# step_pulse_gen

### Placement view, step_pulse_gen

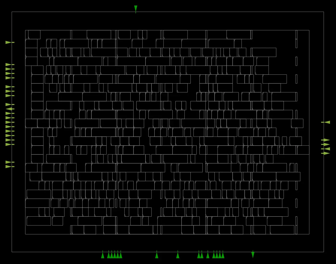
### Selected gate families, step_pulse_gen

Drawn at 4 px/µm.
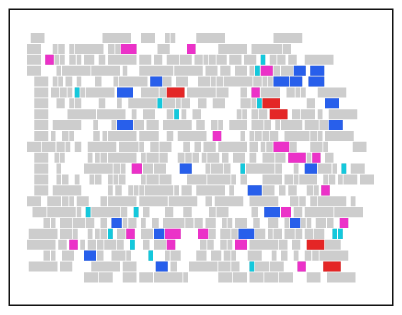
### Routed metal, one color a layer, step_pulse_gen

Drawn at 4 px/µm. Two of the layers only.
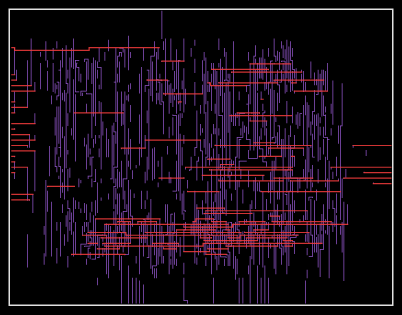
File: src/rtl/step_pulse_gen_pkg.sv
// Shared axis definitions: pulse-generator FSM states and default widths.
// Pure declarations; no timing or backpressure of its own.
package step_pulse_gen_pkg;

  localparam int STEP_CNT_WIDTH   = 16;
  localparam int STEP_COUNT_WIDTH = 16;

  typedef enum logic [1:0] {
    IDLE = 2'd0,
    HIGH = 2'd1,
    LOW  = 2'd2,
    DONE = 2'd3
  } step_state_t;

endpackage

File: src/rtl/step_tick_counter.sv
// Loadable down-counter advanced by clk_en; load wins over decrement, holds at zero.
// Latency: load visible next cycle; no backpressure.
module step_tick_counter
  import step_pulse_gen_pkg::*;
#(
  parameter int CNT_WIDTH = STEP_CNT_WIDTH
) (
  input  logic                 clk,
  input  logic                 reset,
  input  logic                 clk_en,
  input  logic                 load,
  input  logic [CNT_WIDTH-1:0] load_val,
  output logic                 is_zero
);

  logic [CNT_WIDTH-1:0] cnt;

  assign is_zero = (cnt == '0);

  always_ff @(posedge clk) begin
    if (!reset) begin
      cnt <= '0;
    end else if (load) begin
      cnt <= load_val;
    end else if (clk_en && !is_zero) begin
      cnt <= cnt - CNT_WIDTH'(1);
    end
  end

endmodule

File: src/rtl/step_pulse_gen.sv
// Stepper pulse generator: emits cmd_steps pulses of PULSE_TICKS high per eff_period ticks.
// Latency: step rises the cycle after accept; cmd_ready low (command held off) until back in IDLE.
module step_pulse_gen
  import step_pulse_gen_pkg::*;
#(
  parameter int CNT_WIDTH   = STEP_CNT_WIDTH,
  parameter int STEPS_WIDTH = STEP_COUNT_WIDTH,
  parameter int PULSE_TICKS = 4
) (
  input  logic                   clk,
  input  logic                   reset,
  input  logic                   clk_en,
  input  logic                   cmd_valid,
  output logic                   cmd_ready,
  input  logic [STEPS_WIDTH-1:0] cmd_steps,
  input  logic                   cmd_dir,
  input  logic [CNT_WIDTH-1:0]   cmd_period,
  output logic                   step,
  output logic                   dir,
  output logic                   busy,
  output logic                   done
);

  localparam logic [CNT_WIDTH-1:0]   PULSE_W     = CNT_WIDTH'(PULSE_TICKS);
  localparam logic [CNT_WIDTH-1:0]   HIGH_RELOAD = CNT_WIDTH'(PULSE_TICKS - 1);
  localparam logic [CNT_WIDTH-1:0]   MIN_PERIOD  = CNT_WIDTH'(PULSE_TICKS + 1);
  localparam logic [STEPS_WIDTH-1:0] ONE_STEP    = STEPS_WIDTH'(1);

  step_state_t            state;
  logic [STEPS_WIDTH-1:0] steps_left;
  logic [CNT_WIDTH-1:0]   eff_period;
  logic [CNT_WIDTH-1:0]   load_val;
  logic                   load;
  logic                   is_zero;
  logic                   accept;
  logic                   tick_end;

  assign accept    = (state == IDLE) && cmd_valid;
  assign tick_end  = clk_en && is_zero;
  assign step      = (state == HIGH);
  assign done      = (state == DONE);
  assign busy      = (state != IDLE);
  assign cmd_ready = !busy;

  // Clamp guarantees the LOW reload (eff_period - PULSE_TICKS - 1) never underflows.
  always_comb begin
    load     = 1'b0;
    load_val = HIGH_RELOAD;
    case (state)
      IDLE: load = accept && (cmd_steps != '0);
      HIGH: begin
        load     = tick_end;
        load_val = eff_period - PULSE_W - CNT_WIDTH'(1);
      end
      LOW:     load = tick_end && (steps_left != ONE_STEP);
      default: load = 1'b0;
    endcase
  end

  step_tick_counter #(
    .CNT_WIDTH(CNT_WIDTH)
  ) u_tick_counter (
    .clk      (clk),
    .reset    (reset),
    .clk_en   (clk_en),
    .load     (load),
    .load_val (load_val),
    .is_zero  (is_zero)
  );

  always_ff @(posedge clk) begin
    if (!reset) begin
      state      <= IDLE;
      steps_left <= '0;
      eff_period <= '0;
      dir        <= 1'b0;
    end else begin
      case (state)
        IDLE: begin
          if (accept) begin
            dir        <= cmd_dir;
            steps_left <= cmd_steps;
            eff_period <= (cmd_period < MIN_PERIOD) ? MIN_PERIOD : cmd_period;
            state      <= (cmd_steps == '0) ? DONE : HIGH;
          end
        end
        HIGH: begin
          if (tick_end) state <= LOW;
        end
        LOW: begin
          if (tick_end) begin
            steps_left <= steps_left - ONE_STEP;
            state      <= (steps_left == ONE_STEP) ? DONE : HIGH;
          end
        end
        default: state <= IDLE;
      endcase
    end
  end

endmodule

File: config.mk
export PLATFORM = sky130hd
export DESIGN_NAME = step_pulse_gen
export DESIGN_NICKNAME = d
export VERILOG_FILES = /design/src/rtl/step_pulse_gen_pkg.sv /design/src/rtl/step_tick_counter.sv /design/src/rtl/step_pulse_gen.sv
export SDC_FILE = /design/constraint.sdc
export NUM_CORES = 1
export LEC_CHECK = 0
export CAP_MARGIN = 10
export CORE_ASPECT_RATIO = 0.75
export CORE_MARGIN = 4
export CORE_UTILIZATION = 55
export CTS_CLUSTER_DIAMETER = 120
export CTS_CLUSTER_SIZE = 20
export DETAILED_ROUTE_END_ITERATION = 7
export GPL_TIMING_DRIVEN = 0
export HOLD_SLACK_MARGIN = 0.12
export PLACE_DENSITY = 0.8
export SYNTH_ARGS = -nofsm -noshare
export SYNTH_HDL_FRONTEND = slang
export SYNTH_SLANG_ARGS = --single-unit
File: constraint.sdc
create_clock -name clk -period 2.56 [get_ports clk]
set_input_delay 0.512 -clock clk [delete_from_list [all_inputs] [get_ports clk]]
set_output_delay 0.512 -clock clk [all_outputs]
set_load 0.03 [all_outputs]
==> deck_impl_summary.md <==
Run Summary

Outcome
  • Outcome: finished, final reports clean

Setup path
  • CP max-delay cell: clkdlybuf4s50_1
  • R2r endpoint: u_tick_counter.cnt[9]$_SDFFE_PN0P_
  • Reg2Reg Depth: 7
  • Startpoint Class: flip-flop
  • Critical path class: flip-flop to primary output
  • Worst Setup SP: state[1]$_SDFFE_PN0P_
  • Critical R2R Launch: steps_left[13]$_SDFFE_PN0P_

Die
  • Die Size: 7040 µm²

GRT
  • Pin count of the biggest net entering global routing: 19

Clock network
  • Reg clk slew, reported paths: roughly 0.1 ns

Flow run
  • Max-cap violations: 0

Yosys
  • Biggest area cells: dfxtp_1 (32%), a21oi_1 (7.0%), nand2_1 (6.8%)
  • Most frequent cell after synthesis: nand2_1

Placed design
  • Placer Congestion: 0.920

Final timing
  • Rel. slew slack: 56.7%

Pwr
  • Clk power: 501 µW

Route
  • DR vias: 3239
  • DRC: 0

Layout
  • Top cells excl fill/tap: nand2_1 (57), dfxtp_1 (51), a21oi_1 (44)
  • Multi-input gates: ~310
## Picture notes: 'Placement view' of step_pulse_gen
Well Taps: 75
fin cells: 522
Core Region: 5440 µm²
Seq/total area: 27.2%

## Picture notes: 'Selected gate families' of step_pulse_gen
family	color	cells	most used
adder and majority cells	red	5	ha_1
AND-OR and OR-AND gates	blue	20	o211a_1
AND and OR gates	magenta	20	or3_1
inverters	cyan	16	inv_1

## Picture notes: 'Routed metal, one color a layer' of step_pulse_gen
layer	color	wire length
met2	purple	3680 µm
met3	red	959 µm

kinds of logic (layout without fill, tap and decap cells):
family | after synthesis | count (layout) | share of synthesized area (%)
xor gates and xnor gates | 25 | 25 | 6.93
adders and majority gates | 5 | 5 | 1.98
and+or+nand+nor | 166 | 166 | 28.9
AOI/OAI and AO/OA | 116 | 116 | 24.7
muxes | 2 | 2 | 0.633
DFF | 51 | 51 | 32.3
buffers and inverters | 35 | 82 | 4.55
flip-flops by register name (all words and copies together), names as in the netlist:
name and flops:
eff_period 16, steps_left 16, u_tick_counter.cnt 16, state 2, dir 1
per-layer routing:
metal | up-vias | GRT usage, %
met4 | 0 | 5.99
met2 | 185 | 36.4
met3 | 11 | 8.29
li1 | 1554 | -
met1 | 1489 | 38.8
met5 | - | 0
what timing repair did:
item | CTS | global route
gates resized | 0 | 2
hold buffers | 0 | 0
gates cloned | 0 | 0
endpoints found under the setup margin | 1 | 10
through the flow:
stage / std cells / hold slack [ns]
floorplan: 400 / 0.448
global placement: 515 / 0.453
detailed placement: 515 / 0.452
CTS: 522 / 0.470
global route: 522 / 0.514
finish: 522 / 0.474

# fpga_link_receiver

### Routed metal, one color a layer, fpga_link_receiver

Drawn at 4 px/µm. Two of the layers only.
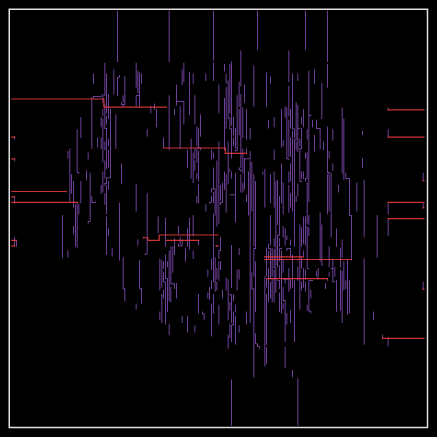
### Close-up of the layout, fpga_link_receiver

Window x 37 to 67, y 37 to 67 µm. Cells in gray, sequential cells in the stronger gray; small squares are vias.
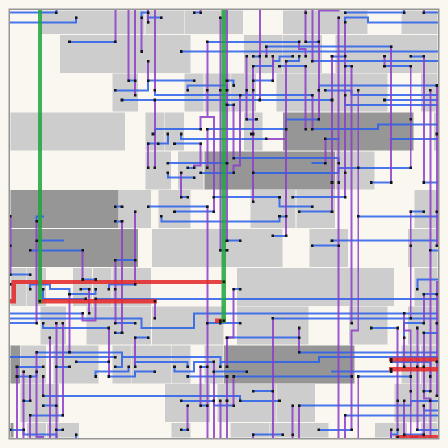
$ cat src/rtl/fpga_link_pkg.sv
// rtl/fpga_link_pkg.sv - shared states, defaults and beat helper for the inter-FPGA link receiver
package fpga_link_pkg;

  typedef enum logic [2:0] {
    ST_IDLE     = 3'd0,
    ST_WAIT     = 3'd1,
    ST_CAPTURE  = 3'd2,
    ST_ACK_HOLD = 3'd3,
    ST_END_ACK  = 3'd4
  } rx_state_e;

  localparam int unsigned DEF_LANES          = 1;
  localparam int unsigned DEF_WORD_WIDTH     = 8;
  localparam int unsigned DEF_MAX_WORDS      = 16;
  localparam int unsigned DEF_TIMEOUT_CYCLES = 1024;

  // Number of handshake beats needed to assemble one word.
  function automatic int unsigned beats_per_word(input int unsigned lanes,
                                                 input int unsigned word_width);
    return word_width / lanes;
  endfunction

endpackage

$ cat src/rtl/fpga_link_sync.sv
// rtl/fpga_link_sync.sv - two-flop synchroniser for asynchronous link strobes
module fpga_link_sync (
  input  logic clock,
  input  logic reset,
  input  logic d_i,
  output logic q_o
);

  logic meta_q;
  logic sync_q;

  // Two back-to-back flops; the first may go metastable, the second settles it.
  always_ff @(posedge clock or negedge reset) begin
    if (!reset) begin
      meta_q <= 1'b0;
      sync_q <= 1'b0;
    end else begin
      meta_q <= d_i;
      sync_q <= meta_q;
    end
  end

  assign q_o = sync_q;

endmodule

$ cat src/rtl/fpga_link_receiver.sv
// rtl/fpga_link_receiver.sv - parametrised inter-FPGA link receiver; FPGA_RX_PARITY_EN adds a per-beat parity check
module fpga_link_receiver
  import fpga_link_pkg::*;
#(
  parameter int unsigned LANES          = DEF_LANES,
  parameter int unsigned WORD_WIDTH     = DEF_WORD_WIDTH,
  parameter int unsigned MAX_WORDS      = DEF_MAX_WORDS,
  parameter int unsigned TIMEOUT_CYCLES = DEF_TIMEOUT_CYCLES
) (
  input  logic                           clock,
  input  logic                           reset,
  input  logic                           send,
  input  logic                           finish,
  input  logic [LANES-1:0]               data,
`ifdef FPGA_RX_PARITY_EN
  input  logic                           parity,
`endif
  input  logic                           out_ready,
  output logic                           acknowledge,
  output logic [WORD_WIDTH-1:0]          out_data,
  output logic                           out_valid,
  output logic                           frame_done,
  output logic [$clog2(MAX_WORDS+1)-1:0] frame_words,
  output logic                           frame_error,
  output logic                           busy
);

  localparam int unsigned BEATS = beats_per_word(LANES, WORD_WIDTH);
  localparam int unsigned BW    = $clog2(BEATS + 1);
  localparam int unsigned CW    = $clog2(MAX_WORDS + 1);
  localparam int unsigned TW    = (TIMEOUT_CYCLES > 1) ? $clog2(TIMEOUT_CYCLES) : 1;
  localparam int unsigned PW    = (WORD_WIDTH > LANES) ? WORD_WIDTH - LANES : 1;
  localparam logic [BW-1:0] BEAT_LAST = BW'(BEATS - 1);
  localparam logic [CW-1:0] WORD_MAX  = CW'(MAX_WORDS);
  localparam logic [TW-1:0] TMO_LAST  = TW'((TIMEOUT_CYCLES > 0) ? TIMEOUT_CYCLES - 1 : 0);
  localparam bit            TMO_EN    = (TIMEOUT_CYCLES > 0);

  rx_state_e             state_q;
  logic                  ack_q;
  logic                  out_valid_q;
  logic [WORD_WIDTH-1:0] out_data_q;
  logic                  frame_done_q;
  logic                  frame_error_q;
  logic [CW-1:0]         frame_words_q;
  logic [BW-1:0]         beat_q;
  logic [CW-1:0]         word_q;
  logic                  ovf_q;
  logic                  bad_q;
  logic [TW-1:0]         tmo_q;
  logic [PW-1:0]         part_q;

  logic                  send_s;
  logic                  finish_s;
  logic                  par_err_c;
  logic                  slot_free_c;
  logic                  stay_c;
  logic                  tmo_abort_c;
  logic [WORD_WIDTH-1:0] word_d;

  fpga_link_sync u_sync_send   (.clock(clock), .reset(reset), .d_i(send),   .q_o(send_s));
  fpga_link_sync u_sync_finish (.clock(clock), .reset(reset), .d_i(finish), .q_o(finish_s));

`ifdef FPGA_RX_PARITY_EN
  logic parity_s;
  fpga_link_sync u_sync_parity (.clock(clock), .reset(reset), .d_i(parity), .q_o(parity_s));
  assign par_err_c = parity_s ^ (^data);
`else
  assign par_err_c = 1'b0;
`endif

  // Only the not-yet-complete part of a word is kept; the newest lanes enter at the LSB end.
  if (WORD_WIDTH > LANES) begin : g_shift
    assign word_d = {part_q, data};
  end else begin : g_single
    assign word_d = data;
  end

  // Stall/timeout qualifiers: a state that holds without progress accrues idle time.
  always_comb begin
    slot_free_c = !out_valid_q || out_ready;
    stay_c      = ((state_q == ST_WAIT) && !(send_s && slot_free_c) && !(!send_s && finish_s)) ||
                  ((state_q == ST_ACK_HOLD) && send_s);
    tmo_abort_c = TMO_EN && stay_c && (tmo_q == TMO_LAST);
  end

  // Receiver FSM with registered handshake, word, frame and error outputs.
  always_ff @(posedge clock or negedge reset) begin
    if (!reset) begin
      state_q       <= ST_IDLE;
      ack_q         <= 1'b0;
      out_valid_q   <= 1'b0;
      out_data_q    <= '0;
      frame_done_q  <= 1'b0;
      frame_error_q <= 1'b0;
      frame_words_q <= '0;
      beat_q        <= '0;
      word_q        <= '0;
      ovf_q         <= 1'b0;
      bad_q         <= 1'b0;
      tmo_q         <= '0;
      part_q        <= '0;
    end else begin
      frame_done_q  <= 1'b0;
      frame_error_q <= 1'b0;
      tmo_q         <= stay_c ? tmo_q + 1'b1 : '0;
      if (out_valid_q && out_ready) out_valid_q <= 1'b0;

      case (state_q)
        ST_IDLE: begin
          ack_q <= 1'b0;
          if (send_s) begin
            state_q <= ST_WAIT;
            beat_q  <= '0;
            word_q  <= '0;
            ovf_q   <= 1'b0;
            bad_q   <= 1'b0;
          end
        end
        ST_WAIT: begin
          if (send_s) begin
            if (slot_free_c) state_q <= ST_CAPTURE;
          end else if (finish_s) begin
            state_q <= ST_END_ACK;
            ack_q   <= 1'b1;
            if ((beat_q == '0) && !ovf_q && !bad_q) begin
              frame_done_q  <= 1'b1;
              frame_words_q <= word_q;
            end else begin
              frame_error_q <= 1'b1;
            end
            beat_q <= '0;
            word_q <= '0;
            ovf_q  <= 1'b0;
            bad_q  <= 1'b0;
          end
        end
        ST_CAPTURE: begin
          state_q <= ST_ACK_HOLD;
          ack_q   <= 1'b1;
          part_q  <= word_d[PW-1:0];
          if (par_err_c) bad_q <= 1'b1;
          if (beat_q == BEAT_LAST) begin
            beat_q <= '0;
            if (word_q == WORD_MAX) begin
              ovf_q <= 1'b1;
            end else begin
              out_data_q  <= word_d;
              out_valid_q <= 1'b1;
              word_q      <= word_q + 1'b1;
            end
          end else begin
            beat_q <= beat_q + 1'b1;
          end
        end
        ST_ACK_HOLD: begin
          if (!send_s) begin
            state_q <= ST_WAIT;
            ack_q   <= 1'b0;
          end
        end
        ST_END_ACK: begin
          if (!finish_s) begin
            state_q <= ST_IDLE;
            ack_q   <= 1'b0;
          end
        end
        default: begin
          state_q <= ST_IDLE;
          ack_q   <= 1'b0;
        end
      endcase

      // A stalled remote aborts the frame; a word already offered downstream survives.
      if (tmo_abort_c) begin
        state_q       <= ST_IDLE;
        ack_q         <= 1'b0;
        frame_error_q <= 1'b1;
        beat_q        <= '0;
        word_q        <= '0;
        ovf_q         <= 1'b0;
        bad_q         <= 1'b0;
        tmo_q         <= '0;
      end
    end
  end

  assign acknowledge = ack_q;
  assign out_data    = out_data_q;
  assign out_valid   = out_valid_q;
  assign frame_done  = frame_done_q;
  assign frame_error = frame_error_q;
  assign frame_words = frame_words_q;
  assign busy        = (state_q != ST_IDLE);

endmodule

$ cat config.mk
export PLATFORM = sky130hd
export DESIGN_NAME = fpga_link_receiver
export DESIGN_NICKNAME = d
export VERILOG_FILES = /design/src/rtl/fpga_link_pkg.sv /design/src/rtl/fpga_link_sync.sv /design/src/rtl/fpga_link_receiver.sv
export SDC_FILE = /design/constraint.sdc
export NUM_CORES = 1
export LEC_CHECK = 0
export CAP_MARGIN = 20
export CORE_MARGIN = 8
export CORE_UTILIZATION = 30
export DETAILED_ROUTE_END_ITERATION = 8
export GPL_ROUTABILITY_DRIVEN = 1
export HOLD_SLACK_MARGIN = 0.05
export SLEW_MARGIN = 20
export SYNTH_ARGS = -nofsm -noshare
export SYNTH_HDL_FRONTEND = slang
export SYNTH_SLANG_ARGS = --single-unit
$ cat constraint.sdc
create_clock -name clock -period 1.9 [get_ports clock]
set_clock_uncertainty 0.2 [all_clocks]
set_input_delay 0.285 -clock clock [delete_from_list [all_inputs] [get_ports clock]]
set_output_delay 0.285 -clock clock [all_outputs]
set_load 0.1 [all_outputs]
==> deck_impl_summary.md <==
Run Summary

Route
  • Drt pass-1 iters: 4

Die
  • Core Region: about 7600 µm²

Setup path
  • CP arrival: 1.44 ns
  • Largest stage delay, worst path: 0.42 ns
  • Worst Setup SP: state_q[0]$_DFFE_PN0P_
  • Critical Path Sink Type: primary output

Layout
  • FF+latch area: 1280 µm²
  • Data buffer area share: 21.5%

Clock network
  • Post-CTS setup buffer count: 0

GRT
  • First-pass GRT wire length: 8950 µm

Outcome
  • Failing checks: setup timing
  • Outcome: complete, but fails checks

Final timing
  • Rel. slew slack: 72.9%
  • Count of final setup violators: 7
  • Final worst slack: -0.0208 ns

Yosys
  • Mux share: 6.70%
## Picture notes: 'Routed metal, one color a layer' of fpga_link_receiver
layer	color	wire length
met3	red	219 µm
met2	purple	2410 µm

## Picture notes: 'Close-up of the layout' of fpga_link_receiver
layer	color
met3	red
met4	green
met2	purple
met1	blue
sequential cells in the window	5
netlist names of flops here include	tmo_q (3), beat_q (2)
cells with their middle in the window	58
most frequent	buf_4 (11), nor2_1 (6), dfrtp_1 (5)

==> how the worst min path moves through the flow <==
stage	cells past startpoint	end	slack, ns	from
CTS	0	u_sync_finish.q_o$_DFF_PN0_	0.16	u_sync_finish.meta_q$_DFF_PN0_
global placement	2	state_q[1]$_DFFE_PN0P_	0.1	reset
detailed placement	2	state_q[1]$_DFFE_PN0P_	0.1	reset
finish	0	u_sync_finish.q_o$_DFF_PN0_	0.15	u_sync_finish.meta_q$_DFF_PN0_
floorplan	0	acknowledge$_DFFE_PN0P_	-0.21	reset
global route	0	u_sync_finish.q_o$_DFF_PN0_	0.17	u_sync_finish.meta_q$_DFF_PN0_
==> stage by stage <==
step           hold slack (ns)  setup WS (ns)  total power, µW  instance area, µm²  instances
2_1_floorplan           -0.211        -0.0246             2590                2340        217
3_3_place_gp            0.0979         -0.136             3350                3140        371
3_5_place_dp            0.0987         -0.157             3390                3140        371
4_1_cts                  0.157        -0.0442             4360                3350        381
5_1_grt                  0.170        -0.0685             4630                3420        381
6_report                 0.154        -0.0208             4410                3420        381
==> sequential cells by signal, summed over array words and instances, names as in the netlist, 3 cells and up <==
register,flops
tmo_q,10
out_data,8
part_q,7
frame_words,5
word_q,5
beat_q,4
state_q,3

# fetch_stage

==> config.mk <==
export PLATFORM = sky130hd
export DESIGN_NAME = fetch_stage
export DESIGN_NICKNAME = d
export VERILOG_FILES = /design/src/rtl/fetch_stage.sv
export SDC_FILE = /design/constraint.sdc
export NUM_CORES = 1
export LEC_CHECK = 0
export CELL_PAD_IN_SITES_DETAIL_PLACEMENT = 1
export CELL_PAD_IN_SITES_GLOBAL_PLACEMENT = 1
export CORE_ASPECT_RATIO = 0.8
export CORE_MARGIN = 2
export CORE_UTILIZATION = 35
export CTS_CLUSTER_SIZE = 10
export DETAILED_ROUTE_END_ITERATION = 8
export PLACE_DENSITY_LB_ADDON = 0.1
export SYNTH_ARGS = -nofsm -noshare
export SYNTH_HDL_FRONTEND = slang
export SYNTH_SLANG_ARGS = --single-unit
export TNS_END_PERCENT = 20
==> constraint.sdc <==
create_clock -name clk -period 9 [get_ports clk]
set_clock_uncertainty 0.2 [all_clocks]
set_input_delay 2.25 -clock clk [delete_from_list [all_inputs] [get_ports clk]]
set_output_delay 2.25 -clock clk [all_outputs]
set_load 0.01 [all_outputs]
==> src/rtl/fetch_stage.sv <==
// Instruction-fetch stage with F/D pipeline register and AdEL fetch-fault detection.
// Optional macro FETCH_RANGE_CHECK_EN adds an instruction-memory range check to the fault test.
module fetch_stage #(
  parameter logic [31:0] RESET_PC   = 32'h0000_3000,
  parameter logic [31:0] HANDLER_PC = 32'h0000_4180
) (
  input  logic        clk,
  input  logic        reset,
  output logic [31:0] imem_addr,
  input  logic [31:0] imem_rdata,
  input  logic        stall,
  input  logic        req,
  input  logic        eret_d,
  input  logic [31:0] epc,
  input  logic        br_taken,
  input  logic [31:0] br_target,
  input  logic        is_jump_d,
  output logic [31:0] d_instr,
  output logic [31:0] d_pc,
  output logic [4:0]  d_exccode,
  output logic        d_bd
);

  localparam logic [4:0] EXC_NONE = 5'd0;
  localparam logic [4:0] EXC_ADEL = 5'd4;

  logic [31:0] r_pc;
  logic [31:0] r_d_instr;
  logic [31:0] r_d_pc;
  logic [4:0]  r_d_exccode;
  logic        r_d_bd;
  logic        w_fault;

`ifdef FETCH_RANGE_CHECK_EN
  logic w_out_of_range;
  assign w_out_of_range = (r_pc < 32'h0000_3000) || (r_pc > 32'h0000_6FFC);
  assign w_fault        = (r_pc[1:0] != 2'b00) || w_out_of_range;
`else
  assign w_fault = (r_pc[1:0] != 2'b00);
`endif

  // Priority: req > stall > eret > branch > sequential. A faulting fetch still advances the PC.
  always_ff @(posedge clk or posedge reset) begin
    if (reset) begin
      r_pc        <= RESET_PC;
      r_d_instr   <= 32'h0;
      r_d_pc      <= RESET_PC;
      r_d_exccode <= EXC_NONE;
      r_d_bd      <= 1'b0;
    end else if (req) begin
      r_pc        <= HANDLER_PC;
      r_d_instr   <= 32'h0;
      r_d_pc      <= HANDLER_PC;
      r_d_exccode <= EXC_NONE;
      r_d_bd      <= 1'b0;
    end else if (!stall) begin
      if (eret_d) begin
        r_pc        <= epc;
        r_d_instr   <= 32'h0;
        r_d_pc      <= epc;
        r_d_exccode <= EXC_NONE;
        r_d_bd      <= 1'b0;
      end else begin
        r_pc        <= br_taken ? br_target : (r_pc + 32'd4);
        r_d_pc      <= r_pc;
        r_d_bd      <= is_jump_d;
        r_d_instr   <= w_fault ? 32'h0 : imem_rdata;
        r_d_exccode <= w_fault ? EXC_ADEL : EXC_NONE;
      end
    end
  end

  assign imem_addr = r_pc;
  assign d_instr   = r_d_instr;
  assign d_pc      = r_d_pc;
  assign d_exccode = r_d_exccode;
  assign d_bd      = r_d_bd;

endmodule

==> deck_impl_summary.md <==
Run Summary

Flow run
  • OpenROAD warning count: 26
  • Max-cap violations: 0

Setup path
  • Reg2Reg Depth: 6

Yosys
  • Post-synth seq share: 47.4%
  • Most frequent cell after synthesis: dfrtp_1
  • Top_reg_cell synth: dfrtp_1

GRT
  • First-pass GRT wire length: ~31000 µm

Worst hold path
  • Hold WC Path Type: flip-flop to flip-flop

Pwr
  • Leak: 0.00313 µW
  • IR drop worst, VDD: about 0.000088 V

Outcome
  • Outcome: complete, but fails checks
  • Failing checks: DRC

Route
  • DRC: 10
  • Via density: 5.69

Clock network
  • CTS root buffer: clkbuf_16
  • CTS buffer count: 9

Final timing
  • RSZ-0062 raised after global routing: no
  • Post-route minimum period: about 4.7 ns

Layout
  • Comb area: around 2500 µm²
cell type report:
cell class	count	area share, %
Clock buffer	10	3.02
Timing Repair Buffer	207	26.9
Sequential cell	98	32.4
Clock inverter	6	0.940
Tap cell	184	3.03
Multi-Input combinational cell	406	32.8
Inverter	18	0.924
per-layer routing:
layer / routed length (µm) / up-vias / global-route usage [%]
met5: 0 / - / 0
met4: 187 / 0 / 5.72
met3: 1200 / 12 / 4.82
met2: 9280 / 159 / 41.4
met1: 8960 / 2711 / 33.8
li1: - / 2406 / -
logic make-up after synthesis:
kind of cell,Yosys count,synth area share [%]
other,1,0.0723
and+or+nand+nor,169,15.6
AOI/OAI and AO/OA,197,24.8
muxes,31,5.98
buffers and inverters,63,5.21
adders and majority gates,1,0.241
DFF,98,47.4
xor gates and xnor gates,4,0.675
state kept, by name (all words and copies together) (netlist names):
name	flops
d_exccode	1
d_instr	32
d_bd	1
imem_addr	32
d_pc	32
power by group:
| group | internal (µW) | leakage, µW | switching, µW |
|---|---|---|---|
| clock | 219 | 0.000140 | 184 |
| sequential | 466 | 0.00129 | 30.8 |
| combinational | 118 | 0.00171 | 113 |
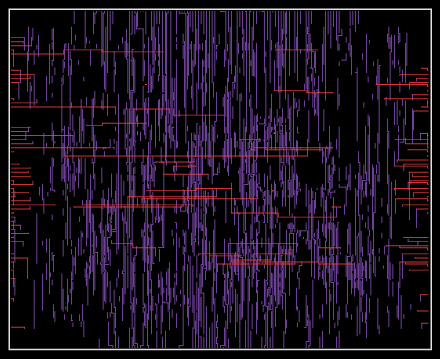
*Routed metal, one color a layer, fetch_stage*
Drawn at 3 px/µm. Two of the layers only.
layer	color	wire length
met2	purple	9280 µm
met3	red	1200 µm

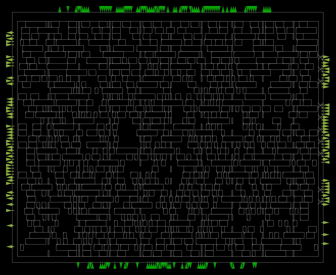
*Placement view, fetch_stage*
flop count: 98
Site Rows: 39
Seq/total area: 32.4%
Core Region: 14400 µm²
fin cells: 929


# object_overlay

### Selected gate families, object_overlay

Drawn at 2 px/µm.
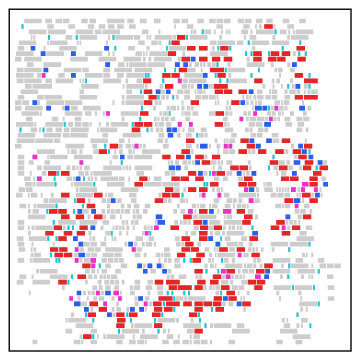
### Signal metal coverage by tile, object_overlay

Drawn at 1.5 px/µm. 34 x 34 tiles, from dark purple (low) to yellow (high), scaled to the fullest tile. Values are wire area over tile area, all layers added.
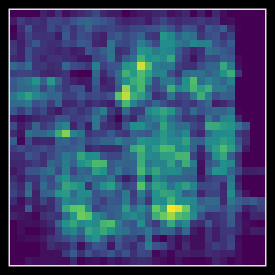
===== config.mk =====
export PLATFORM = sky130hd
export DESIGN_NAME = object_overlay
export DESIGN_NICKNAME = d
export VERILOG_FILES = /design/src/rtl/object_overlay.sv
export SDC_FILE = /design/constraint.sdc
export NUM_CORES = 1
export LEC_CHECK = 0
export CAP_MARGIN = 25
export CORE_MARGIN = 2
export CORE_UTILIZATION = 40
export DETAILED_ROUTE_END_ITERATION = 7
export PLACE_DENSITY_LB_ADDON = 0.15
export SKIP_LAST_GASP = 1
export SLEW_MARGIN = 20
export SYNTH_ARGS = -nofsm -noshare
export SYNTH_HDL_FRONTEND = slang
export SYNTH_SLANG_ARGS = --single-unit

===== constraint.sdc =====
create_clock -name clk -period 15.1 [get_ports clk]
set_input_delay 4.53 -clock clk [delete_from_list [all_inputs] [get_ports clk]]
set_output_delay 4.53 -clock clk [all_outputs]
set_load 0.05 [all_outputs]

===== src/rtl/object_overlay.sv =====
// Multi-object marker overlay: draws up to NUM_OBJ box/outline/crosshair markers
// over a greyscale pixel stream, with per-frame shadowed positions and lost-track blinking.
module object_overlay #(
    parameter int NUM_OBJ      = 2,
    parameter int COLOR_WIDTH  = 10,
    parameter int DISP_WIDTH   = 11,
    parameter int THICK        = 2,
    parameter int BLINK_FRAMES = 8,
    parameter int LOST_FRAMES  = 60
) (
    input  logic                          clk,
    input  logic                          aresetn,
    input  logic                          enable,
    input  logic [1:0]                    mode,
    input  logic                          frame_start,
    input  logic [NUM_OBJ-1:0]            obj_valid,
    input  logic [NUM_OBJ*DISP_WIDTH-1:0] x_obj,
    input  logic [NUM_OBJ*DISP_WIDTH-1:0] y_obj,
    input  logic [DISP_WIDTH-1:0]         half_size,
    input  logic                          in_valid,
    input  logic [COLOR_WIDTH-1:0]        curr,
    input  logic [DISP_WIDTH-1:0]         x_pos,
    input  logic [DISP_WIDTH-1:0]         y_pos,
    output logic                          out_valid,
    output logic [COLOR_WIDTH-1:0]        r_out,
    output logic [COLOR_WIDTH-1:0]        g_out,
    output logic [COLOR_WIDTH-1:0]        b_out
);

    // Stream handshake: in_valid qualifies the pixel on the same cycle, there is no
    // backpressure, and out_valid is in_valid delayed by exactly the 2-stage latency.

    typedef enum logic [1:0] {
        MODE_PASS  = 2'd0,
        MODE_BOX   = 2'd1,
        MODE_OUTLN = 2'd2,
        MODE_CROSS = 2'd3
    } mode_e;

    localparam int LW = $clog2(LOST_FRAMES + 1);
    localparam int BW = (BLINK_FRAMES > 1) ? $clog2(BLINK_FRAMES) : 1;
    localparam int IW = (NUM_OBJ > 1) ? $clog2(NUM_OBJ) : 1;

    localparam logic [LW-1:0]         LOST_MAX   = LW'(LOST_FRAMES);
    localparam logic [BW-1:0]         BLINK_LAST = BW'(BLINK_FRAMES - 1);
    localparam logic [DISP_WIDTH:0]   THICK_W    = (DISP_WIDTH + 1)'(THICK);
    localparam logic [COLOR_WIDTH-1:0] C_MAX     = '1;
    localparam logic [COLOR_WIDTH-1:0] C_ZERO    = '0;

    // Shadow (per-frame) state
    mode_e                  mode_s_q, mode_s_d;
    logic [DISP_WIDTH-1:0]  hs_s_q, hs_s_d;
    logic [DISP_WIDTH-1:0]  x_s_q [NUM_OBJ];
    logic [DISP_WIDTH-1:0]  x_s_d [NUM_OBJ];
    logic [DISP_WIDTH-1:0]  y_s_q [NUM_OBJ];
    logic [DISP_WIDTH-1:0]  y_s_d [NUM_OBJ];
    logic [LW-1:0]          lost_q [NUM_OBJ];
    logic [LW-1:0]          lost_d [NUM_OBJ];
    logic [BW-1:0]          blink_cnt_q, blink_cnt_d;
    logic                   blink_phase_q, blink_phase_d;

    // Pipeline state
    logic [NUM_OBJ-1:0]     hit_d, hit_q;
    logic [COLOR_WIDTH-1:0] curr_q;
    logic                   valid_q;
    logic [COLOR_WIDTH-1:0] r_d, g_d, b_d;
    logic [IW-1:0]          win;
    logic                   any_hit;

    always_comb begin
        mode_s_d      = mode_s_q;
        hs_s_d        = hs_s_q;
        blink_cnt_d   = blink_cnt_q;
        blink_phase_d = blink_phase_q;
        for (int i = 0; i < NUM_OBJ; i++) begin
            x_s_d[i]  = x_s_q[i];
            y_s_d[i]  = y_s_q[i];
            lost_d[i] = lost_q[i];
        end
        if (frame_start) begin
            mode_s_d = mode_e'(mode);
            hs_s_d   = half_size;
            for (int i = 0; i < NUM_OBJ; i++) begin
                if (obj_valid[i]) begin
                    x_s_d[i]  = x_obj[i*DISP_WIDTH +: DISP_WIDTH];
                    y_s_d[i]  = y_obj[i*DISP_WIDTH +: DISP_WIDTH];
                    lost_d[i] = '0;
                end else if (lost_q[i] != LOST_MAX) begin
                    lost_d[i] = lost_q[i] + LW'(1);
                end
            end
            if (blink_cnt_q == BLINK_LAST) begin
                blink_cnt_d   = '0;
                blink_phase_d = ~blink_phase_q;
            end else begin
                blink_cnt_d = blink_cnt_q + BW'(1);
            end
        end
    end

    // Lost counters reset to saturation so nothing is drawn before the first valid frame.
    always_ff @(posedge clk or negedge aresetn) begin
        if (!aresetn) begin
            mode_s_q      <= MODE_PASS;
            hs_s_q        <= '0;
            blink_cnt_q   <= '0;
            blink_phase_q <= 1'b0;
            for (int i = 0; i < NUM_OBJ; i++) begin
                x_s_q[i]  <= '0;
                y_s_q[i]  <= '0;
                lost_q[i] <= LOST_MAX;
            end
        end else begin
            mode_s_q      <= mode_s_d;
            hs_s_q        <= hs_s_d;
            blink_cnt_q   <= blink_cnt_d;
            blink_phase_q <= blink_phase_d;
            for (int i = 0; i < NUM_OBJ; i++) begin
                x_s_q[i]  <= x_s_d[i];
                y_s_q[i]  <= y_s_d[i];
                lost_q[i] <= lost_d[i];
            end
        end
    end

    // Stage 1 hit test; compares run one bit wider so dx+THICK cannot overflow.
    for (genvar gi = 0; gi < NUM_OBJ; gi++) begin : g_obj
        logic [DISP_WIDTH-1:0] dx, dy;
        logic [DISP_WIDTH:0]   dx_e, dy_e, hs_e;
        logic                  in_box, on_edge, on_cross, visible, raw_hit;

        assign dx   = (x_pos >= x_s_q[gi]) ? (x_pos - x_s_q[gi]) : (x_s_q[gi] - x_pos);
        assign dy   = (y_pos >= y_s_q[gi]) ? (y_pos - y_s_q[gi]) : (y_s_q[gi] - y_pos);
        assign dx_e = {1'b0, dx};
        assign dy_e = {1'b0, dy};
        assign hs_e = {1'b0, hs_s_q};

        assign in_box   = (dx <= hs_s_q) && (dy <= hs_s_q);
        assign on_edge  = ((dx_e + THICK_W) > hs_e) || ((dy_e + THICK_W) > hs_e);
        assign on_cross = ((dx_e < THICK_W) && (dy <= hs_s_q)) ||
                          ((dy_e < THICK_W) && (dx <= hs_s_q));

        assign visible = (lost_q[gi] == '0) ||
                         ((lost_q[gi] != LOST_MAX) && blink_phase_q);

        assign raw_hit = (mode_s_q == MODE_BOX)   ? in_box :
                         (mode_s_q == MODE_OUTLN) ? (in_box && on_edge) :
                         (mode_s_q == MODE_CROSS) ? on_cross : 1'b0;

        assign hit_d[gi] = raw_hit && visible;
    end

    always_ff @(posedge clk or negedge aresetn) begin
        if (!aresetn) begin
            hit_q   <= '0;
            curr_q  <= '0;
            valid_q <= 1'b0;
        end else begin
            hit_q   <= hit_d;
            curr_q  <= curr;
            valid_q <= in_valid;
        end
    end

    // Stage 2: lowest-index hit wins; palette repeats every four objects.
    always_comb begin
        win     = '0;
        any_hit = 1'b0;
        for (int i = NUM_OBJ - 1; i >= 0; i--) begin
            if (hit_q[i]) begin
                win     = IW'(i);
                any_hit = 1'b1;
            end
        end
        r_d = curr_q;
        g_d = curr_q;
        b_d = curr_q;
        if (enable && any_hit) begin
            case (2'(win))
                2'd0:    begin r_d = C_MAX;  g_d = C_ZERO; b_d = C_ZERO; end
                2'd1:    begin r_d = C_ZERO; g_d = C_MAX;  b_d = C_ZERO; end
                2'd2:    begin r_d = C_ZERO; g_d = C_ZERO; b_d = C_MAX;  end
                default: begin r_d = C_MAX;  g_d = C_MAX;  b_d = C_ZERO; end
            endcase
        end
    end

    always_ff @(posedge clk or negedge aresetn) begin
        if (!aresetn) begin
            out_valid <= 1'b0;
            r_out     <= '0;
            g_out     <= '0;
            b_out     <= '0;
        end else begin
            out_valid <= valid_q;
            r_out     <= r_d;
            g_out     <= g_d;
            b_out     <= b_d;
        end
    end

endmodule


==> deck_impl_summary.md <==
Run Summary

Outcome
  • Outcome: finished, final reports clean

Route
  • Drt pass-1 iters: 8
  • M1 wire length: around 15000 µm

Placed design
  • Port Buffers: 126
  • Placer Congestion: 0.904

Setup path
  • CP arrival: around 10 ns

Yosys
  • Yosys cell types: 73
  • Synth flops: ~120
  • Top_reg_cell synth: dfrtp_1
  • Synthesized instance count: 1282

Final timing
  • Worst hold-check slack: ~0.35 ns
  • FMAX: 98.8 MHz
  • Rel. slew slack: 38.1%
  • Final Cycle Share: 67.0%

Clock network
  • CTS HTree Levels: 4

Worst hold path
  • Hold WC Path Type: flip-flop to flip-flop

Flow run
  • Max-cap violations: 0

Layout
  • Final instance area: 13100 µm²
## Picture notes: 'Selected gate families' of object_overlay
family	color	cells	most used
inverters	cyan	121	inv_1
adder and majority cells	red	190	ha_1
AND-OR and OR-AND gates	blue	85	a21o_1
AND and OR gates	magenta	45	and3_1

## Picture notes: 'Signal metal coverage by tile' of object_overlay
fullest tile	0.67
nearly empty tiles	11%
mean over tiles	0.17
densest ninth of the die	center

==> critical path, stage by stage <==
cell and delay, ns:
clkdlybuf4s50_1 0.64, inv_1 0.19, ha_1 0.35, nand3_1 0.09, or4_1 0.52, a21o_1 0.25
nand2_1 0.38, mux2i_1 0.27, xnor2_1 0.22, ha_1 0.29, o2111a_1 0.20, nand4_1 0.20
xnor2_1 0.22, ha_1 0.32, nand4_1 0.12, o21ai_0 0.13, a2111oi_0 0.53, a211o_1 0.19
a21boi_0 0.10, a41o_1 0.22, a2111oi_0 0.38, nor2_1 0.09
==> where the power goes <==
group          internal (µW)  switching [µW]  leakage [µW]
clock network            220             184      0.000278
logic                    424             602       0.00446
registers                358            27.3       0.00140
==> sequential cells by signal (all words and copies together) (netlist names), 3 cells and up <==
name,flops
x_s_q,22
y_s_q,22
lost_q,12
hs_s_q,11
b_out,10
curr_q,10
g_out,10
r_out,10
blink_cnt_q,3
==> cell families after synthesis <==
family                     after synthesis  synth area share (%)
adders and majority gates              190                  22.1
muxes                                   38                  3.57
DFF                                    117                  26.6
xor gates and xnor gates                78                  6.19
and+or+nand+nor                        358                  16.0
AOI/OAI and AO/OA                      333                  19.4
buffers and inverters                  168                  6.09

# bcd_to_bin_seq

### Selected gate families, bcd_to_bin_seq

Drawn at 4 px/µm.
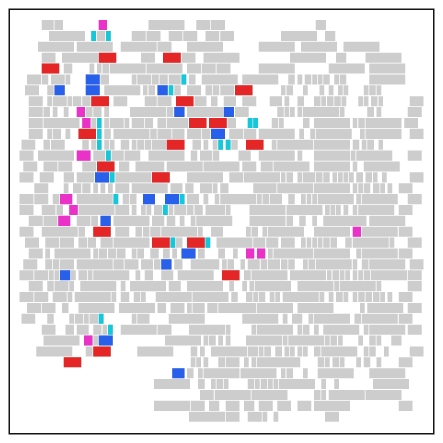
### Placement view, bcd_to_bin_seq

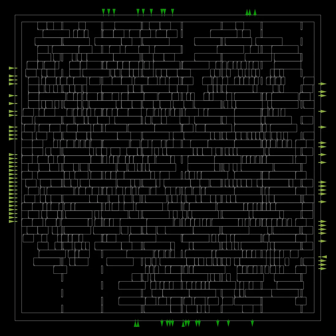
==> config.mk <==
export PLATFORM = sky130hd
export DESIGN_NAME = bcd_to_bin_seq
export DESIGN_NICKNAME = d
export VERILOG_FILES = /design/src/rtl/bcd_to_bin_seq_pkg.sv /design/src/rtl/bcd_digit_adjust.sv /design/src/rtl/bcd_to_bin_seq.sv
export SDC_FILE = /design/constraint.sdc
export NUM_CORES = 1
export LEC_CHECK = 0
export CAP_MARGIN = 10
export CORE_MARGIN = 2
export CORE_UTILIZATION = 55
export DETAILED_ROUTE_END_ITERATION = 12
export GPL_ROUTABILITY_DRIVEN = 0
export PLACE_DENSITY = 0.9
export SYNTH_ARGS = -nofsm -noshare
export SYNTH_HDL_FRONTEND = slang
export SYNTH_SLANG_ARGS = --single-unit
==> constraint.sdc <==
create_clock -name clk -period 3.92 [get_ports clk]
set_input_delay 1.176 -clock clk [delete_from_list [all_inputs] [get_ports clk]]
set_output_delay 1.176 -clock clk [all_outputs]
set_load 0.1 [all_outputs]
==> src/rtl/bcd_to_bin_seq_pkg.sv <==
// Shared BCD definitions used by the display path and the BCD-to-binary converter.
// Holds the controller state type, digit constants and default sizes.
package bcd_to_bin_seq_pkg;

  localparam int DIGITS_DEF = 10;
  localparam int WIDTH_DEF  = 32;

  localparam logic [3:0] BCD_MAX        = 4'd9;
  localparam logic [3:0] BCD_ADJ_THRESH = 4'd8;
  localparam logic [3:0] BCD_ADJ        = 4'd3;

  typedef enum logic {
    IDLE  = 1'b0,
    SHIFT = 1'b1
  } state_e;

endpackage

==> src/rtl/bcd_digit_adjust.sv <==
// Per-digit correction step of reverse double-dabble: after a right shift,
// a digit that picked up the half-weight of the digit above (>= 8) loses 3.
module bcd_digit_adjust
  import bcd_to_bin_seq_pkg::*;
(
  input  logic [3:0] digit_in,
  output logic [3:0] digit_out
);

  always_comb begin
    digit_out = (digit_in >= BCD_ADJ_THRESH) ? (digit_in - BCD_ADJ) : digit_in;
  end

endmodule

==> src/rtl/bcd_to_bin_seq.sv <==
// Sequential packed-BCD to unsigned binary converter (reverse double-dabble).
// One right shift plus digit correction per clock; flags bad digits and overflow.
module bcd_to_bin_seq
  import bcd_to_bin_seq_pkg::*;
#(
  parameter int DIGITS = DIGITS_DEF,
  parameter int WIDTH  = WIDTH_DEF
) (
  input  logic                  clk,
  input  logic                  rst_n,
  input  logic                  start,
  input  logic [4*DIGITS-1:0]   bcd_in,
  output logic                  busy,
  output logic                  done,
  output logic [WIDTH-1:0]      bin_out,
  output logic                  overflow,
  output logic                  bad_digit
);

  localparam int BCD_W = 4 * DIGITS;
  localparam int CNT_W = $clog2(WIDTH + 1);
  localparam logic [CNT_W-1:0] LAST_CNT = CNT_W'(WIDTH - 1);

  state_e             state_q, state_d;
  logic [BCD_W-1:0]   bcd_q, bcd_d;
  logic [WIDTH-1:0]   bin_q, bin_d;
  logic [CNT_W-1:0]   cnt_q, cnt_d;
  logic               done_q, done_d;
  logic [WIDTH-1:0]   bin_out_q, bin_out_d;
  logic               overflow_q, overflow_d;
  logic               bad_digit_q, bad_digit_d;

  logic [BCD_W-1:0]   bcd_shift;
  logic [BCD_W-1:0]   bcd_adj;
  logic [WIDTH-1:0]   bin_shift;
  logic [DIGITS-1:0]  digit_bad;
  logic               any_bad;

  // The LSB of the BCD field falls into the MSB of the binary field.
  assign bcd_shift = {1'b0, bcd_q[BCD_W-1:1]};
  assign bin_shift = {bcd_q[0], bin_q[WIDTH-1:1]};

  for (genvar g = 0; g < DIGITS; g++) begin : g_digit
    bcd_digit_adjust u_adjust (
      .digit_in  (bcd_shift[4*g +: 4]),
      .digit_out (bcd_adj[4*g +: 4])
    );
    assign digit_bad[g] = (bcd_in[4*g +: 4] > BCD_MAX);
  end

  assign any_bad = |digit_bad;

  // NOTE: sequential state uses non-blocking assignments only, so every flop
  // samples the pre-edge value of every other flop regardless of block order.
  // The working register is a few dozen flops, not a RAM, so it is reset too.
  always_ff @(posedge clk or negedge rst_n) begin
    if (!rst_n) begin
      state_q     <= IDLE;
      bcd_q       <= '0;
      bin_q       <= '0;
      cnt_q       <= '0;
      done_q      <= 1'b0;
      bin_out_q   <= '0;
      overflow_q  <= 1'b0;
      bad_digit_q <= 1'b0;
    end else begin
      state_q     <= state_d;
      bcd_q       <= bcd_d;
      bin_q       <= bin_d;
      cnt_q       <= cnt_d;
      done_q      <= done_d;
      bin_out_q   <= bin_out_d;
      overflow_q  <= overflow_d;
      bad_digit_q <= bad_digit_d;
    end
  end

  // NOTE: every variable gets a hold/default value before the case statement,
  // so no path leaves one unassigned and no latch is inferred.
  always_comb begin
    state_d     = state_q;
    bcd_d       = bcd_q;
    bin_d       = bin_q;
    cnt_d       = cnt_q;
    done_d      = 1'b0;
    bin_out_d   = bin_out_q;
    overflow_d  = overflow_q;
    bad_digit_d = bad_digit_q;

    unique case (state_q)
      IDLE: begin
        if (start) begin
          if (any_bad) begin
            done_d      = 1'b1;
            bad_digit_d = 1'b1;
            bin_out_d   = '0;
            overflow_d  = 1'b0;
          end else begin
            bcd_d       = bcd_in;
            bin_d       = '0;
            cnt_d       = '0;
            overflow_d  = 1'b0;
            bad_digit_d = 1'b0;
            state_d     = SHIFT;
          end
        end
      end
      SHIFT: begin
        bcd_d = bcd_adj;
        bin_d = bin_shift;
        cnt_d = cnt_q + CNT_W'(1);
        if (cnt_q == LAST_CNT) begin
          // Anything left in the BCD field did not fit in WIDTH bits.
          bin_out_d   = bin_shift;
          overflow_d  = |bcd_adj;
          bad_digit_d = 1'b0;
          done_d      = 1'b1;
          state_d     = IDLE;
        end
      end
      default: state_d = IDLE;
    endcase
  end

  always_comb begin
    busy      = (state_q == SHIFT);
    done      = done_q;
    bin_out   = bin_out_q;
    overflow  = overflow_q;
    bad_digit = bad_digit_q;
  end

endmodule

==> deck_impl_summary.md <==
Run Summary

Outcome
  • Outcome: finished, final reports clean

Layout
  • Top cells excl fill/tap: nand2_1 (184), dfrtp_1 (112), o21ai_0 (84)
  • # nets final: 754

GRT
  • Global route overflow: 0
  • GRT busiest layer: met2

Final timing
  • Rel. slew slack: 34.8%
  • Slew Limit Fails: 0

Yosys
  • Syn. warnings: 0
  • Synthesized instance count: around 630
  • Leading area contributor after synthesis: dfrtp_1
  • Synth flops: 113
  • Yosys chip area: 5700 µm²

Setup path
  • Reg2Reg Depth: 5
  • Largest stage delay, worst path: 1.14 ns
  • Critical path class: flip-flop to primary output
  • Startpoint Class: flip-flop
  • Crit-path max FO: 2

Clock network
  • Post-CTS Hold Fix Bufs: 0
  • Reg clk slew, reported paths: about 0.060 ns
  • CTS root buffer: clkbuf_8

Die
  • Site Rows: 37
  • Die Size: 11200 µm²

Placed design
  • Placed cell areas: ~6500 µm²
  • Post-Place Cells: a little over 800

Route
  • Drt pass-1 iters: 6
  • Drt initial violations: 355
  • Met3 wire length: 773 µm

Pwr
  • PD cells: 495 nW/µm²

Worst hold path
  • Hold WC Path Type: flip-flop to flip-flop
About 'Selected gate families' of bcd_to_bin_seq:
family	color	cells
AND and OR gates	magenta	11
adder and majority cells	red	19
AND-OR and OR-AND gates	blue	16
inverters	cyan	20

About 'Placement view' of bcd_to_bin_seq:
Core Util, Final: 70.2%
flop count: 113
Seq/total area: 39.6%
Well Taps: 136
Filler cells: 758

## registers in the layout, summed over array words and instances, names as in the netlist
name / cells
bin_out: 32
overflow: 1
bin_q: 31
cnt_q: 6
busy: 1
bcd_q: 40
bad_digit: 1
done: 1
## layout make-up
type	instances	area (µm²)	share of cell area [%]
clock buffers	17	414	5.79
multi-input cells	454	2620	36.6
clock inverters	15	171	2.40
inverters	20	75.1	1.05
flip-flops and latches	113	2830	39.6
well taps	136	170	2.38
repair buffers	86	868	12.1
## cell families (layout without fill, tap and decap cells)
kind of cell    Yosys count  after routing  synth area share (%)
compound gates          144            144                  14.3
xor+xnor                 19             19                  2.92
fa+ha+maj                19             19                  4.17
buf+inv                  60            138                  4.61
flops                   113            113                  49.6
mux                      40             40                  7.03
simple gates            232            232                  17.3
## report_power, final
part	total, µW	internal, µW	switching [µW]
clock	1530	924	611
sequential	1540	1350	190
combinational	468	210	258
## worst reg2reg max path, cell delays in order, from the launching register on
cell and delay [ns]:
dfrtp_1 0.40, ha_1 0.20, nand3_1 0.20, or3_1 0.67
a2111oi_2 0.40, a21oi_1 0.14

# shift_arbiter

## src/rtl/shift_arbiter.sv

```systemverilog
// Two-requester arbiter in front of one shared 32-bit barrel shifter, with a
// single-entry output register and an accepted-transaction counter.
module shift_arbiter #(
    parameter logic FIRST_PRIO = 1'b0,
    parameter int   CNT_W      = 16
) (
    input  logic             clk,
    input  logic             reset,
    input  logic             req0_valid,
    input  logic [31:0]      req0_X,
    input  logic [4:0]       req0_shamt,
    input  logic             req0_left,
    input  logic             req0_log,
    output logic             req0_ready,
    input  logic             req1_valid,
    input  logic [31:0]      req1_X,
    input  logic [4:0]       req1_shamt,
    input  logic             req1_left,
    input  logic             req1_log,
    output logic             req1_ready,
    output logic             rsp_valid,
    output logic             rsp_id,
    output logic [31:0]      rsp_result,
    input  logic             rsp_ready,
    output logic [CNT_W-1:0] xfer_count
);

    typedef enum logic {EMPTY = 1'b0, FULL = 1'b1} state_t;

    state_t            r_state;
    state_t            w_stateNext;
    logic              r_lastServed;
    logic              r_id;
    logic [31:0]       r_result;
    logic [CNT_W-1:0]  r_count;

    logic              w_anyValid;
    logic              w_grantIdx;
    logic              w_canAccept;
    logic              w_accept;
    logic [31:0]       w_x;
    logic [4:0]        w_shamt;
    logic              w_left;
    logic              w_log;
    logic              w_fill;
    logic [31:0]       w_shIn;
    logic [63:0]       w_wide;
    logic [31:0]       w_shOut;
    logic [31:0]       w_result;

    // On contention the requester that was not served last wins.
    assign w_anyValid  = req0_valid | req1_valid;
    assign w_grantIdx  = (req0_valid && req1_valid) ? ~r_lastServed : req1_valid;
    assign w_canAccept = (r_state == EMPTY) || rsp_ready;
    assign w_accept    = w_canAccept && w_anyValid && !reset;
    assign req0_ready  = w_accept && !w_grantIdx;
    assign req1_ready  = w_accept && w_grantIdx;

    assign w_x     = w_grantIdx ? req1_X     : req0_X;
    assign w_shamt = w_grantIdx ? req1_shamt : req0_shamt;
    assign w_left  = w_grantIdx ? req1_left  : req0_left;
    assign w_log   = w_grantIdx ? req1_log   : req0_log;
    assign w_fill  = !w_left && !w_log && w_x[31];

    // Left shifts reuse the single right shifter by bit-reversing in and out.
    always_comb begin
        w_shIn = w_x;
        if (w_left) begin
            for (int i = 0; i < 32; i++) begin
                w_shIn[i] = w_x[31-i];
            end
        end
    end

    assign w_wide  = {{32{w_fill}}, w_shIn} >> w_shamt;
    assign w_shOut = w_wide[31:0];

    always_comb begin
        w_result = w_shOut;
        if (w_left) begin
            for (int i = 0; i < 32; i++) begin
                w_result[i] = w_shOut[31-i];
            end
        end
    end

    always_ff @(posedge clk or posedge reset) begin
        if (reset) begin
            r_state <= EMPTY;
        end else begin
            r_state <= w_stateNext;
        end
    end

    always_comb begin
        w_stateNext = r_state;
        case (r_state)
            EMPTY: if (w_accept) w_stateNext = FULL;
            FULL:  if (!w_accept && rsp_ready) w_stateNext = EMPTY;
            default: w_stateNext = EMPTY;
        endcase
    end

    // Reset value of last-served makes FIRST_PRIO win the first contention.
    always_ff @(posedge clk or posedge reset) begin
        if (reset) begin
            r_lastServed <= ~FIRST_PRIO;
            r_id         <= 1'b0;
            r_result     <= 32'h0;
            r_count      <= '0;
        end else if (w_accept) begin
            r_lastServed <= w_grantIdx;
            r_id         <= w_grantIdx;
            r_result     <= w_result;
            r_count      <= r_count + {{(CNT_W-1){1'b0}}, 1'b1};
        end
    end

    assign rsp_valid  = (r_state == FULL);
    assign rsp_id     = r_id;
    assign rsp_result = r_result;
    assign xfer_count = r_count;

endmodule

```

## config.mk

```make
export PLATFORM = sky130hd
export DESIGN_NAME = shift_arbiter
export DESIGN_NICKNAME = d
export VERILOG_FILES = /design/src/rtl/shift_arbiter.sv
export SDC_FILE = /design/constraint.sdc
export NUM_CORES = 1
export LEC_CHECK = 0
export CAP_MARGIN = 10
export CORE_MARGIN = 4
export CORE_UTILIZATION = 58
export CTS_CLUSTER_DIAMETER = 200
export DETAILED_ROUTE_END_ITERATION = 6
export GPL_TIMING_DRIVEN = 0
export PLACE_DENSITY = 0.95
export SYNTH_ARGS = -nofsm -noshare
export SYNTH_HDL_FRONTEND = slang
export SYNTH_SLANG_ARGS = --single-unit
```

## constraint.sdc

```tcl
create_clock -name clk -period 4.14 [get_ports clk]
set_input_delay 0.621 -clock clk [delete_from_list [all_inputs] [get_ports clk]]
set_output_delay 0.621 -clock clk [all_outputs]
set_load 0.01 [all_outputs]
```

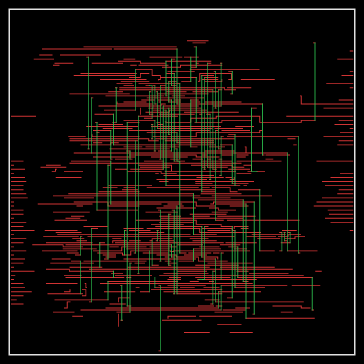
*Routed metal, one color a layer, shift_arbiter*
Drawn at 3 px/µm. Two of the layers only.
layer	color	wire length
met3	red	4610 µm
met4	green	1610 µm

==> deck_impl_summary.md <==
Run Summary

Route
  • Drt pass-1 iters: 7
  • DRC: 7

Setup path
  • R2r endpoint: rsp_result[0]$_DFFE_PP0P_
  • Reg2Reg Depth: 9
  • Critical path class: input port to flip-flop

Outcome
  • Outcome: complete, but fails checks
  • Failing checks: DRC

Yosys
  • Adder-cell area share of the yosys netlist: less than 1%
  • FFs w/ async S/R, synth: 100%
  • Simple-Gate Area Share: around 18%

Layout
  • Layout cells sized above 1: roughly 15%

GRT
  • Pin count of the biggest net entering global routing: 36

Final timing
  • RSZ-0062 raised after global routing: no
  • Post-route minimum period: 4.11 ns
  • Count of final setup violators: 0

Clock network
  • Post-CTS setup buffer count: 0
  • TritonCTS clock tree: yes
  • Post-CTS Hold Fix Bufs: 0
  • CTS Sinks: between 50 and 60

Pwr
  • Gate power share: 57.4%
  • Switching portion of total power: 43.2%
  • Top pwr grp: combinational logic

Placed design
  • Placer Congestion: 1.13
  • Port Buffers: between 100 and 150

Worst hold path
  • Min-delay src: xfer_count[15]$_DFFE_PP0P_

Die
  • Die Size: 13100 µm²
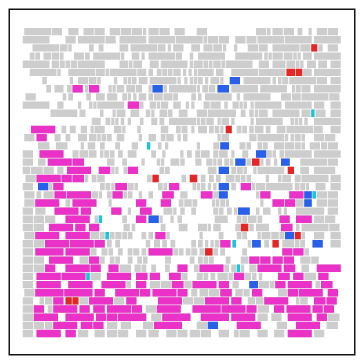
*Selected gate families, shift_arbiter*
Drawn at 3 px/µm.
family	color	cells
multiplexers	magenta	144
AND-OR and OR-AND gates	blue	20
inverters	cyan	8
AND and OR gates	red	14

[per-layer routing]
layer  track usage [%]  wire length [µm]
met3              16.4              4610
met5                 0                13
met1              57.0             10200
met2              62.0             11700
met4              14.9              1610
[through the flow]
stage,utilization [%],hold WS (ns)
floorplan,-,0.506
global placement,73.4,0.460
detailed placement,73.6,0.471
CTS,75.0,0.485
global route,75.1,0.517
finish,75.1,0.480
[worst max-delay path: stages]
cell and delay (ns):
clkdlybuf4s50_1 0.55, a21boi_0 0.35, buf_2 0.35, buf_4 0.26, buf_2 0.25, nor3_1 0.08, nor4_1 0.94, o22ai_1 0.27
o21ai_0 0.36, o221ai_1 0.16, a21oi_1 0.14
[Yosys cell counts (all sizes together), types with 5 or more instances]
cell type	count	area (µm²)
nor3	39	195
nand2	66	248
o22ai	8	50.1
o221ai	12	105
inv	7	26.3
mux2	22	251
xor2	6	52.6
mux2i	63	634
a2111oi	5	43.8
buf	44	289
a22oi	10	80.1
and2	6	37.5
dfrtp	50	1250
o211ai	9	67.6
xnor2	11	96.3
nor2	59	221
a31oi	13	81.3
nand3	45	225
clkbuf	27	101
nor4	5	31.3
a221oi	11	120
a211oi	16	120
mux4	59	1360
o21ai	35	179
a21oi	28	140
nand4	14	87.6

# kernel_fifo_sink

### Signal metal coverage by tile, kernel_fifo_sink

Drawn at 1 px/µm. 25 x 25 tiles, from dark purple (low) to yellow (high), scaled to the fullest tile. Values are wire area over tile area, all layers added.
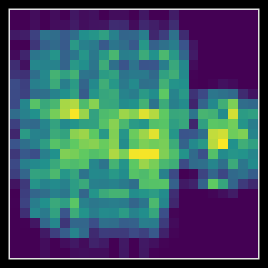
### Close-up of the layout, kernel_fifo_sink

Window x 109 to 139, y 109 to 139 µm. Cells in gray, sequential cells in the stronger gray; small squares are vias.
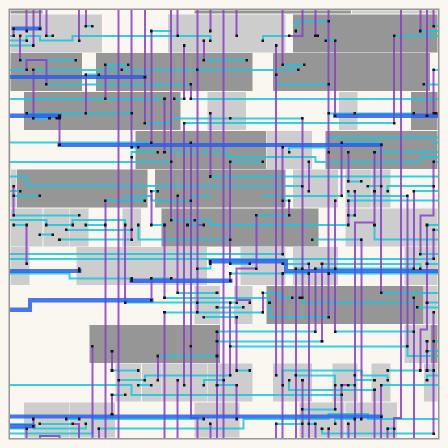
`config.mk`:
```
export PLATFORM = sky130hd
export DESIGN_NAME = kernel_fifo_sink
export DESIGN_NICKNAME = d
export VERILOG_FILES = /design/src/rtl/kernel_fifo_sink.sv
export SDC_FILE = /design/constraint.sdc
export NUM_CORES = 1
export LEC_CHECK = 0
export CORE_MARGIN = 4
export CORE_UTILIZATION = 40
export CTS_CLUSTER_SIZE = 16
export DETAILED_ROUTE_END_ITERATION = 10
export PLACE_DENSITY = 0.65
export SYNTH_ARGS = -nofsm -noshare
export SYNTH_HDL_FRONTEND = slang
export SYNTH_SLANG_ARGS = --single-unit
```
`constraint.sdc`:
```
create_clock -name ap_clk -period 10.12 [get_ports ap_clk]
set_input_delay 1.518 -clock ap_clk [delete_from_list [all_inputs] [get_ports ap_clk]]
set_output_delay 1.518 -clock ap_clk [all_outputs]
set_load 0.02 [all_outputs]
```
`src/rtl/kernel_fifo_sink.sv`:
```
// Responder end of an HLS ap_fifo output stream: buffers kernel writes, drains them at
// a programmable rate, folds each drained word to a 4-bit signature and tracks per-run totals.
module kernel_fifo_sink #(
  parameter int DATA_WIDTH     = 32,
  parameter int FIFO_DEPTH     = 16,
  parameter int DRAIN_INV      = 1,
  parameter int EXPECTED_WORDS = 4096
) (
  input  logic                  ap_clk,
  input  logic                  ap_rst_n,
  input  logic                  ap_start,
  input  logic                  ap_done,
  input  logic [DATA_WIDTH-1:0] fifo_din,
  input  logic                  fifo_write,
  output logic                  fifo_full_n,
  output logic [3:0]            sig_out,
  output logic                  sig_valid,
  output logic [31:0]           word_count,
  output logic [3:0]            run_sig,
  output logic                  run_done,
  output logic                  count_err,
  output logic                  overflow_err,
  output logic [1:0]            state_dbg
);

  localparam int AW     = (FIFO_DEPTH > 1) ? $clog2(FIFO_DEPTH) : 1;
  localparam int CW     = AW + 1;
  localparam int DCW    = (DRAIN_INV > 1) ? $clog2(DRAIN_INV) : 1;
  localparam int NBYTES = DATA_WIDTH / 8;

  // Handshake: a word is accepted on a rising ap_clk edge where fifo_write and
  // fifo_full_n are both high; fifo_write while fifo_full_n is low drops the word.
  typedef enum logic [1:0] {
    S_IDLE  = 2'd0,
    S_RUN   = 2'd1,
    S_FLUSH = 2'd2,
    S_DONE  = 2'd3
  } state_t;

  state_t                 state_q, state_d;
  logic [DATA_WIDTH-1:0]  mem [FIFO_DEPTH];
  logic [AW-1:0]          wr_ptr, rd_ptr;
  logic [CW-1:0]          occ_q, occ_d;
  logic [DCW-1:0]         drain_cnt;
  logic                   push, drop, pop, start_clear, run_end;
  logic [DATA_WIDTH-1:0]  rd_word;
  logic [7:0]             fold_byte;
  logic                   s1_valid;
  logic [7:0]             s1_byte;
  logic [3:0]             s2_nibble;

  assign push        = fifo_write & fifo_full_n;
  assign drop        = fifo_write & ~fifo_full_n;
  assign pop         = (drain_cnt == DCW'(DRAIN_INV - 1)) && (occ_q != '0);
  assign start_clear = (state_q == S_IDLE) && ap_start;
  assign run_end     = (state_q == S_FLUSH) && (state_d == S_DONE);
  assign rd_word     = mem[rd_ptr];
  assign s2_nibble   = s1_byte[7:4] ^ s1_byte[3:0];
  assign run_done    = (state_q == S_DONE);
  assign state_dbg   = state_q;

  always_comb begin
    state_d = state_q;
    case (state_q)
      S_IDLE:  if (ap_start) state_d = S_RUN;
      S_RUN:   if (ap_done) state_d = S_FLUSH;
      // A push in the same cycle would leave a word behind, so wait for it too.
      S_FLUSH: if ((occ_q == '0) && !push && !s1_valid && !sig_valid) state_d = S_DONE;
      S_DONE:  state_d = S_IDLE;
      default: state_d = S_IDLE;
    endcase
  end

  always_comb begin
    occ_d = occ_q;
    if (push && !pop)
      occ_d = occ_q + CW'(1);
    else if (pop && !push)
      occ_d = occ_q - CW'(1);
  end

  always_comb begin
    fold_byte = '0;
    for (int i = 0; i < NBYTES; i++)
      fold_byte = fold_byte ^ rd_word[i*8 +: 8];
  end

  always_ff @(posedge ap_clk or negedge ap_rst_n) begin
    if (!ap_rst_n) begin
      state_q     <= S_IDLE;
      occ_q       <= '0;
      wr_ptr      <= '0;
      rd_ptr      <= '0;
      drain_cnt   <= '0;
      fifo_full_n <= 1'b0;
    end else begin
      state_q <= state_d;
      occ_q   <= occ_d;
      if (push) wr_ptr <= wr_ptr + AW'(1);
      if (pop)  rd_ptr <= rd_ptr + AW'(1);
      if (drain_cnt == DCW'(DRAIN_INV - 1))
        drain_cnt <= '0;
      else
        drain_cnt <= drain_cnt + DCW'(1);
      // Registered so it describes the occupancy seen at the start of each cycle.
      fifo_full_n <= ((state_d == S_RUN) || (state_d == S_FLUSH)) &&
                     (occ_d < CW'(FIFO_DEPTH));
    end
  end

  always_ff @(posedge ap_clk) begin
    if (push) mem[wr_ptr] <= fifo_din;
  end

  always_ff @(posedge ap_clk or negedge ap_rst_n) begin
    if (!ap_rst_n) begin
      s1_valid  <= 1'b0;
      s1_byte   <= '0;
      sig_valid <= 1'b0;
      sig_out   <= '0;
    end else begin
      s1_valid  <= pop;
      if (pop) s1_byte <= fold_byte;
      sig_valid <= s1_valid;
      if (s1_valid) sig_out <= s2_nibble;
    end
  end

  always_ff @(posedge ap_clk or negedge ap_rst_n) begin
    if (!ap_rst_n) begin
      word_count   <= '0;
      run_sig      <= '0;
      count_err    <= 1'b0;
      overflow_err <= 1'b0;
    end else begin
      if (start_clear)
        word_count <= '0;
      else if (push && (word_count != 32'hFFFF_FFFF))
        word_count <= word_count + 32'd1;

      // Folded in on the edge that raises sig_valid, so both appear together.
      if (start_clear)
        run_sig <= '0;
      else if (s1_valid)
        run_sig <= run_sig ^ s2_nibble;

      if (start_clear)
        count_err <= 1'b0;
      else if (run_end)
        count_err <= (word_count != 32'(EXPECTED_WORDS));

      // A dropped write wins over the clear: it belongs to the run being started.
      if (drop)
        overflow_err <= 1'b1;
      else if (start_clear)
        overflow_err <= 1'b0;
    end
  end

endmodule

```
==> deck_impl_summary.md <==
Run Summary

Outcome
  • Outcome: finished, final reports clean

Yosys
  • EDFF count, synth: 512
  • Leading area contributor after synthesis: edfxtp_1
  • Aoi share: 4.24%
  • Top-area cell share: about two thirds
  • Avg Cell Area, Syn: 19.7 µm²
  • Biggest area cells: edfxtp_1 (67%), mux4_2 (11%), dfrtp_1 (7.4%)

Layout
  • FF+latch area: 17100 µm²
  • Data buffer area share: just over 4%
  • Diode count: 2

GRT
  • Grt met2 use: 26.1%

Setup path
  • Most frequent CP cell: nand2_1
  • CP arrival: roughly 3.9 ns
  • Crit path cell chain: clkdlybuf4s50_1 -> nand2_1 -> inv_1 -> nand2_1 -> nor2_4 -> buf_4

Route
  • M1 wire length: 21600 µm
  • Drt initial violations: 1106

Die
  • I/O Pins: 84

Pwr
  • PD cells: 267 nW/µm²

Placed design
  • Port Buffers: 83

Flow run
  • OpenROAD warning count: 34
Notes on 'Signal metal coverage by tile' of kernel_fifo_sink above:
tiles over half the peak	30%
nearly empty tiles	24%
emptiest ninth of the die	south-east
densest ninth of the die	center
fullest tile	0.39

Notes on 'Close-up of the layout' of kernel_fifo_sink above:
layer	color
met1	cyan
met2	purple
met3	blue
cells with their middle in the window	44
netlist names of flops here include	mem (6), s1_byte (5)
sequential cells in the window	11
most frequent	nand2_1 (7), xor2_1 (6), edfxtp_1 (6)

==> synthesized netlist by cell type (9+ instances only) <==
master / count
a21oi_1: 9
a221oi_1: 21
a221oi_2: 11
a22o_1: 30
buf_1: 11
clkbuf_1: 26
dfrtp_1: 68
edfxtp_1: 512
ha_1: 14
inv_1: 22
mux2i_1: 10
mux4_2: 116
nand2_1: 44
nand3_1: 12
nand4_1: 9
nor2_1: 55
nor2b_1: 9
nor3_1: 10
o21ai_0: 14
xnor2_1: 36
xor2_1: 31
==> kinds of logic after synthesis <==
| family | count (synthesis) |
|---|---|
| muxes | 134 |
| and+or+nand+nor | 175 |
| AOI/OAI and AO/OA | 120 |
| DFF | 580 |
| xor gates and xnor gates | 68 |
| buffers and inverters | 79 |
| adders and majority gates | 14 |
==> state kept, by name (all words and copies together) (netlist names) <==
name,flops
count_err,1
fifo_full_n,1
mem,512
occ_q,5
overflow_err,1
rd_ptr,4
run_sig,4
s1_byte,8
s1_valid,1
sig_out,4
sig_valid,1
state_dbg,2
word_count,32
wr_ptr,4
==> power breakdown <==
part	internal [µW]	total [µW]	switching, µW
Clock	1270	2170	906
Sequential	2760	2940	178
Combinational	966	2060	1090
Total	5000	7170	2170

# sync_edge_detect

--- src/rtl/sync_pkg.sv ---
// Shared constants and helpers for the multi-channel synchronizer / edge detector.
package sync_pkg;

    localparam int MIN_STAGES   = 2;
    localparam int MAX_STAGES   = 4;
    localparam int MAX_DEBOUNCE = 65535;

    // Debounce counter width; never collapses to zero bits.
    function automatic int cnt_width(input int d);
        int w;
        w = $clog2(d + 1);
        if (w < 1) begin
            w = 1;
        end
        return w;
    endfunction

endpackage

--- src/rtl/sync_edge_chan.sv ---
// One channel: synchronizer chain, optional debounce filter, previous-value
// tracking, edge pulses and a sticky rise flag.
module sync_edge_chan
    import sync_pkg::*;
#(
    parameter int   STAGES          = 2,
    parameter int   DEBOUNCE_CYCLES = 0,
    parameter logic RESET_BIT       = 1'b0
) (
    input  logic clk,
    input  logic rst,
    input  logic i_d,
    input  logic i_clr,
    output logic o_level,
    output logic o_rise,
    output logic o_fall,
    output logic o_edge_p,
    output logic o_sticky_rise
);

    (* ASYNC_REG = "TRUE" *) logic [STAGES-1:0] r_sync_ff;

    logic w_sync;
    logic w_stable;
    logic w_rise;
    logic w_fall;
    logic r_prev;
    logic r_sticky;

    always_ff @(posedge clk or posedge rst) begin
        if (rst) begin
            r_sync_ff <= {STAGES{RESET_BIT}};
        end else begin
            r_sync_ff <= {r_sync_ff[STAGES-2:0], i_d};
        end
    end

    assign w_sync = r_sync_ff[STAGES-1];

    generate
        if (DEBOUNCE_CYCLES == 0) begin : g_no_debounce
            assign w_stable = w_sync;
        end else begin : g_debounce
            localparam int               CNT_W    = cnt_width(DEBOUNCE_CYCLES);
            localparam logic [CNT_W-1:0] CNT_LAST = CNT_W'(DEBOUNCE_CYCLES - 1);

            logic [CNT_W-1:0] r_cnt;
            logic             r_stable;

            // A new value is accepted only after it has been seen on
            // DEBOUNCE_CYCLES consecutive edges; any return to the stable
            // value restarts the count.
            always_ff @(posedge clk or posedge rst) begin
                if (rst) begin
                    r_cnt    <= '0;
                    r_stable <= RESET_BIT;
                end else if (w_sync == r_stable) begin
                    r_cnt <= '0;
                end else if (r_cnt == CNT_LAST) begin
                    r_stable <= w_sync;
                    r_cnt    <= '0;
                end else begin
                    r_cnt <= r_cnt + 1'b1;
                end
            end

            assign w_stable = r_stable;
        end
    endgenerate

    assign w_rise = w_stable & ~r_prev;
    assign w_fall = ~w_stable & r_prev;

    // Set has priority over clear so a rise coinciding with clr is not lost.
    always_ff @(posedge clk or posedge rst) begin
        if (rst) begin
            r_prev   <= RESET_BIT;
            r_sticky <= 1'b0;
        end else begin
            r_prev <= w_stable;
            if (w_rise) begin
                r_sticky <= 1'b1;
            end else if (i_clr) begin
                r_sticky <= 1'b0;
            end
        end
    end

    assign o_level       = w_stable;
    assign o_rise        = w_rise;
    assign o_fall        = w_fall;
    assign o_edge_p      = w_stable ^ r_prev;
    assign o_sticky_rise = r_sticky;

endmodule

--- src/rtl/sync_edge_detect.sv ---
// Multi-channel input conditioner: WIDTH independent sync_edge_chan instances
// plus elaboration-time parameter range checks.
module sync_edge_detect
    import sync_pkg::*;
#(
    parameter int               WIDTH           = 1,
    parameter int               STAGES          = 2,
    parameter int               DEBOUNCE_CYCLES = 0,
    parameter logic [WIDTH-1:0] RESET_VAL       = '0
) (
    input  logic             clk,
    input  logic             rst,
    input  logic [WIDTH-1:0] d,
    input  logic [WIDTH-1:0] clr,
    output logic [WIDTH-1:0] level,
    output logic [WIDTH-1:0] rise,
    output logic [WIDTH-1:0] fall,
    output logic [WIDTH-1:0] edge_p,
    output logic [WIDTH-1:0] sticky_rise
);

    generate
        if (WIDTH < 1) begin : g_bad_width
            $error("sync_edge_detect: WIDTH must be at least 1");
        end
        if (STAGES < MIN_STAGES || STAGES > MAX_STAGES) begin : g_bad_stages
            $error("sync_edge_detect: STAGES must be in 2..4");
        end
        if (DEBOUNCE_CYCLES < 0 || DEBOUNCE_CYCLES > MAX_DEBOUNCE) begin : g_bad_debounce
            $error("sync_edge_detect: DEBOUNCE_CYCLES must be in 0..65535");
        end
    endgenerate

    generate
        for (genvar i = 0; i < WIDTH; i++) begin : g_chan
            sync_edge_chan #(
                .STAGES          (STAGES),
                .DEBOUNCE_CYCLES (DEBOUNCE_CYCLES),
                .RESET_BIT       (RESET_VAL[i])
            ) u_chan (
                .clk           (clk),
                .rst           (rst),
                .i_d           (d[i]),
                .i_clr         (clr[i]),
                .o_level       (level[i]),
                .o_rise        (rise[i]),
                .o_fall        (fall[i]),
                .o_edge_p      (edge_p[i]),
                .o_sticky_rise (sticky_rise[i])
            );
        end
    endgenerate

endmodule

--- config.mk ---
export PLATFORM = sky130hd
export DESIGN_NAME = sync_edge_detect
export DESIGN_NICKNAME = d
export VERILOG_FILES = /design/src/rtl/sync_pkg.sv /design/src/rtl/sync_edge_chan.sv /design/src/rtl/sync_edge_detect.sv
export SDC_FILE = /design/constraint.sdc
export NUM_CORES = 1
export LEC_CHECK = 0
export CORE_AREA = 8 8 45 47
export CTS_BUF_LIST = sky130_fd_sc_hd__clkbuf_4 sky130_fd_sc_hd__clkbuf_8
export DETAILED_ROUTE_END_ITERATION = 16
export DIE_AREA = 0 0 53 55
export DONT_BUFFER_PORTS = 1
export SYNTH_ARGS = -nofsm -noshare
export SYNTH_HDL_FRONTEND = slang
export SYNTH_SLANG_ARGS = --single-unit
export TNS_END_PERCENT = 20
--- constraint.sdc ---
create_clock -name clk -period 0.8 [get_ports clk]
set_input_delay 0.08 -clock clk [delete_from_list [all_inputs] [get_ports clk]]
set_output_delay 0.08 -clock clk [all_outputs]
set_load 0.03 [all_outputs]
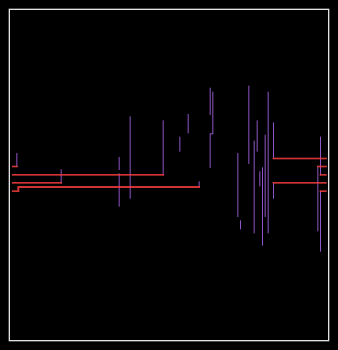
*Routed metal, one color a layer, sync_edge_detect*
Drawn at 6 px/µm. Two of the layers only.
layer	color	wire length
met3	red	85.9 µm
met2	purple	191 µm

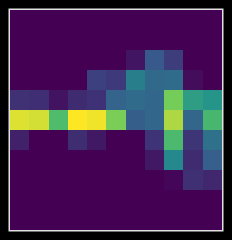
*Signal metal coverage by tile, sync_edge_detect*
Drawn at 4 px/µm. 11 x 11 tiles, from dark purple (low) to yellow (high), scaled to the fullest tile. Values are wire area over tile area, all layers added.
nearly empty tiles	64%
mean over tiles	0.026
fullest tile	0.19

==> deck_impl_summary.md <==
Run Summary

Outcome
  • Failing checks: setup timing
  • Outcome: complete, but fails checks

Yosys
  • Post-synth net total: 18
  • Avg Cell Area, Syn: 12.6 µm²
  • Yosys cell types: 4
  • Synth flops: 4
  • Syn. warnings: 0

Layout
  • Final instance area: 313 µm²
  • Top cells excl fill/tap: clkbuf_4 (4), buf_6 (4), dfrtp_1 (3)

Setup path
  • Worst Setup SP: g_chan[0].u_chan.r_sync_ff[1]$_DFF_PP0_
  • CP arrival: 1.03 ns

GRT
  • Initial antenna violation count: 0
  • Pin count of the biggest net entering global routing: 5

Route
  • Via density: about 2.8

Final timing
  • Rel. slew slack: 89.3%
  • Final worst slack: -0.310 ns
  • Count of final setup violators: 6
  • Final Cycle Share: 139%
  • Slew Limit Fails: 0

Pwr
  • PD cells: between 2000 and 2500 nW/µm²

Flow run
  • OpenROAD warning count: 30

Placed design
  • Place WS: -0.159 ns
-- area by class of cell --
class | count | area (µm²) | share of cell area [%]
Inverter | 5 | 23.8 | 7.60
Tap cell | 16 | 20.0 | 6.40
Clock buffer | 4 | 30.0 | 9.60
Multi-Input combinational cell | 3 | 57.6 | 18.4
Sequential cell | 4 | 101 | 32.4
Timing Repair Buffer | 8 | 80.1 | 25.6
-- where the power goes --
group / switching [µW] / internal [µW] / total [µW]
Combinational: 65.7 / 56.3 / 122
Clock: 92.2 / 222 / 314
Sequential: 12.2 / 216 / 228
-- synth_stat cells --
master | number | area share (%)
inv_1 | 5 | 12
dfrtp_1 | 4 | 66
ha_1 | 2 | 17
a21o_1 | 1 | 5.0
-- timing repair --
item / in CTS / in global routing
setup endpoints to repair: 6 / 6
setup buffers: 2 / 0
hold buffers: 2 / 0
hold endpoints to repair: 5 / 0
resized: 9 / 0
pin swaps: 0 / 0
cloned: 0 / 0
-- per-layer routing --
metal	GRT usage, %	wire, µm
met4	5.17	0
met3	6.15	85
met1	2.60	149
met2	5.08	191
met5	0	0
-- kinds of logic after synthesis --
logic type	share of synthesized area, %
buf+inv	12.4
flops	66.1
fa+ha+maj	16.5
compound gates	4.96

# dpbram_stream_reader

### Signal metal coverage by tile, dpbram_stream_reader

Drawn at 2 px/µm. 23 x 23 tiles, from dark purple (low) to yellow (high), scaled to the fullest tile. Values are wire area over tile area, all layers added.
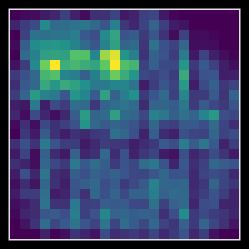
### Close-up of the layout, dpbram_stream_reader

Window x 42 to 72, y 42 to 72 µm. Cells in gray, sequential cells in the stronger gray; small squares are vias.
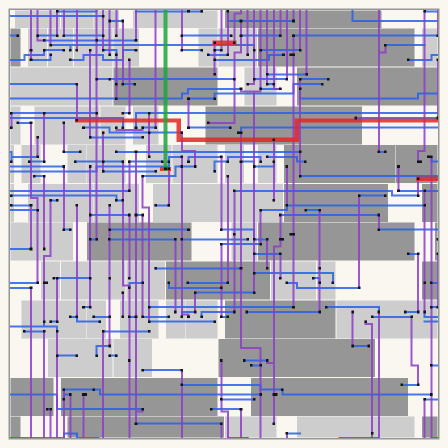
### Selected gate families, dpbram_stream_reader

Drawn at 3 px/µm.
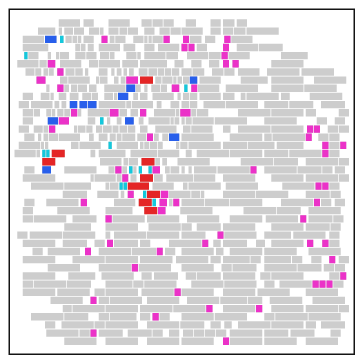
==> src/rtl/dpbram_pkg.sv <==
// Shared definitions for the dual-port BRAM stream reader and other wbDPBRAM users.
// Holds the reader FSM state encoding and the default BRAM geometry.
package dpbram_pkg;

  localparam int DPB_DATA_WIDTH = 32;
  localparam int DPB_ADDR_WIDTH = 10;

  typedef enum logic [1:0] {
    ST_IDLE  = 2'd0,
    ST_ISSUE = 2'd1,
    ST_DRAIN = 2'd2
  } rd_state_e;

endpackage

==> src/rtl/dpbram_rd_fifo.sv <==
// Small synchronous FIFO buffering BRAM read returns (data plus last bit).
// Head outputs read as zero while empty so the stream outputs are clean after reset.
module dpbram_rd_fifo #(
  parameter int WIDTH = 33,
  parameter int DEPTH = 4
) (
  input  logic                     i_clk,
  input  logic                     i_reset,
  input  logic                     i_push,
  input  logic [WIDTH-1:0]         i_push_data,
  input  logic                     i_pop,
  output logic [$clog2(DEPTH):0]   o_count,
  output logic                     o_valid,
  output logic [WIDTH-1:0]         o_head
);

  localparam int PW = $clog2(DEPTH);

  logic [WIDTH-1:0] mem_q [DEPTH];
  logic [PW-1:0]    wr_ptr_q, rd_ptr_q;
  logic [PW:0]      count_q;
  logic             do_push, do_pop;

  assign do_push = i_push && (count_q != (PW+1)'(DEPTH));
  assign do_pop  = i_pop && (count_q != '0);

  // NOTE: storage is deliberately not reset; the pointers and count define what is valid.
  always_ff @(posedge i_clk) begin
    if (do_push) mem_q[wr_ptr_q] <= i_push_data;
  end

  always_ff @(posedge i_clk) begin
    if (i_reset) begin
      wr_ptr_q <= '0;
      rd_ptr_q <= '0;
      count_q  <= '0;
    end else begin
      if (do_push) wr_ptr_q <= wr_ptr_q + PW'(1);
      if (do_pop)  rd_ptr_q <= rd_ptr_q + PW'(1);
      case ({do_push, do_pop})
        2'b10:   count_q <= count_q + (PW+1)'(1);
        2'b01:   count_q <= count_q - (PW+1)'(1);
        default: count_q <= count_q;
      endcase
    end
  end

  assign o_count = count_q;
  assign o_valid = (count_q != '0);
  assign o_head  = o_valid ? mem_q[rd_ptr_q] : '0;

endmodule

==> src/rtl/dpbram_stream_reader.sv <==
// Fetches a contiguous block from BRAM port B and re-emits it as a valid/ready stream.
// Reads are issued only when FIFO occupancy plus the in-flight read leave room.
module dpbram_stream_reader
  import dpbram_pkg::*;
#(
  parameter int DATA_WIDTH = DPB_DATA_WIDTH,
  parameter int ADDR_WIDTH = DPB_ADDR_WIDTH,
  parameter int FIFO_DEPTH = 4
) (
  input  logic                  i_clk,
  input  logic                  i_reset,
  input  logic                  i_start,
  input  logic [ADDR_WIDTH-1:0] i_base,
  input  logic [ADDR_WIDTH:0]   i_len,
  output logic                  o_busy,
  output logic                  o_done,
  output logic                  o_enB,
  output logic [ADDR_WIDTH-1:0] o_addrB,
  input  logic [DATA_WIDTH-1:0] i_doutB,
  output logic                  o_valid,
  output logic [DATA_WIDTH-1:0] o_data,
  output logic                  o_last,
  input  logic                  i_ready
);

  localparam int CW = $clog2(FIFO_DEPTH) + 1;

  rd_state_e             state_q, state_d;
  logic [ADDR_WIDTH-1:0] addr_q, addr_d;
  logic [ADDR_WIDTH-1:0] hold_q, hold_d;
  logic [ADDR_WIDTH:0]   rem_q, rem_d;
  logic                  done_q, done_d;
  logic                  inflight_q, inflight_last_q;

  logic [CW-1:0]         occupancy;
  logic [CW:0]           outstanding;
  logic                  credit, issue, pop, head_valid;
  logic [DATA_WIDTH:0]   head;

  assign outstanding = {1'b0, occupancy} + {{CW{1'b0}}, inflight_q};
  assign credit      = outstanding < (CW+1)'(FIFO_DEPTH);
  assign issue       = (state_q == ST_ISSUE) && credit;
  assign pop         = head_valid && i_ready;

  // NOTE: every always_comb output gets a default first so no path infers a latch.
  always_comb begin
    state_d = state_q;
    addr_d  = addr_q;
    hold_d  = hold_q;
    rem_d   = rem_q;
    done_d  = 1'b0;
    case (state_q)
      ST_IDLE: begin
        if (i_start) begin
          if (i_len == '0) begin
            done_d = 1'b1;
          end else begin
            addr_d  = i_base;
            rem_d   = i_len;
            state_d = ST_ISSUE;
          end
        end
      end
      ST_ISSUE: begin
        if (issue) begin
          addr_d = addr_q + ADDR_WIDTH'(1);
          hold_d = addr_q;
          rem_d  = rem_q - (ADDR_WIDTH+1)'(1);
          if (rem_q == (ADDR_WIDTH+1)'(1)) state_d = ST_DRAIN;
        end
      end
      ST_DRAIN: begin
        if (pop && head[DATA_WIDTH]) begin
          done_d  = 1'b1;
          state_d = ST_IDLE;
        end
      end
      default: state_d = ST_IDLE;
    endcase
  end

  always_ff @(posedge i_clk) begin
    if (i_reset) begin
      state_q         <= ST_IDLE;
      addr_q          <= '0;
      hold_q          <= '0;
      rem_q           <= '0;
      done_q          <= 1'b0;
      inflight_q      <= 1'b0;
      inflight_last_q <= 1'b0;
    end else begin
      state_q         <= state_d;
      addr_q          <= addr_d;
      hold_q          <= hold_d;
      rem_q           <= rem_d;
      done_q          <= done_d;
      inflight_q      <= issue;
      inflight_last_q <= issue && (rem_q == (ADDR_WIDTH+1)'(1));
    end
  end

  // Read data returns one cycle after issue; push it tagged with its last flag.
  dpbram_rd_fifo #(
    .WIDTH (DATA_WIDTH + 1),
    .DEPTH (FIFO_DEPTH)
  ) u_fifo (
    .i_clk       (i_clk),
    .i_reset     (i_reset),
    .i_push      (inflight_q),
    .i_push_data ({inflight_last_q, i_doutB}),
    .i_pop       (pop),
    .o_count     (occupancy),
    .o_valid     (head_valid),
    .o_head      (head)
  );

  // The address shows the next read while issuing and otherwise holds the last one issued.
  assign o_enB   = issue;
  assign o_addrB = issue ? addr_q : hold_q;
  assign o_busy  = (state_q != ST_IDLE);
  assign o_done  = done_q;
  assign o_valid = head_valid;
  assign o_data  = head[DATA_WIDTH-1:0];
  assign o_last  = head[DATA_WIDTH];

endmodule

==> config.mk <==
export PLATFORM = sky130hd
export DESIGN_NAME = dpbram_stream_reader
export DESIGN_NICKNAME = d
export VERILOG_FILES = /design/src/rtl/dpbram_pkg.sv /design/src/rtl/dpbram_rd_fifo.sv /design/src/rtl/dpbram_stream_reader.sv
export SDC_FILE = /design/constraint.sdc
export NUM_CORES = 1
export LEC_CHECK = 0
export CAP_MARGIN = 20
export CORE_UTILIZATION = 59
export CTS_CLUSTER_SIZE = 28
export DETAILED_ROUTE_END_ITERATION = 16
export PLACE_DENSITY = 0.85
export SLEW_MARGIN = 20
export SYNTH_ARGS = -nofsm -noshare
export SYNTH_HDL_FRONTEND = slang
export SYNTH_SLANG_ARGS = --single-unit
export TNS_END_PERCENT = 1
==> constraint.sdc <==
create_clock -name i_clk -period 4.5 [get_ports i_clk]
set_input_delay 0.675 -clock i_clk [delete_from_list [all_inputs] [get_ports i_clk]]
set_output_delay 0.675 -clock i_clk [all_outputs]
set_load 0.005 [all_outputs]
==> deck_impl_summary.md <==
Run Summary

Layout
  • Reg with most FFs: u_fifo.mem_q
  • Most frequent logic cell in the layout: edfxtp_1
  • Top cells excl fill/tap: edfxtp_1 (132), clkdlybuf4s50_1 (103), and2_1 (44)

Setup path
  • Reg2Reg Depth: 9
  • CP arrival: 2.58 ns
  • Worst setup path endpoint: o_data[7]

GRT
  • GRT Overall Usage: between 20% and 30%
  • GRT busiest layer: met2

Die
  • Initial Util: just over 60%
  • Die Size: around 13000 µm²

Pwr
  • Top pwr grp: registers

Yosys
  • Most frequent cell after synthesis: edfxtp_1
  • Yosys chip area: 7470 µm²

Clock network
  • CTS root buffer: clkbuf_16
  • Reg clk slew, reported paths: 0.07 ns
  • TritonCTS clock tree: yes
  • Post-CTS setup buffer count: 0

Worst hold path
  • Hold path endpoint: u_fifo.mem_q[0][32]$_DFFE_PP_

Final timing
  • Fin Clk Skew: ~0.011 ns
  • Final Cycle Share: between 70% and 80%
  • FMAX: 307 MHz

Outcome
  • Outcome: finished, final reports clean

Placed design
  • Final HPWL from detailed placement: 9870 µm
## Picture notes: 'Signal metal coverage by tile' of dpbram_stream_reader
mean over tiles	0.19
tiles over half the peak	8.1%
fullest tile	0.76

## Picture notes: 'Close-up of the layout' of dpbram_stream_reader
layer	color
met4	green
met1	blue
met2	purple
met3	red
most frequent	edfxtp_1 (8)
cells with their middle in the window	52
netlist names of flops here include	u_fifo.mem_q (8), u_fifo.rd_ptr_q (2)
sequential cells in the window	14

## Picture notes: 'Selected gate families' of dpbram_stream_reader
family	color	cells
inverters	cyan	14
adder and majority cells	red	9
AND-OR and OR-AND gates	blue	11
AND and OR gates	magenta	65

-- logic make-up after synthesis --
kind of cell | after synthesis | synth area share, %
DFF | 177 | 65.2
xor gates and xnor gates | 5 | 0.587
adders and majority gates | 9 | 1.61
buffers and inverters | 43 | 2.45
muxes | 44 | 11.6
AOI/OAI and AO/OA | 77 | 7.68
and+or+nand+nor | 142 | 10.9
-- final cells by class --
type / instances / area [µm²]
Sequential cell: 177 / 4870
Fill cell: 734 / 2950
Multi-Input combinational cell: 277 / 2420
Timing Repair Buffer: 109 / 1080
Clock buffer: 20 / 489
Tap cell: 168 / 210
Clock inverter: 12 / 93.8
Inverter: 14 / 52.6
-- metrics by stage --
| step | power, µW | utilization, % | setup slack (ns) | area (µm²) | cells |
|---|---|---|---|---|---|
| after floorplan | 2530 | - | 2.27 | 7470 | 497 |
| after global placement | 2980 | 71.0 | 1.64 | 8630 | 745 |
| after detailed placement | 3000 | 71.0 | 1.59 | 8630 | 745 |
| after CTS | 4420 | 75.8 | 1.17 | 9210 | 777 |
| after global routing | 4580 | 75.8 | 1.08 | 9210 | 777 |
| final | 4400 | 75.8 | 1.25 | 9210 | 777 |

# uart_param_flat

### Signal metal coverage by tile, uart_param_flat

Drawn at 4 px/µm. 14 x 14 tiles, from dark purple (low) to yellow (high), scaled to the fullest tile. Values are wire area over tile area, all layers added.
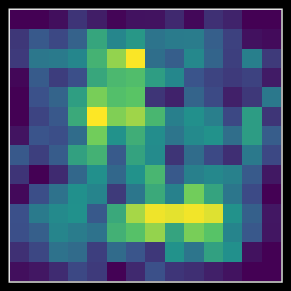
### Selected gate families, uart_param_flat

Drawn at 6 px/µm.
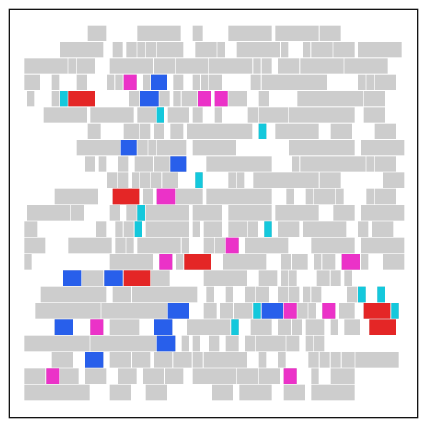
### Close-up of the layout, uart_param_flat

Window x 19 to 49, y 19 to 49 µm. Cells in gray, sequential cells in the stronger gray; small squares are vias.
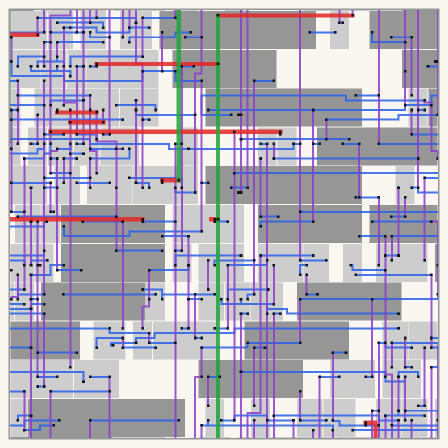
`config.mk`:
```
export PLATFORM = sky130hd
export DESIGN_NAME = uart_param_flat
export DESIGN_NICKNAME = d
export VERILOG_FILES = /design/src/rtl/uart_param_if.sv /design/src/rtl/uart_param.sv /design/src/flat_wrapper.sv
export SDC_FILE = /design/constraint.sdc
export NUM_CORES = 1
export LEC_CHECK = 0
export CORE_MARGIN = 2
export CORE_UTILIZATION = 60
export CTS_CLUSTER_DIAMETER = 30
export DETAILED_ROUTE_END_ITERATION = 7
export GPL_TIMING_DRIVEN = 0
export PLACE_DENSITY = 0.82
export SLEW_MARGIN = 20
export SYNTH_ARGS = -nofsm -noshare
export SYNTH_HDL_FRONTEND = slang
export SYNTH_SLANG_ARGS = --single-unit
```
`constraint.sdc`:
```
create_clock -name clk -period 4.95 [get_ports clk]
set_clock_uncertainty 0.2 [all_clocks]
set_input_delay 0.7425 -clock clk [delete_from_list [all_inputs] [get_ports clk]]
set_output_delay 0.7425 -clock clk [all_outputs]
set_load 0.02 [all_outputs]
```
`src/rtl/uart_param_if.sv`:
```
// Client-side bus of uart_param: transmit valid/ready handshake and receive result.
// The client holds the master modport and the UART holds the slave modport.
interface uart_param_if #(
  parameter int DATA_W = 8
);
  logic              tx_valid;
  logic [DATA_W-1:0] tx_data;
  logic              tx_ready;
  logic              tx_done;
  logic [DATA_W-1:0] rx_data;
  logic              rx_valid;
  logic              rx_frame_err;
  logic              rx_parity_err;

  modport master (
    output tx_valid, tx_data,
    input  tx_ready, tx_done, rx_data, rx_valid, rx_frame_err, rx_parity_err
  );

  modport slave (
    input  tx_valid, tx_data,
    output tx_ready, tx_done, rx_data, rx_valid, rx_frame_err, rx_parity_err
  );
endinterface

```
`src/rtl/uart_param.sv`:
```
// Parametrised full-duplex UART: start, DATA_W data bits LSB first, optional parity, STOP_BITS stops.
// Defining UART_PARITY_EN inserts and checks a parity bit (even, or odd when PARITY_ODD=1).
module uart_param #(
  parameter int DATA_W       = 8,
  parameter int CLKS_PER_BIT = 16,
  parameter int STOP_BITS    = 1,
  parameter int PARITY_ODD   = 0
) (
  input  logic        clk,
  input  logic        rst_n,
  uart_param_if.slave bus,
  output logic        tx,
  input  logic        rx
);
  localparam int BAUD_W = $clog2(CLKS_PER_BIT);
  localparam int BIT_W  = $clog2(DATA_W + 1);
  localparam logic [BAUD_W-1:0] BAUD_LAST = BAUD_W'(CLKS_PER_BIT - 1);
  localparam logic [BAUD_W-1:0] BAUD_HALF = BAUD_W'(CLKS_PER_BIT / 2 - 1);
  localparam logic [BIT_W-1:0]  DATA_LAST = BIT_W'(DATA_W - 1);
  localparam logic [BIT_W-1:0]  STOP_LAST = BIT_W'(STOP_BITS - 1);

  function automatic logic parity_of(input logic [DATA_W-1:0] d);
    return (^d) ^ 1'(PARITY_ODD);
  endfunction

  typedef enum logic [2:0] {TX_IDLE, TX_START, TX_DATA, TX_PARITY, TX_STOP} tx_state_t;
  typedef enum logic [2:0] {RX_IDLE, RX_START, RX_DATA, RX_PARITY, RX_STOP} rx_state_t;

  tx_state_t         tx_state, tx_state_nx;
  logic [BAUD_W-1:0] tx_baud, tx_baud_nx;
  logic [BIT_W-1:0]  tx_bit, tx_bit_nx;
  logic [DATA_W-1:0] tx_sh, tx_sh_nx;
  logic              tx_par, tx_par_nx;
  logic              tx_nx;
  logic              tx_baud_end;

  assign tx_baud_end  = (tx_baud == BAUD_LAST);
  assign bus.tx_ready = (tx_state == TX_IDLE);
  assign bus.tx_done  = (tx_state == TX_STOP) && tx_baud_end && (tx_bit == STOP_LAST);

  always_comb begin
    tx_state_nx = tx_state;
    tx_baud_nx  = tx_baud + 1'b1;
    tx_bit_nx   = tx_bit;
    tx_sh_nx    = tx_sh;
    tx_par_nx   = tx_par;
    unique case (tx_state)
      TX_IDLE: begin
        tx_baud_nx = '0;
        tx_bit_nx  = '0;
        if (bus.tx_valid) begin
          tx_state_nx = TX_START;
          tx_sh_nx    = bus.tx_data;
          tx_par_nx   = parity_of(bus.tx_data);
        end
      end
      TX_START: if (tx_baud_end) begin
        tx_baud_nx  = '0;
        tx_state_nx = TX_DATA;
      end
      TX_DATA: if (tx_baud_end) begin
        tx_baud_nx = '0;
        tx_sh_nx   = tx_sh >> 1;
        if (tx_bit == DATA_LAST) begin
          tx_bit_nx   = '0;
`ifdef UART_PARITY_EN
          tx_state_nx = TX_PARITY;
`else
          tx_state_nx = TX_STOP;
`endif
        end else begin
          tx_bit_nx = tx_bit + 1'b1;
        end
      end
      TX_PARITY: if (tx_baud_end) begin
        tx_baud_nx  = '0;
        tx_state_nx = TX_STOP;
      end
      TX_STOP: if (tx_baud_end) begin
        tx_baud_nx = '0;
        if (tx_bit == STOP_LAST) tx_state_nx = TX_IDLE;
        else                     tx_bit_nx   = tx_bit + 1'b1;
      end
      default: tx_state_nx = TX_IDLE;
    endcase
  end

  // The pin is driven from a flop, so it is decoded from the next state.
  always_comb begin
    tx_nx = 1'b1;
    case (tx_state_nx)
      TX_START:  tx_nx = 1'b0;
      TX_DATA:   tx_nx = tx_sh_nx[0];
      TX_PARITY: tx_nx = tx_par_nx;
      default:   tx_nx = 1'b1;
    endcase
  end

  always_ff @(posedge clk) begin
    if (!rst_n) begin
      tx_state <= TX_IDLE;
      tx_baud  <= '0;
      tx_bit   <= '0;
      tx       <= 1'b1;
    end else begin
      tx_state <= tx_state_nx;
      tx_baud  <= tx_baud_nx;
      tx_bit   <= tx_bit_nx;
      tx       <= tx_nx;
    end
  end

  always_ff @(posedge clk) begin
    tx_sh  <= tx_sh_nx;
    tx_par <= tx_par_nx;
  end

  // Receive path: rx_p0/rx_p1 synchronise, rx_p2 holds the previous value for edge detect.
  logic              rx_p0, rx_p1, rx_p2;
  rx_state_t         rx_state, rx_state_nx;
  logic [BAUD_W-1:0] rx_baud, rx_baud_nx;
  logic [BIT_W-1:0]  rx_bit, rx_bit_nx;
  logic [DATA_W-1:0] rx_sh, rx_sh_nx;
  logic              rx_ferr_acc, rx_ferr_nx;
  logic              rx_done, rx_baud_end;
  logic              rx_valid_q, rx_ferr_q;
  logic [DATA_W-1:0] rx_data_q;

  assign rx_baud_end = (rx_baud == BAUD_LAST);

  always_comb begin
    rx_state_nx = rx_state;
    rx_baud_nx  = rx_baud + 1'b1;
    rx_bit_nx   = rx_bit;
    rx_sh_nx    = rx_sh;
    rx_ferr_nx  = rx_ferr_acc;
    rx_done     = 1'b0;
    unique case (rx_state)
      RX_IDLE: begin
        rx_baud_nx = '0;
        rx_bit_nx  = '0;
        if (rx_p2 && !rx_p1) begin
          rx_state_nx = RX_START;
          rx_ferr_nx  = 1'b0;
        end
      end
      RX_START: if (rx_baud == BAUD_HALF) begin
        rx_baud_nx  = '0;
        rx_state_nx = rx_p1 ? RX_IDLE : RX_DATA;
      end
      RX_DATA: if (rx_baud_end) begin
        rx_baud_nx = '0;
        rx_sh_nx   = {rx_p1, rx_sh[DATA_W-1:1]};
        if (rx_bit == DATA_LAST) begin
          rx_bit_nx   = '0;
`ifdef UART_PARITY_EN
          rx_state_nx = RX_PARITY;
`else
          rx_state_nx = RX_STOP;
`endif
        end else begin
          rx_bit_nx = rx_bit + 1'b1;
        end
      end
      RX_PARITY: if (rx_baud_end) begin
        rx_baud_nx  = '0;
        rx_state_nx = RX_STOP;
      end
      RX_STOP: if (rx_baud_end) begin
        rx_baud_nx = '0;
        if (!rx_p1) rx_ferr_nx = 1'b1;
        if (rx_bit == STOP_LAST) begin
          rx_state_nx = RX_IDLE;
          rx_done     = 1'b1;
        end else begin
          rx_bit_nx = rx_bit + 1'b1;
        end
      end
      default: rx_state_nx = RX_IDLE;
    endcase
  end

  always_ff @(posedge clk) begin
    if (!rst_n) begin
      rx_p0      <= 1'b1;
      rx_p1      <= 1'b1;
      rx_p2      <= 1'b1;
      rx_state   <= RX_IDLE;
      rx_baud    <= '0;
      rx_bit     <= '0;
      rx_valid_q <= 1'b0;
      rx_ferr_q  <= 1'b0;
      rx_data_q  <= '0;
    end else begin
      rx_p0      <= rx;
      rx_p1      <= rx_p0;
      rx_p2      <= rx_p1;
      rx_state   <= rx_state_nx;
      rx_baud    <= rx_baud_nx;
      rx_bit     <= rx_bit_nx;
      rx_valid_q <= rx_done;
      if (rx_done) begin
        rx_data_q <= rx_sh;
        rx_ferr_q <= rx_ferr_acc | ~rx_p1;
      end
    end
  end

  always_ff @(posedge clk) begin
    rx_sh       <= rx_sh_nx;
    rx_ferr_acc <= rx_ferr_nx;
  end

`ifdef UART_PARITY_EN
  logic rx_par_bit, rx_perr_q;

  always_ff @(posedge clk) begin
    if (rx_state == RX_PARITY && rx_baud_end) rx_par_bit <= rx_p1;
  end

  always_ff @(posedge clk) begin
    if (!rst_n)       rx_perr_q <= 1'b0;
    else if (rx_done) rx_perr_q <= (parity_of(rx_sh) != rx_par_bit);
  end

  assign bus.rx_parity_err = rx_perr_q;
`else
  assign bus.rx_parity_err = 1'b0;
`endif

  assign bus.rx_data      = rx_data_q;
  assign bus.rx_valid     = rx_valid_q;
  assign bus.rx_frame_err = rx_ferr_q;
endmodule

```
`src/flat_wrapper.sv`:
```
// flat-port wrapper written by rule: the top's interface ports become plain ports
module uart_param_flat 
#(
  parameter int DATA_W       = 8,
  parameter int CLKS_PER_BIT = 16,
  parameter int STOP_BITS    = 1,
  parameter int PARITY_ODD   = 0
)
  (clk, rst_n, tx, rx, bus_tx_valid, bus_tx_data, bus_tx_ready, bus_tx_done, bus_rx_data, bus_rx_valid, bus_rx_frame_err, bus_rx_parity_err);
  uart_param_if #(.DATA_W(DATA_W)) bus_i ();
  input  logic clk;
  input  logic rst_n;
  output logic tx;
  input  logic rx;
  input wire logic [$bits(bus_i.tx_valid)-1:0] bus_tx_valid;
  input wire logic [$bits(bus_i.tx_data)-1:0] bus_tx_data;
  output wire logic [$bits(bus_i.tx_ready)-1:0] bus_tx_ready;
  output wire logic [$bits(bus_i.tx_done)-1:0] bus_tx_done;
  output wire logic [$bits(bus_i.rx_data)-1:0] bus_rx_data;
  output wire logic [$bits(bus_i.rx_valid)-1:0] bus_rx_valid;
  output wire logic [$bits(bus_i.rx_frame_err)-1:0] bus_rx_frame_err;
  output wire logic [$bits(bus_i.rx_parity_err)-1:0] bus_rx_parity_err;
  assign bus_i.tx_valid = bus_tx_valid;
  assign bus_i.tx_data = bus_tx_data;
  assign bus_tx_ready = bus_i.tx_ready;
  assign bus_tx_done = bus_i.tx_done;
  assign bus_rx_data = bus_i.rx_data;
  assign bus_rx_valid = bus_i.rx_valid;
  assign bus_rx_frame_err = bus_i.rx_frame_err;
  assign bus_rx_parity_err = bus_i.rx_parity_err;
  uart_param #(.DATA_W(DATA_W), .CLKS_PER_BIT(CLKS_PER_BIT), .STOP_BITS(STOP_BITS), .PARITY_ODD(PARITY_ODD)) u_core (.clk(clk), .rst_n(rst_n), .bus(bus_i), .tx(tx), .rx(rx));
endmodule
```
==> deck_impl_summary.md <==
Run Summary

Worst hold path
  • Hold WC Path Type: flip-flop to flip-flop

Setup path
  • Worst reg-to-reg setup slack: about 2.8 ns
  • Crit path DRT: 4.01 ns
  • Startpoint Class: flip-flop
  • Critical R2R Launch: u_core.rx_bit[0]$_SDFFE_PN0P_

Yosys
  • Avg Cell Area, Syn: just under 10 µm²
  • Leading area contributor after synthesis: dfxtp_1
  • Yosys chip area: 2440 µm²
  • Simple-Gate Area Share: 20.9%

Route
  • Routed WL per cell: 13.4 µm
  • Drt initial violations: 106
  • Metal2 WL: between 2000 and 2500 µm

Clock network
  • CTS buffer count: 5
  • Post-CTS setup buffer count: 0
  • Post-CTS Hold Fix Bufs: 0

Flow run
  • Max-cap violations: 0

Outcome
  • Outcome: finished, final reports clean

Pwr
  • Switching portion of total power: 25.6%

Final timing
  • FMAX: 332 MHz
  • Tightest Pin Transition: 0.582 ns

GRT
  • Global route overflow: 0
  • Routing usage on met1: 26.1%

Placed design
  • Place WS: 2.22 ns

Die
  • Core Region: just under 4000 µm²
About 'Signal metal coverage by tile' of uart_param_flat:
tiles over half the peak	25%
emptiest ninth of the die	north-east
fullest tile	0.44
nearly empty tiles	7.1%

About 'Selected gate families' of uart_param_flat:
family	color	cells	most used
AND and OR gates	magenta	12	and3_1
AND-OR and OR-AND gates	blue	12	a22o_1
inverters	cyan	12	inv_1
adder and majority cells	red	6	ha_1

About 'Close-up of the layout' of uart_param_flat:
layer	color
met3	red
met4	green
met2	purple
met1	blue
sequential cells in the window	16
most frequent	dfxtp_1 (11), nor2_1 (9), edfxtp_1 (5)
cells with their middle in the window	73
netlist names of flops here include	u_core.tx_baud (4), u_core.rx_sh (3), u_core.tx_state (3)

==> power by group through the flow <==
| stage | combinational, µW | clock, µW | sequential, µW |
|---|---|---|---|
| after floorplan | 65.3 | 0 | 486 |
| after global placement | 90.3 | 0 | 487 |
| after detailed placement | 91.1 | 0 | 487 |
| after CTS | 92.0 | 259 | 477 |
| after global routing | 101 | 276 | 479 |
| final | 92.1 | 253 | 477 |
==> worst max-delay path, stage by stage (launching register included) <==
cell,delay (ns)
dfxtp_1,0.37
inv_1,0.07
ha_1,0.13
nor3b_1,0.26
and2_1,0.19
and3_1,0.15
clkdlybuf4s50_1,0.60
==> metrics by stage <==
step | std cells | cell area [µm²] | hold slack, ns
floorplan | 249 | 2440 | 0.186
global placement | 322 | 2740 | 0.196
detailed placement | 322 | 2740 | 0.196
CTS | 330 | 2830 | 0.221
global route | 330 | 2830 | 0.245
finish | 330 | 2830 | 0.217
==> cell type report <==
class	instances	area share, %
Clock buffer	5	2.43
Inverter	12	1.59
Sequential cell	54	43.9
Tap cell	50	2.21
Multi-Input combinational cell	172	39.1
Clock inverter	3	0.884
Timing Repair Buffer	23	8.13
Buffer	11	1.77

# nrzi_stuff_serializer

### config.mk
export PLATFORM = sky130hd
export DESIGN_NAME = nrzi_stuff_serializer
export DESIGN_NICKNAME = d
export VERILOG_FILES = /design/src/rtl/nrzi_link_pkg.sv /design/src/rtl/nrzi_line_reg.sv /design/src/rtl/nrzi_stuff_serializer.sv
export SDC_FILE = /design/constraint.sdc
export NUM_CORES = 1
export LEC_CHECK = 0
export ABC_AREA = 1
export CAP_MARGIN = 20
export CORE_UTILIZATION = 45
export CTS_CLUSTER_DIAMETER = 120
export DETAILED_ROUTE_END_ITERATION = 8
export DONT_BUFFER_PORTS = 1
export GPL_ROUTABILITY_DRIVEN = 0
export GPL_TIMING_DRIVEN = 0
export SLEW_MARGIN = 20
export SYNTH_ARGS = -nofsm -noshare
export SYNTH_HDL_FRONTEND = slang
export SYNTH_HIERARCHICAL = 1
export SYNTH_SLANG_ARGS = --single-unit
### constraint.sdc
create_clock -name clk -period 1.8 [get_ports clk]
set_clock_uncertainty 0.15 [all_clocks]
set_input_delay 0.18 -clock clk [delete_from_list [all_inputs] [get_ports clk]]
set_output_delay 0.18 -clock clk [all_outputs]
set_load 0.03 [all_outputs]
### src/rtl/nrzi_link_pkg.sv
// Shared definitions for the NRZI transition link: serializer FSM encoding and link defaults.
// Also intended for use by a stuff-aware receiver.
package nrzi_link_pkg;

    typedef enum logic [1:0] {
        StIdle,
        StShift,
        StStuff
    } nrzi_state_e;

    localparam int unsigned StuffLenDefault  = 6;
    localparam logic        InitLevelDefault = 1'b1;

endpackage

### src/rtl/nrzi_line_reg.sv
// NRZI line output register: toggles the line on an emitted 1 and flags valid/stuff bits.
module nrzi_line_reg
    import nrzi_link_pkg::*;
#(
    parameter logic INIT_LEVEL = InitLevelDefault
) (
    input  logic clk,
    input  logic rst,
    input  logic emit_i,
    input  logic toggle_i,
    input  logic stuff_i,
    output logic ser_o,
    output logic valid_o,
    output logic stuff_o
);

    logic ser_q, valid_q, stuff_q;

    always_ff @(posedge clk) begin
        if (rst) begin
            ser_q   <= INIT_LEVEL;
            valid_q <= 1'b0;
            stuff_q <= 1'b0;
        end else begin
            valid_q <= emit_i;
            stuff_q <= emit_i & stuff_i;
            // Line keeps its last level when idle; it never returns to INIT_LEVEL.
            if (emit_i && toggle_i) begin
                ser_q <= ~ser_q;
            end
        end
    end

    assign ser_o   = ser_q;
    assign valid_o = valid_q;
    assign stuff_o = stuff_q;

endmodule

### src/rtl/nrzi_stuff_serializer.sv
// Parallel-to-serial NRZI transmitter with zero-run bit stuffing and valid/ready word intake.
module nrzi_stuff_serializer
    import nrzi_link_pkg::*;
#(
    parameter int unsigned DATA_W     = 8,
    parameter int unsigned STUFF_LEN  = StuffLenDefault,
    parameter logic        INIT_LEVEL = InitLevelDefault
) (
    input  logic              clk,
    input  logic              rst,
    input  logic [DATA_W-1:0] din,
    input  logic              din_valid,
    output logic              din_ready,
    output logic              ser_out,
    output logic              ser_valid,
    output logic              stuff_flag
);

    localparam int unsigned CntW  = $clog2(DATA_W + 1);
    localparam int unsigned ZrunW = $clog2(STUFF_LEN + 1);

    nrzi_state_e       state_q, state_d;
    logic [DATA_W-1:0] shift_q, shift_d;
    logic [CntW-1:0]   cnt_q, cnt_d;
    logic [ZrunW-1:0]  zrun_q, zrun_d;
    logic [ZrunW-1:0]  zrun_next;
    logic              bit_b, word_last;
    logic              emit, toggle, stuff;

    always_ff @(posedge clk) begin
        if (rst) begin
            state_q <= StIdle;
            shift_q <= '0;
            cnt_q   <= '0;
            zrun_q  <= '0;
        end else begin
            state_q <= state_d;
            shift_q <= shift_d;
            cnt_q   <= cnt_d;
            zrun_q  <= zrun_d;
        end
    end

    always_comb begin
        state_d   = state_q;
        shift_d   = shift_q;
        cnt_d     = cnt_q;
        zrun_d    = zrun_q;
        emit      = 1'b0;
        toggle    = 1'b0;
        stuff     = 1'b0;
        din_ready = 1'b0;
        bit_b     = shift_q[0];
        zrun_next = bit_b ? '0 : zrun_q + 1'b1;
        word_last = (cnt_q == CntW'(DATA_W - 1));

        unique case (state_q)
            StIdle: begin
                din_ready = 1'b1;
                if (din_valid) begin
                    shift_d = din;
                    cnt_d   = '0;
                    state_d = StShift;
                end
            end
            StShift: begin
                emit    = 1'b1;
                toggle  = bit_b;
                shift_d = shift_q >> 1;
                cnt_d   = cnt_q + 1'b1;
                zrun_d  = zrun_next;
                // Stuff takes priority; a word ending on the stuff point completes from StStuff.
                if (zrun_next == ZrunW'(STUFF_LEN)) begin
                    state_d = StStuff;
                end else if (word_last) begin
                    din_ready = 1'b1;
                    if (din_valid) begin
                        shift_d = din;
                        cnt_d   = '0;
                    end else begin
                        state_d = StIdle;
                        zrun_d  = '0;
                    end
                end
            end
            StStuff: begin
                emit   = 1'b1;
                toggle = 1'b1;
                stuff  = 1'b1;
                zrun_d = '0;
                if (cnt_q == CntW'(DATA_W)) begin
                    din_ready = 1'b1;
                    if (din_valid) begin
                        shift_d = din;
                        cnt_d   = '0;
                        state_d = StShift;
                    end else begin
                        state_d = StIdle;
                    end
                end else begin
                    state_d = StShift;
                end
            end
            default: state_d = StIdle;
        endcase

        if (rst) begin
            din_ready = 1'b0;
        end
    end

    nrzi_line_reg #(
        .INIT_LEVEL(INIT_LEVEL)
    ) u_line_reg (
        .clk     (clk),
        .rst     (rst),
        .emit_i  (emit),
        .toggle_i(toggle),
        .stuff_i (stuff),
        .ser_o   (ser_out),
        .valid_o (ser_valid),
        .stuff_o (stuff_flag)
    );

endmodule

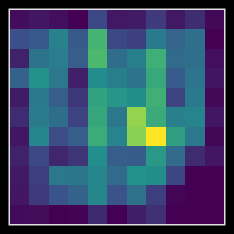
*Signal metal coverage by tile, nrzi_stuff_serializer*
Drawn at 4 px/µm. 11 x 11 tiles, from dark purple (low) to yellow (high), scaled to the fullest tile. Values are wire area over tile area, all layers added.
nearly empty tiles	12%
tiles over half the peak	13%
densest ninth of the die	center
emptiest ninth of the die	south-east

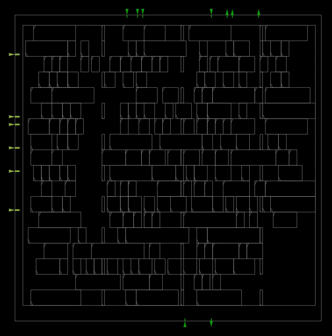
*Placement view, nrzi_stuff_serializer*
Site Rows: 18
Core Region: 2500 µm²
flop count: 20

==> deck_impl_summary.md <==
Run Summary

Final timing
  • Final worst slack: -0.000267 ns
  • Tightest Pin Transition: around 0.47 ns
  • Worst hold-check slack: roughly 0.061 ns
  • Count of final setup violators: 1

Pwr
  • Sequential fraction of design power: 41.7%
  • IR drop worst, VDD: 0.000528 V

Layout
  • Synth-to-Final Area Change: 31.2%
  • Top cell category: logic gates

Yosys
  • FFs w/ async S/R, synth: 0%
  • Yosys xor share: 0%
  • Adder-cell area share of the yosys netlist: 7.35%
  • EDFF count, synth: 0
  • Yosys cell types: 19

Outcome
  • Failing checks: setup timing
  • Outcome: complete, but fails checks

Clock network
  • Resized Gates After CTS: 26
  • Post-CTS Hold Fix Bufs: 9
  • Insertion delay to the later sink of the worst-skew pair: slightly above 0.3 ns

Setup path
  • Top delay family on crit path: flip-flops
  • Critical R2R Launch: cnt_q[0]$_SDFFE_PP0P_
  • Worst reg-to-reg setup slack: around 0.10 ns

Route
  • Routed Antenna Nets: 0

Placed design
  • Port Buffers: 0

Worst hold path
  • Hold WC Path Type: input port to flip-flop
  • Hold path endpoint: zrun_q[0]$_SDFFE_PP0P_
-- stage by stage --
step | setup TNS (ns) | area, µm²
2_1_floorplan | 0 | 1190
3_3_place_gp | -0.194 | 1230
3_5_place_dp | -0.181 | 1230
4_1_cts | -0.0160 | 1530
5_1_grt | -0.204 | 1560
6_report | -0.000267 | 1560
-- registers in the layout, indices dropped and copies added, names as in the netlist --
| signal | count |
|---|---|
| cnt_q | 4 |
| shift_q | 8 |
| state_q | 2 |
| u_line_reg/ser_o | 1 |
| u_line_reg/stuff_o | 1 |
| u_line_reg/valid_o | 1 |
| zrun_q | 3 |
-- worst max-delay path by stage --
stage	startpoint	to	depth (start not counted)
after detailed placement	state_q[0]$_SDFFE_PP0P_	din_ready	4
after CTS	zrun_q[1]$_SDFFE_PP0P_	din_ready	6
after global routing	zrun_q[0]$_SDFFE_PP0P_	din_ready	7
after global placement	state_q[0]$_SDFFE_PP0P_	din_ready	4
final	zrun_q[0]$_SDFFE_PP0P_	din_ready	6
after floorplan	state_q[0]$_SDFFE_PP0P_	din_ready	4
-- tightest hold or removal path, delay by kind of cell --
family	cells	cell delay, ns
compound gates	1	0.07
buf+inv	1	0.09
simple gates	2	0.16

# bus_timer_irq

==> config.mk <==
export PLATFORM = sky130hd
export DESIGN_NAME = bus_timer_irq
export DESIGN_NICKNAME = d
export VERILOG_FILES = /design/src/rtl/bus_timer_irq.sv
export SDC_FILE = /design/constraint.sdc
export NUM_CORES = 1
export LEC_CHECK = 0
export CAP_MARGIN = 15
export CELL_PAD_IN_SITES_DETAIL_PLACEMENT = 1
export CELL_PAD_IN_SITES_GLOBAL_PLACEMENT = 2
export CORE_MARGIN = 2
export CORE_UTILIZATION = 31
export DETAILED_ROUTE_END_ITERATION = 10
export HOLD_SLACK_MARGIN = 0.08
export PLACE_DENSITY = 0.81
export RECOVER_POWER = 100
export SYNTH_ARGS = -nofsm -noshare
export SYNTH_HDL_FRONTEND = slang
export SYNTH_SLANG_ARGS = --single-unit
==> constraint.sdc <==
create_clock -name clk -period 2.45 [get_ports clk]
set_clock_uncertainty 0.2 [all_clocks]
set_input_delay 0.3675 -clock clk [delete_from_list [all_inputs] [get_ports clk]]
set_output_delay 0.3675 -clock clk [all_outputs]
set_load 0.01 [all_outputs]
==> src/rtl/bus_timer_irq.sv <==
// bus_timer_irq: CPU-addressable 16-bit down-counting timer with level interrupt
// and an optional watchdog that raises a non-maskable interrupt.
//
// Register map (address):
//   0 TLO   reload low byte (R/W)
//   1 THI   reload high byte (R/W); writing it loads reload and count
//   2 CTRL  bit0 EN, bit1 AUTO, bit2 IEN (R/W)
//   3 STAT  bit0 TF, write 1 to clear
//   4 WDOG  watchdog kick (8'hA5) / armed status
//   5 CNTLO count[7:0]; reading latches count[15:8] into a shadow
//   6 CNTHI shadow of count[15:8]
//   7 reserved, reads 8'h00
//
// Build option: define WATCHDOG_EN to include the watchdog. Without it nmi is
// tied low and WDOG reads 8'h00.

module bus_timer_irq #(
  parameter logic [15:0] WDT_CYCLES = 16'hFFFF
) (
  input  logic       clk,
  input  logic       reset,
  input  logic       cs,
  input  logic [2:0] address,
  input  logic       write,
  input  logic [7:0] data_i,
  output logic [7:0] data_o,
  output logic       irq,
  output logic       nmi
);

  localparam logic [2:0] A_TLO   = 3'd0;
  localparam logic [2:0] A_THI   = 3'd1;
  localparam logic [2:0] A_CTRL  = 3'd2;
  localparam logic [2:0] A_STAT  = 3'd3;
  localparam logic [2:0] A_WDOG  = 3'd4;
  localparam logic [2:0] A_CNTLO = 3'd5;
  localparam logic [2:0] A_CNTHI = 3'd6;

  logic [7:0]  r_tlo;
  logic [7:0]  r_thi;
  logic [15:0] r_reload;
  logic [15:0] r_count;
  logic        r_en;
  logic        r_auto;
  logic        r_ien;
  logic        r_tf;
  logic [7:0]  r_shadow;

  logic        w_wr;
  logic        w_rd;
  logic        w_wr_tlo;
  logic        w_wr_thi;
  logic        w_wr_ctrl;
  logic        w_wr_stat;
  logic        w_rd_cntlo;
  logic        w_tick;
  logic [7:0]  w_wdog_rd;

  assign w_wr       = cs & write;
  assign w_rd       = cs & ~write;
  assign w_wr_tlo   = w_wr & (address == A_TLO);
  assign w_wr_thi   = w_wr & (address == A_THI);
  assign w_wr_ctrl  = w_wr & (address == A_CTRL);
  assign w_wr_stat  = w_wr & (address == A_STAT);
  assign w_rd_cntlo = w_rd & (address == A_CNTLO);

  // Terminal-count event: the counter sits at zero while enabled.
  assign w_tick = r_en & (r_count == 16'd0);

  // Reload byte registers; reload only takes effect when the high byte is written.
  // NOTE: state registers use non-blocking (<=) so every flop samples the
  // pre-edge values of its neighbours regardless of statement order.
  always_ff @(posedge clk) begin
    if (reset) begin
      r_tlo    <= 8'h00;
      r_thi    <= 8'h00;
      r_reload <= 16'h0000;
    end else begin
      if (w_wr_tlo) r_tlo <= data_i;
      if (w_wr_thi) begin
        r_thi    <= data_i;
        r_reload <= {data_i, r_tlo};
      end
    end
  end

  // Down-counter: a THI write overrides any decrement or auto-reload on the same edge.
  always_ff @(posedge clk) begin
    if (reset) begin
      r_count <= 16'h0000;
    end else if (w_wr_thi) begin
      r_count <= {data_i, r_tlo};
    end else if (r_en) begin
      if (r_count != 16'd0) r_count <= r_count - 16'd1;
      else if (r_auto)      r_count <= r_reload;
    end
  end

  // Control bits; a one-shot terminal count drops EN unless the CPU rewrites CTRL.
  always_ff @(posedge clk) begin
    if (reset) begin
      r_en   <= 1'b0;
      r_auto <= 1'b0;
      r_ien  <= 1'b0;
    end else if (w_wr_ctrl) begin
      r_en   <= data_i[0];
      r_auto <= data_i[1];
      r_ien  <= data_i[2];
    end else if (w_tick && !r_auto) begin
      r_en   <= 1'b0;
    end
  end

  // Timer flag: a set event beats a simultaneous write-1-to-clear.
  always_ff @(posedge clk) begin
    if (reset)                         r_tf <= 1'b0;
    else if (w_tick)                   r_tf <= 1'b1;
    else if (w_wr_stat && data_i[0])   r_tf <= 1'b0;
  end

  // High-byte shadow captured on every CNTLO read for tear-free 16-bit reads.
  always_ff @(posedge clk) begin
    if (reset)           r_shadow <= 8'h00;
    else if (w_rd_cntlo) r_shadow <= r_count[15:8];
  end

  assign irq = r_tf & r_ien;

`ifdef WATCHDOG_EN
  logic        r_armed;
  logic [15:0] r_wcount;
  logic        r_nmi;
  logic        w_kick;

  assign w_kick = w_wr & (address == A_WDOG) & (data_i == 8'hA5);

  // Watchdog: a kick reloads the timeout; expiry latches nmi until the next kick.
  always_ff @(posedge clk) begin
    if (reset) begin
      r_armed  <= 1'b0;
      r_wcount <= 16'h0000;
      r_nmi    <= 1'b0;
    end else if (w_kick) begin
      r_armed  <= 1'b1;
      r_wcount <= WDT_CYCLES;
      r_nmi    <= 1'b0;
    end else if (r_armed) begin
      if (r_wcount != 16'd0) r_wcount <= r_wcount - 16'd1;
      else                   r_nmi    <= 1'b1;
    end
  end

  assign nmi       = r_nmi;
  assign w_wdog_rd = {7'b0, r_armed};
`else
  assign nmi       = 1'b0;
  assign w_wdog_rd = 8'h00;
`endif

  // Read mux: only a CPU read cycle drives data; everything else reads zero.
  // NOTE: data_o gets a default before the case so no path leaves it
  // unassigned, which would otherwise infer a latch.
  always_comb begin
    data_o = 8'h00;
    if (w_rd) begin
      case (address)
        A_TLO:   data_o = r_tlo;
        A_THI:   data_o = r_thi;
        A_CTRL:  data_o = {5'b0, r_ien, r_auto, r_en};
        A_STAT:  data_o = {7'b0, r_tf};
        A_WDOG:  data_o = w_wdog_rd;
        A_CNTLO: data_o = r_count[7:0];
        A_CNTHI: data_o = r_shadow;
        default: data_o = 8'h00;
      endcase
    end
  end

endmodule

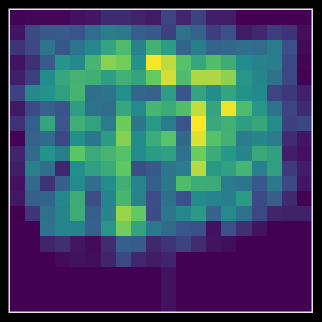
*Signal metal coverage by tile, bus_timer_irq*
Drawn at 3 px/µm. 20 x 20 tiles, from dark purple (low) to yellow (high), scaled to the fullest tile. Values are wire area over tile area, all layers added.
mean over tiles	0.16
nearly empty tiles	24%
fullest tile	0.52

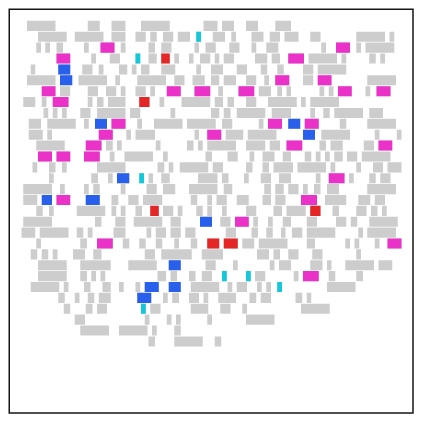
*Selected gate families, bus_timer_irq*
Drawn at 4 px/µm.
family	color	cells	most used
AND and OR gates	red	6	or4_1
AND-OR and OR-AND gates	blue	13	a22o_1
multiplexers	magenta	31	mux2i_1
inverters	cyan	7	inv_1

-- cells by family (layout without fill, tap and decap cells) --
kind of cell / count (synthesis) / after routing / share of synthesized area, %
and+or+nand+nor: 148 / 148 / 24.1
other: 1 / 1 / 0.130
xor gates and xnor gates: 4 / 4 / 1.21
muxes: 31 / 31 / 11.3
AOI/OAI and AO/OA: 89 / 89 / 21.2
DFF: 52 / 52 / 36.0
buffers and inverters: 33 / 97 / 5.15
adders and majority gates: 2 / 2 / 0.866
-- worst max-delay path: cells and delay by family --
family,cells,cell delay (ns)
buf+inv,3,0.75
simple gates,2,0.24
compound gates,2,0.49
-- repair_timing --
item | CTS | global route
gates resized | 20 | 1
hold buffers | 0 | 0
gates cloned | 0 | 0
hold endpoints to repair | 0 | 0
setup endpoints to repair | 8 | 5
-- layer usage --
metal	up-vias	wire, µm	part of all wire [%]
li1	1418	-	-
met1	1466	4920	48
met2	55	4900	48
met3	10	359	3.5
met4	0	88	0.86
met5	-	0	0
-- where the power goes --
group | total [µW] | switching (µW) | internal [µW] | leakage (µW)
clock network | 525 | 295 | 231 | 0.0000445
logic | 279 | 156 | 123 | 0.00104
registers | 861 | 8.79 | 852 | 0.000419
total | 1670 | 460 | 1210 | 0.00150
==> deck_impl_summary.md <==
Run Summary

Yosys
  • Syn. warnings: 0
  • Top-area cell share: 36.0%
  • # Cells Yosys: 360
  • Yosys chip area: 2890 µm²
  • Syn Std Cell Area: 2890 µm²
  • Avg Cell Area, Syn: around 8.0 µm²
  • Top cells by count, synth: nand2_1 (57), dfxtp_1 (52), nor2_1 (47)

Pwr
  • Leak: 0.00150 µW

Route
  • Drt pass-1 iters: 4
  • Routed WL per cell: 19.2 µm

Layout
  • Diode count: 0
  • FF+latch area: 1040 µm²
  • Multi-input gates: 275
  • Core Util, Final: about two fifths
  • Comb/total area: 46.9%
  • Filler cells: 1113
  • Top cells excl fill/tap: nand2_1 (57), dfxtp_1 (52), nor2_1 (45), buf_4 (45), a21oi_1 (31)
  • Final instance area: 3650 µm²

Worst hold path
  • Min-delay src: r_reload[7]$_SDFFE_PP0P_

Clock network
  • Post-CTS setup buffer count: 0

GRT
  • GRT Overall Usage: 21.5%
  • Met3 Use GR: 2.57%

Outcome
  • Outcome: finished, final reports clean

Final timing
  • Tightest Pin Transition: between 0.6 and 0.7 ns
  • Count of final setup violators: 0
  • Final worst slack: about 0.037 ns


==> layout pictures side by side <==
Placement view.
image #1
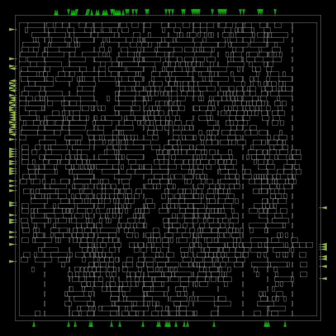
image #2
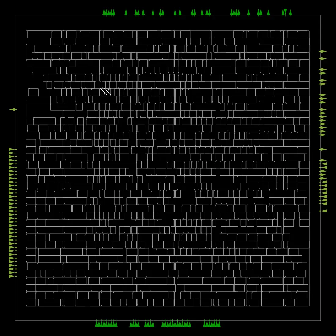
image #3
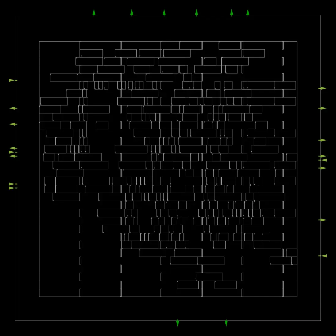
image #4
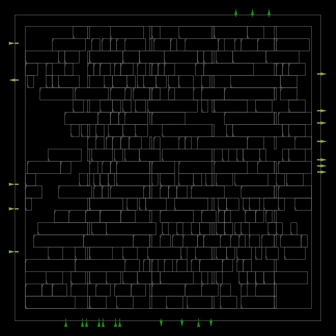
image #5
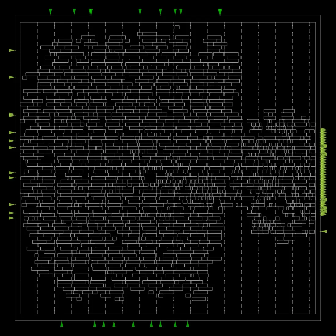
image #6
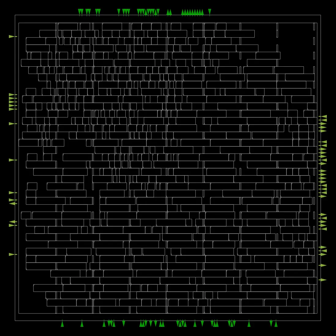
The one with the most cells is image #5.
The one with the fewest cells is image #4.
| picture | from |
|---|---|
| image #6 | dpbram_stream_reader |
| image #5 | kernel_fifo_sink |
| image #4 | uart_param_flat |
| image #3 | fpga_link_receiver |
| image #2 | shift_arbiter |
| image #1 | object_overlay |


==> notes/layouts.md <==
Pictures saved along the way, in no particular order.

Close-up of the layout.
Plate I
Window x 70 to 100, y 70 to 100 µm. Cells in gray, sequential cells in the stronger gray; small squares are vias.
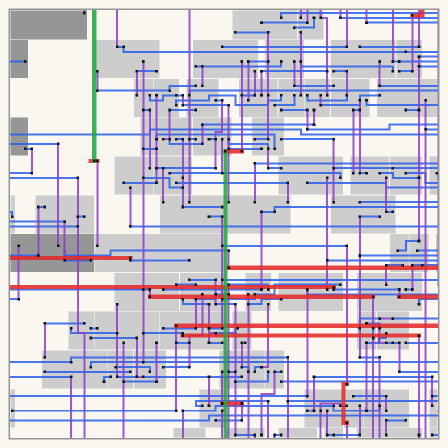
Plate II
Window x 35 to 65, y 35 to 65 µm. Cells in gray, sequential cells in the stronger gray; small squares are vias.
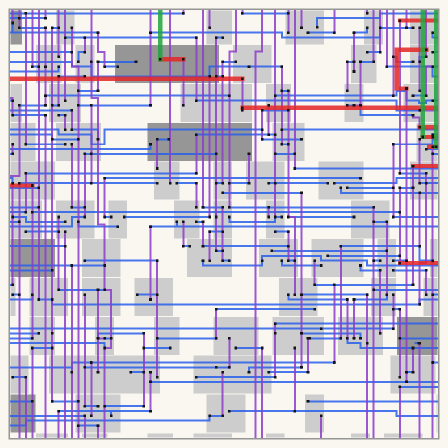
Plate III
Window x 55 to 85, y 41 to 71 µm. Cells in gray, sequential cells in the stronger gray; small squares are vias.
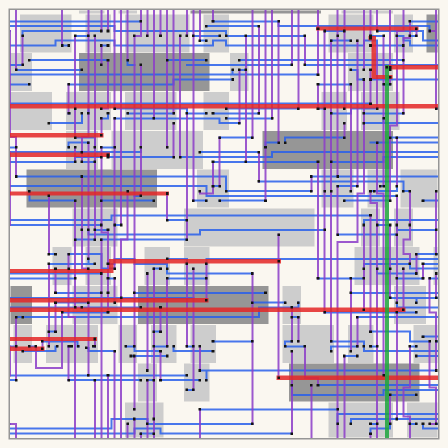
Plate IV
Window x 42 to 72, y 42 to 72 µm. Cells in gray, sequential cells in the stronger gray; small squares are vias.
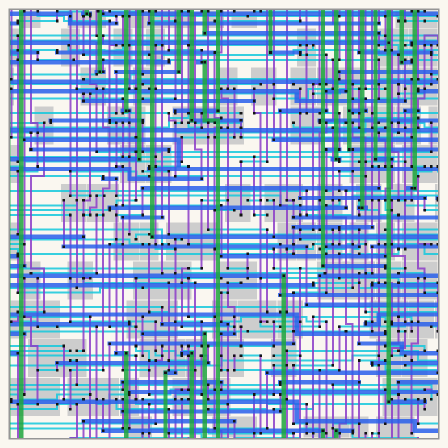
Plate V
Window x 12 to 42, y 12 to 42 µm. Cells in gray, sequential cells in the stronger gray; small squares are vias.
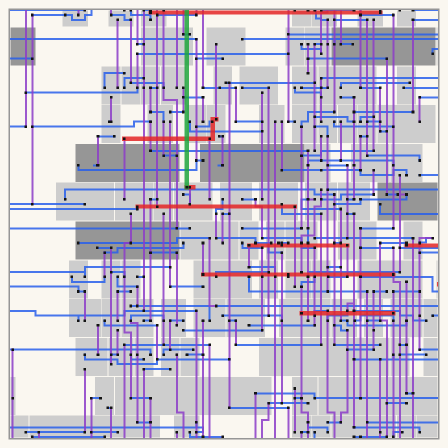
Plate VI
Window x 38 to 68, y 38 to 68 µm. Cells in gray, sequential cells in the stronger gray; small squares are vias.
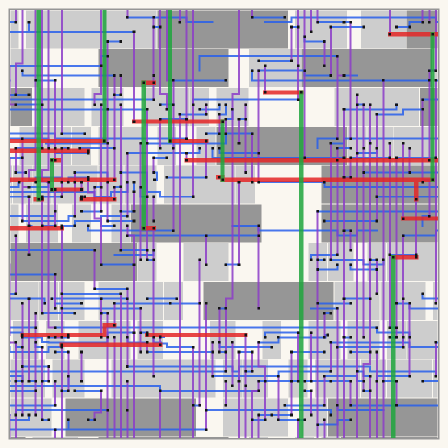
fetch_stage is Plate III.
bcd_to_bin_seq is Plate VI.
object_overlay is Plate I.
shift_arbiter is Plate IV.
nrzi_stuff_serializer is Plate V.
bus_timer_irq is Plate II.

Power figures rest on the tool's default switching activity, not on a simulated workload.
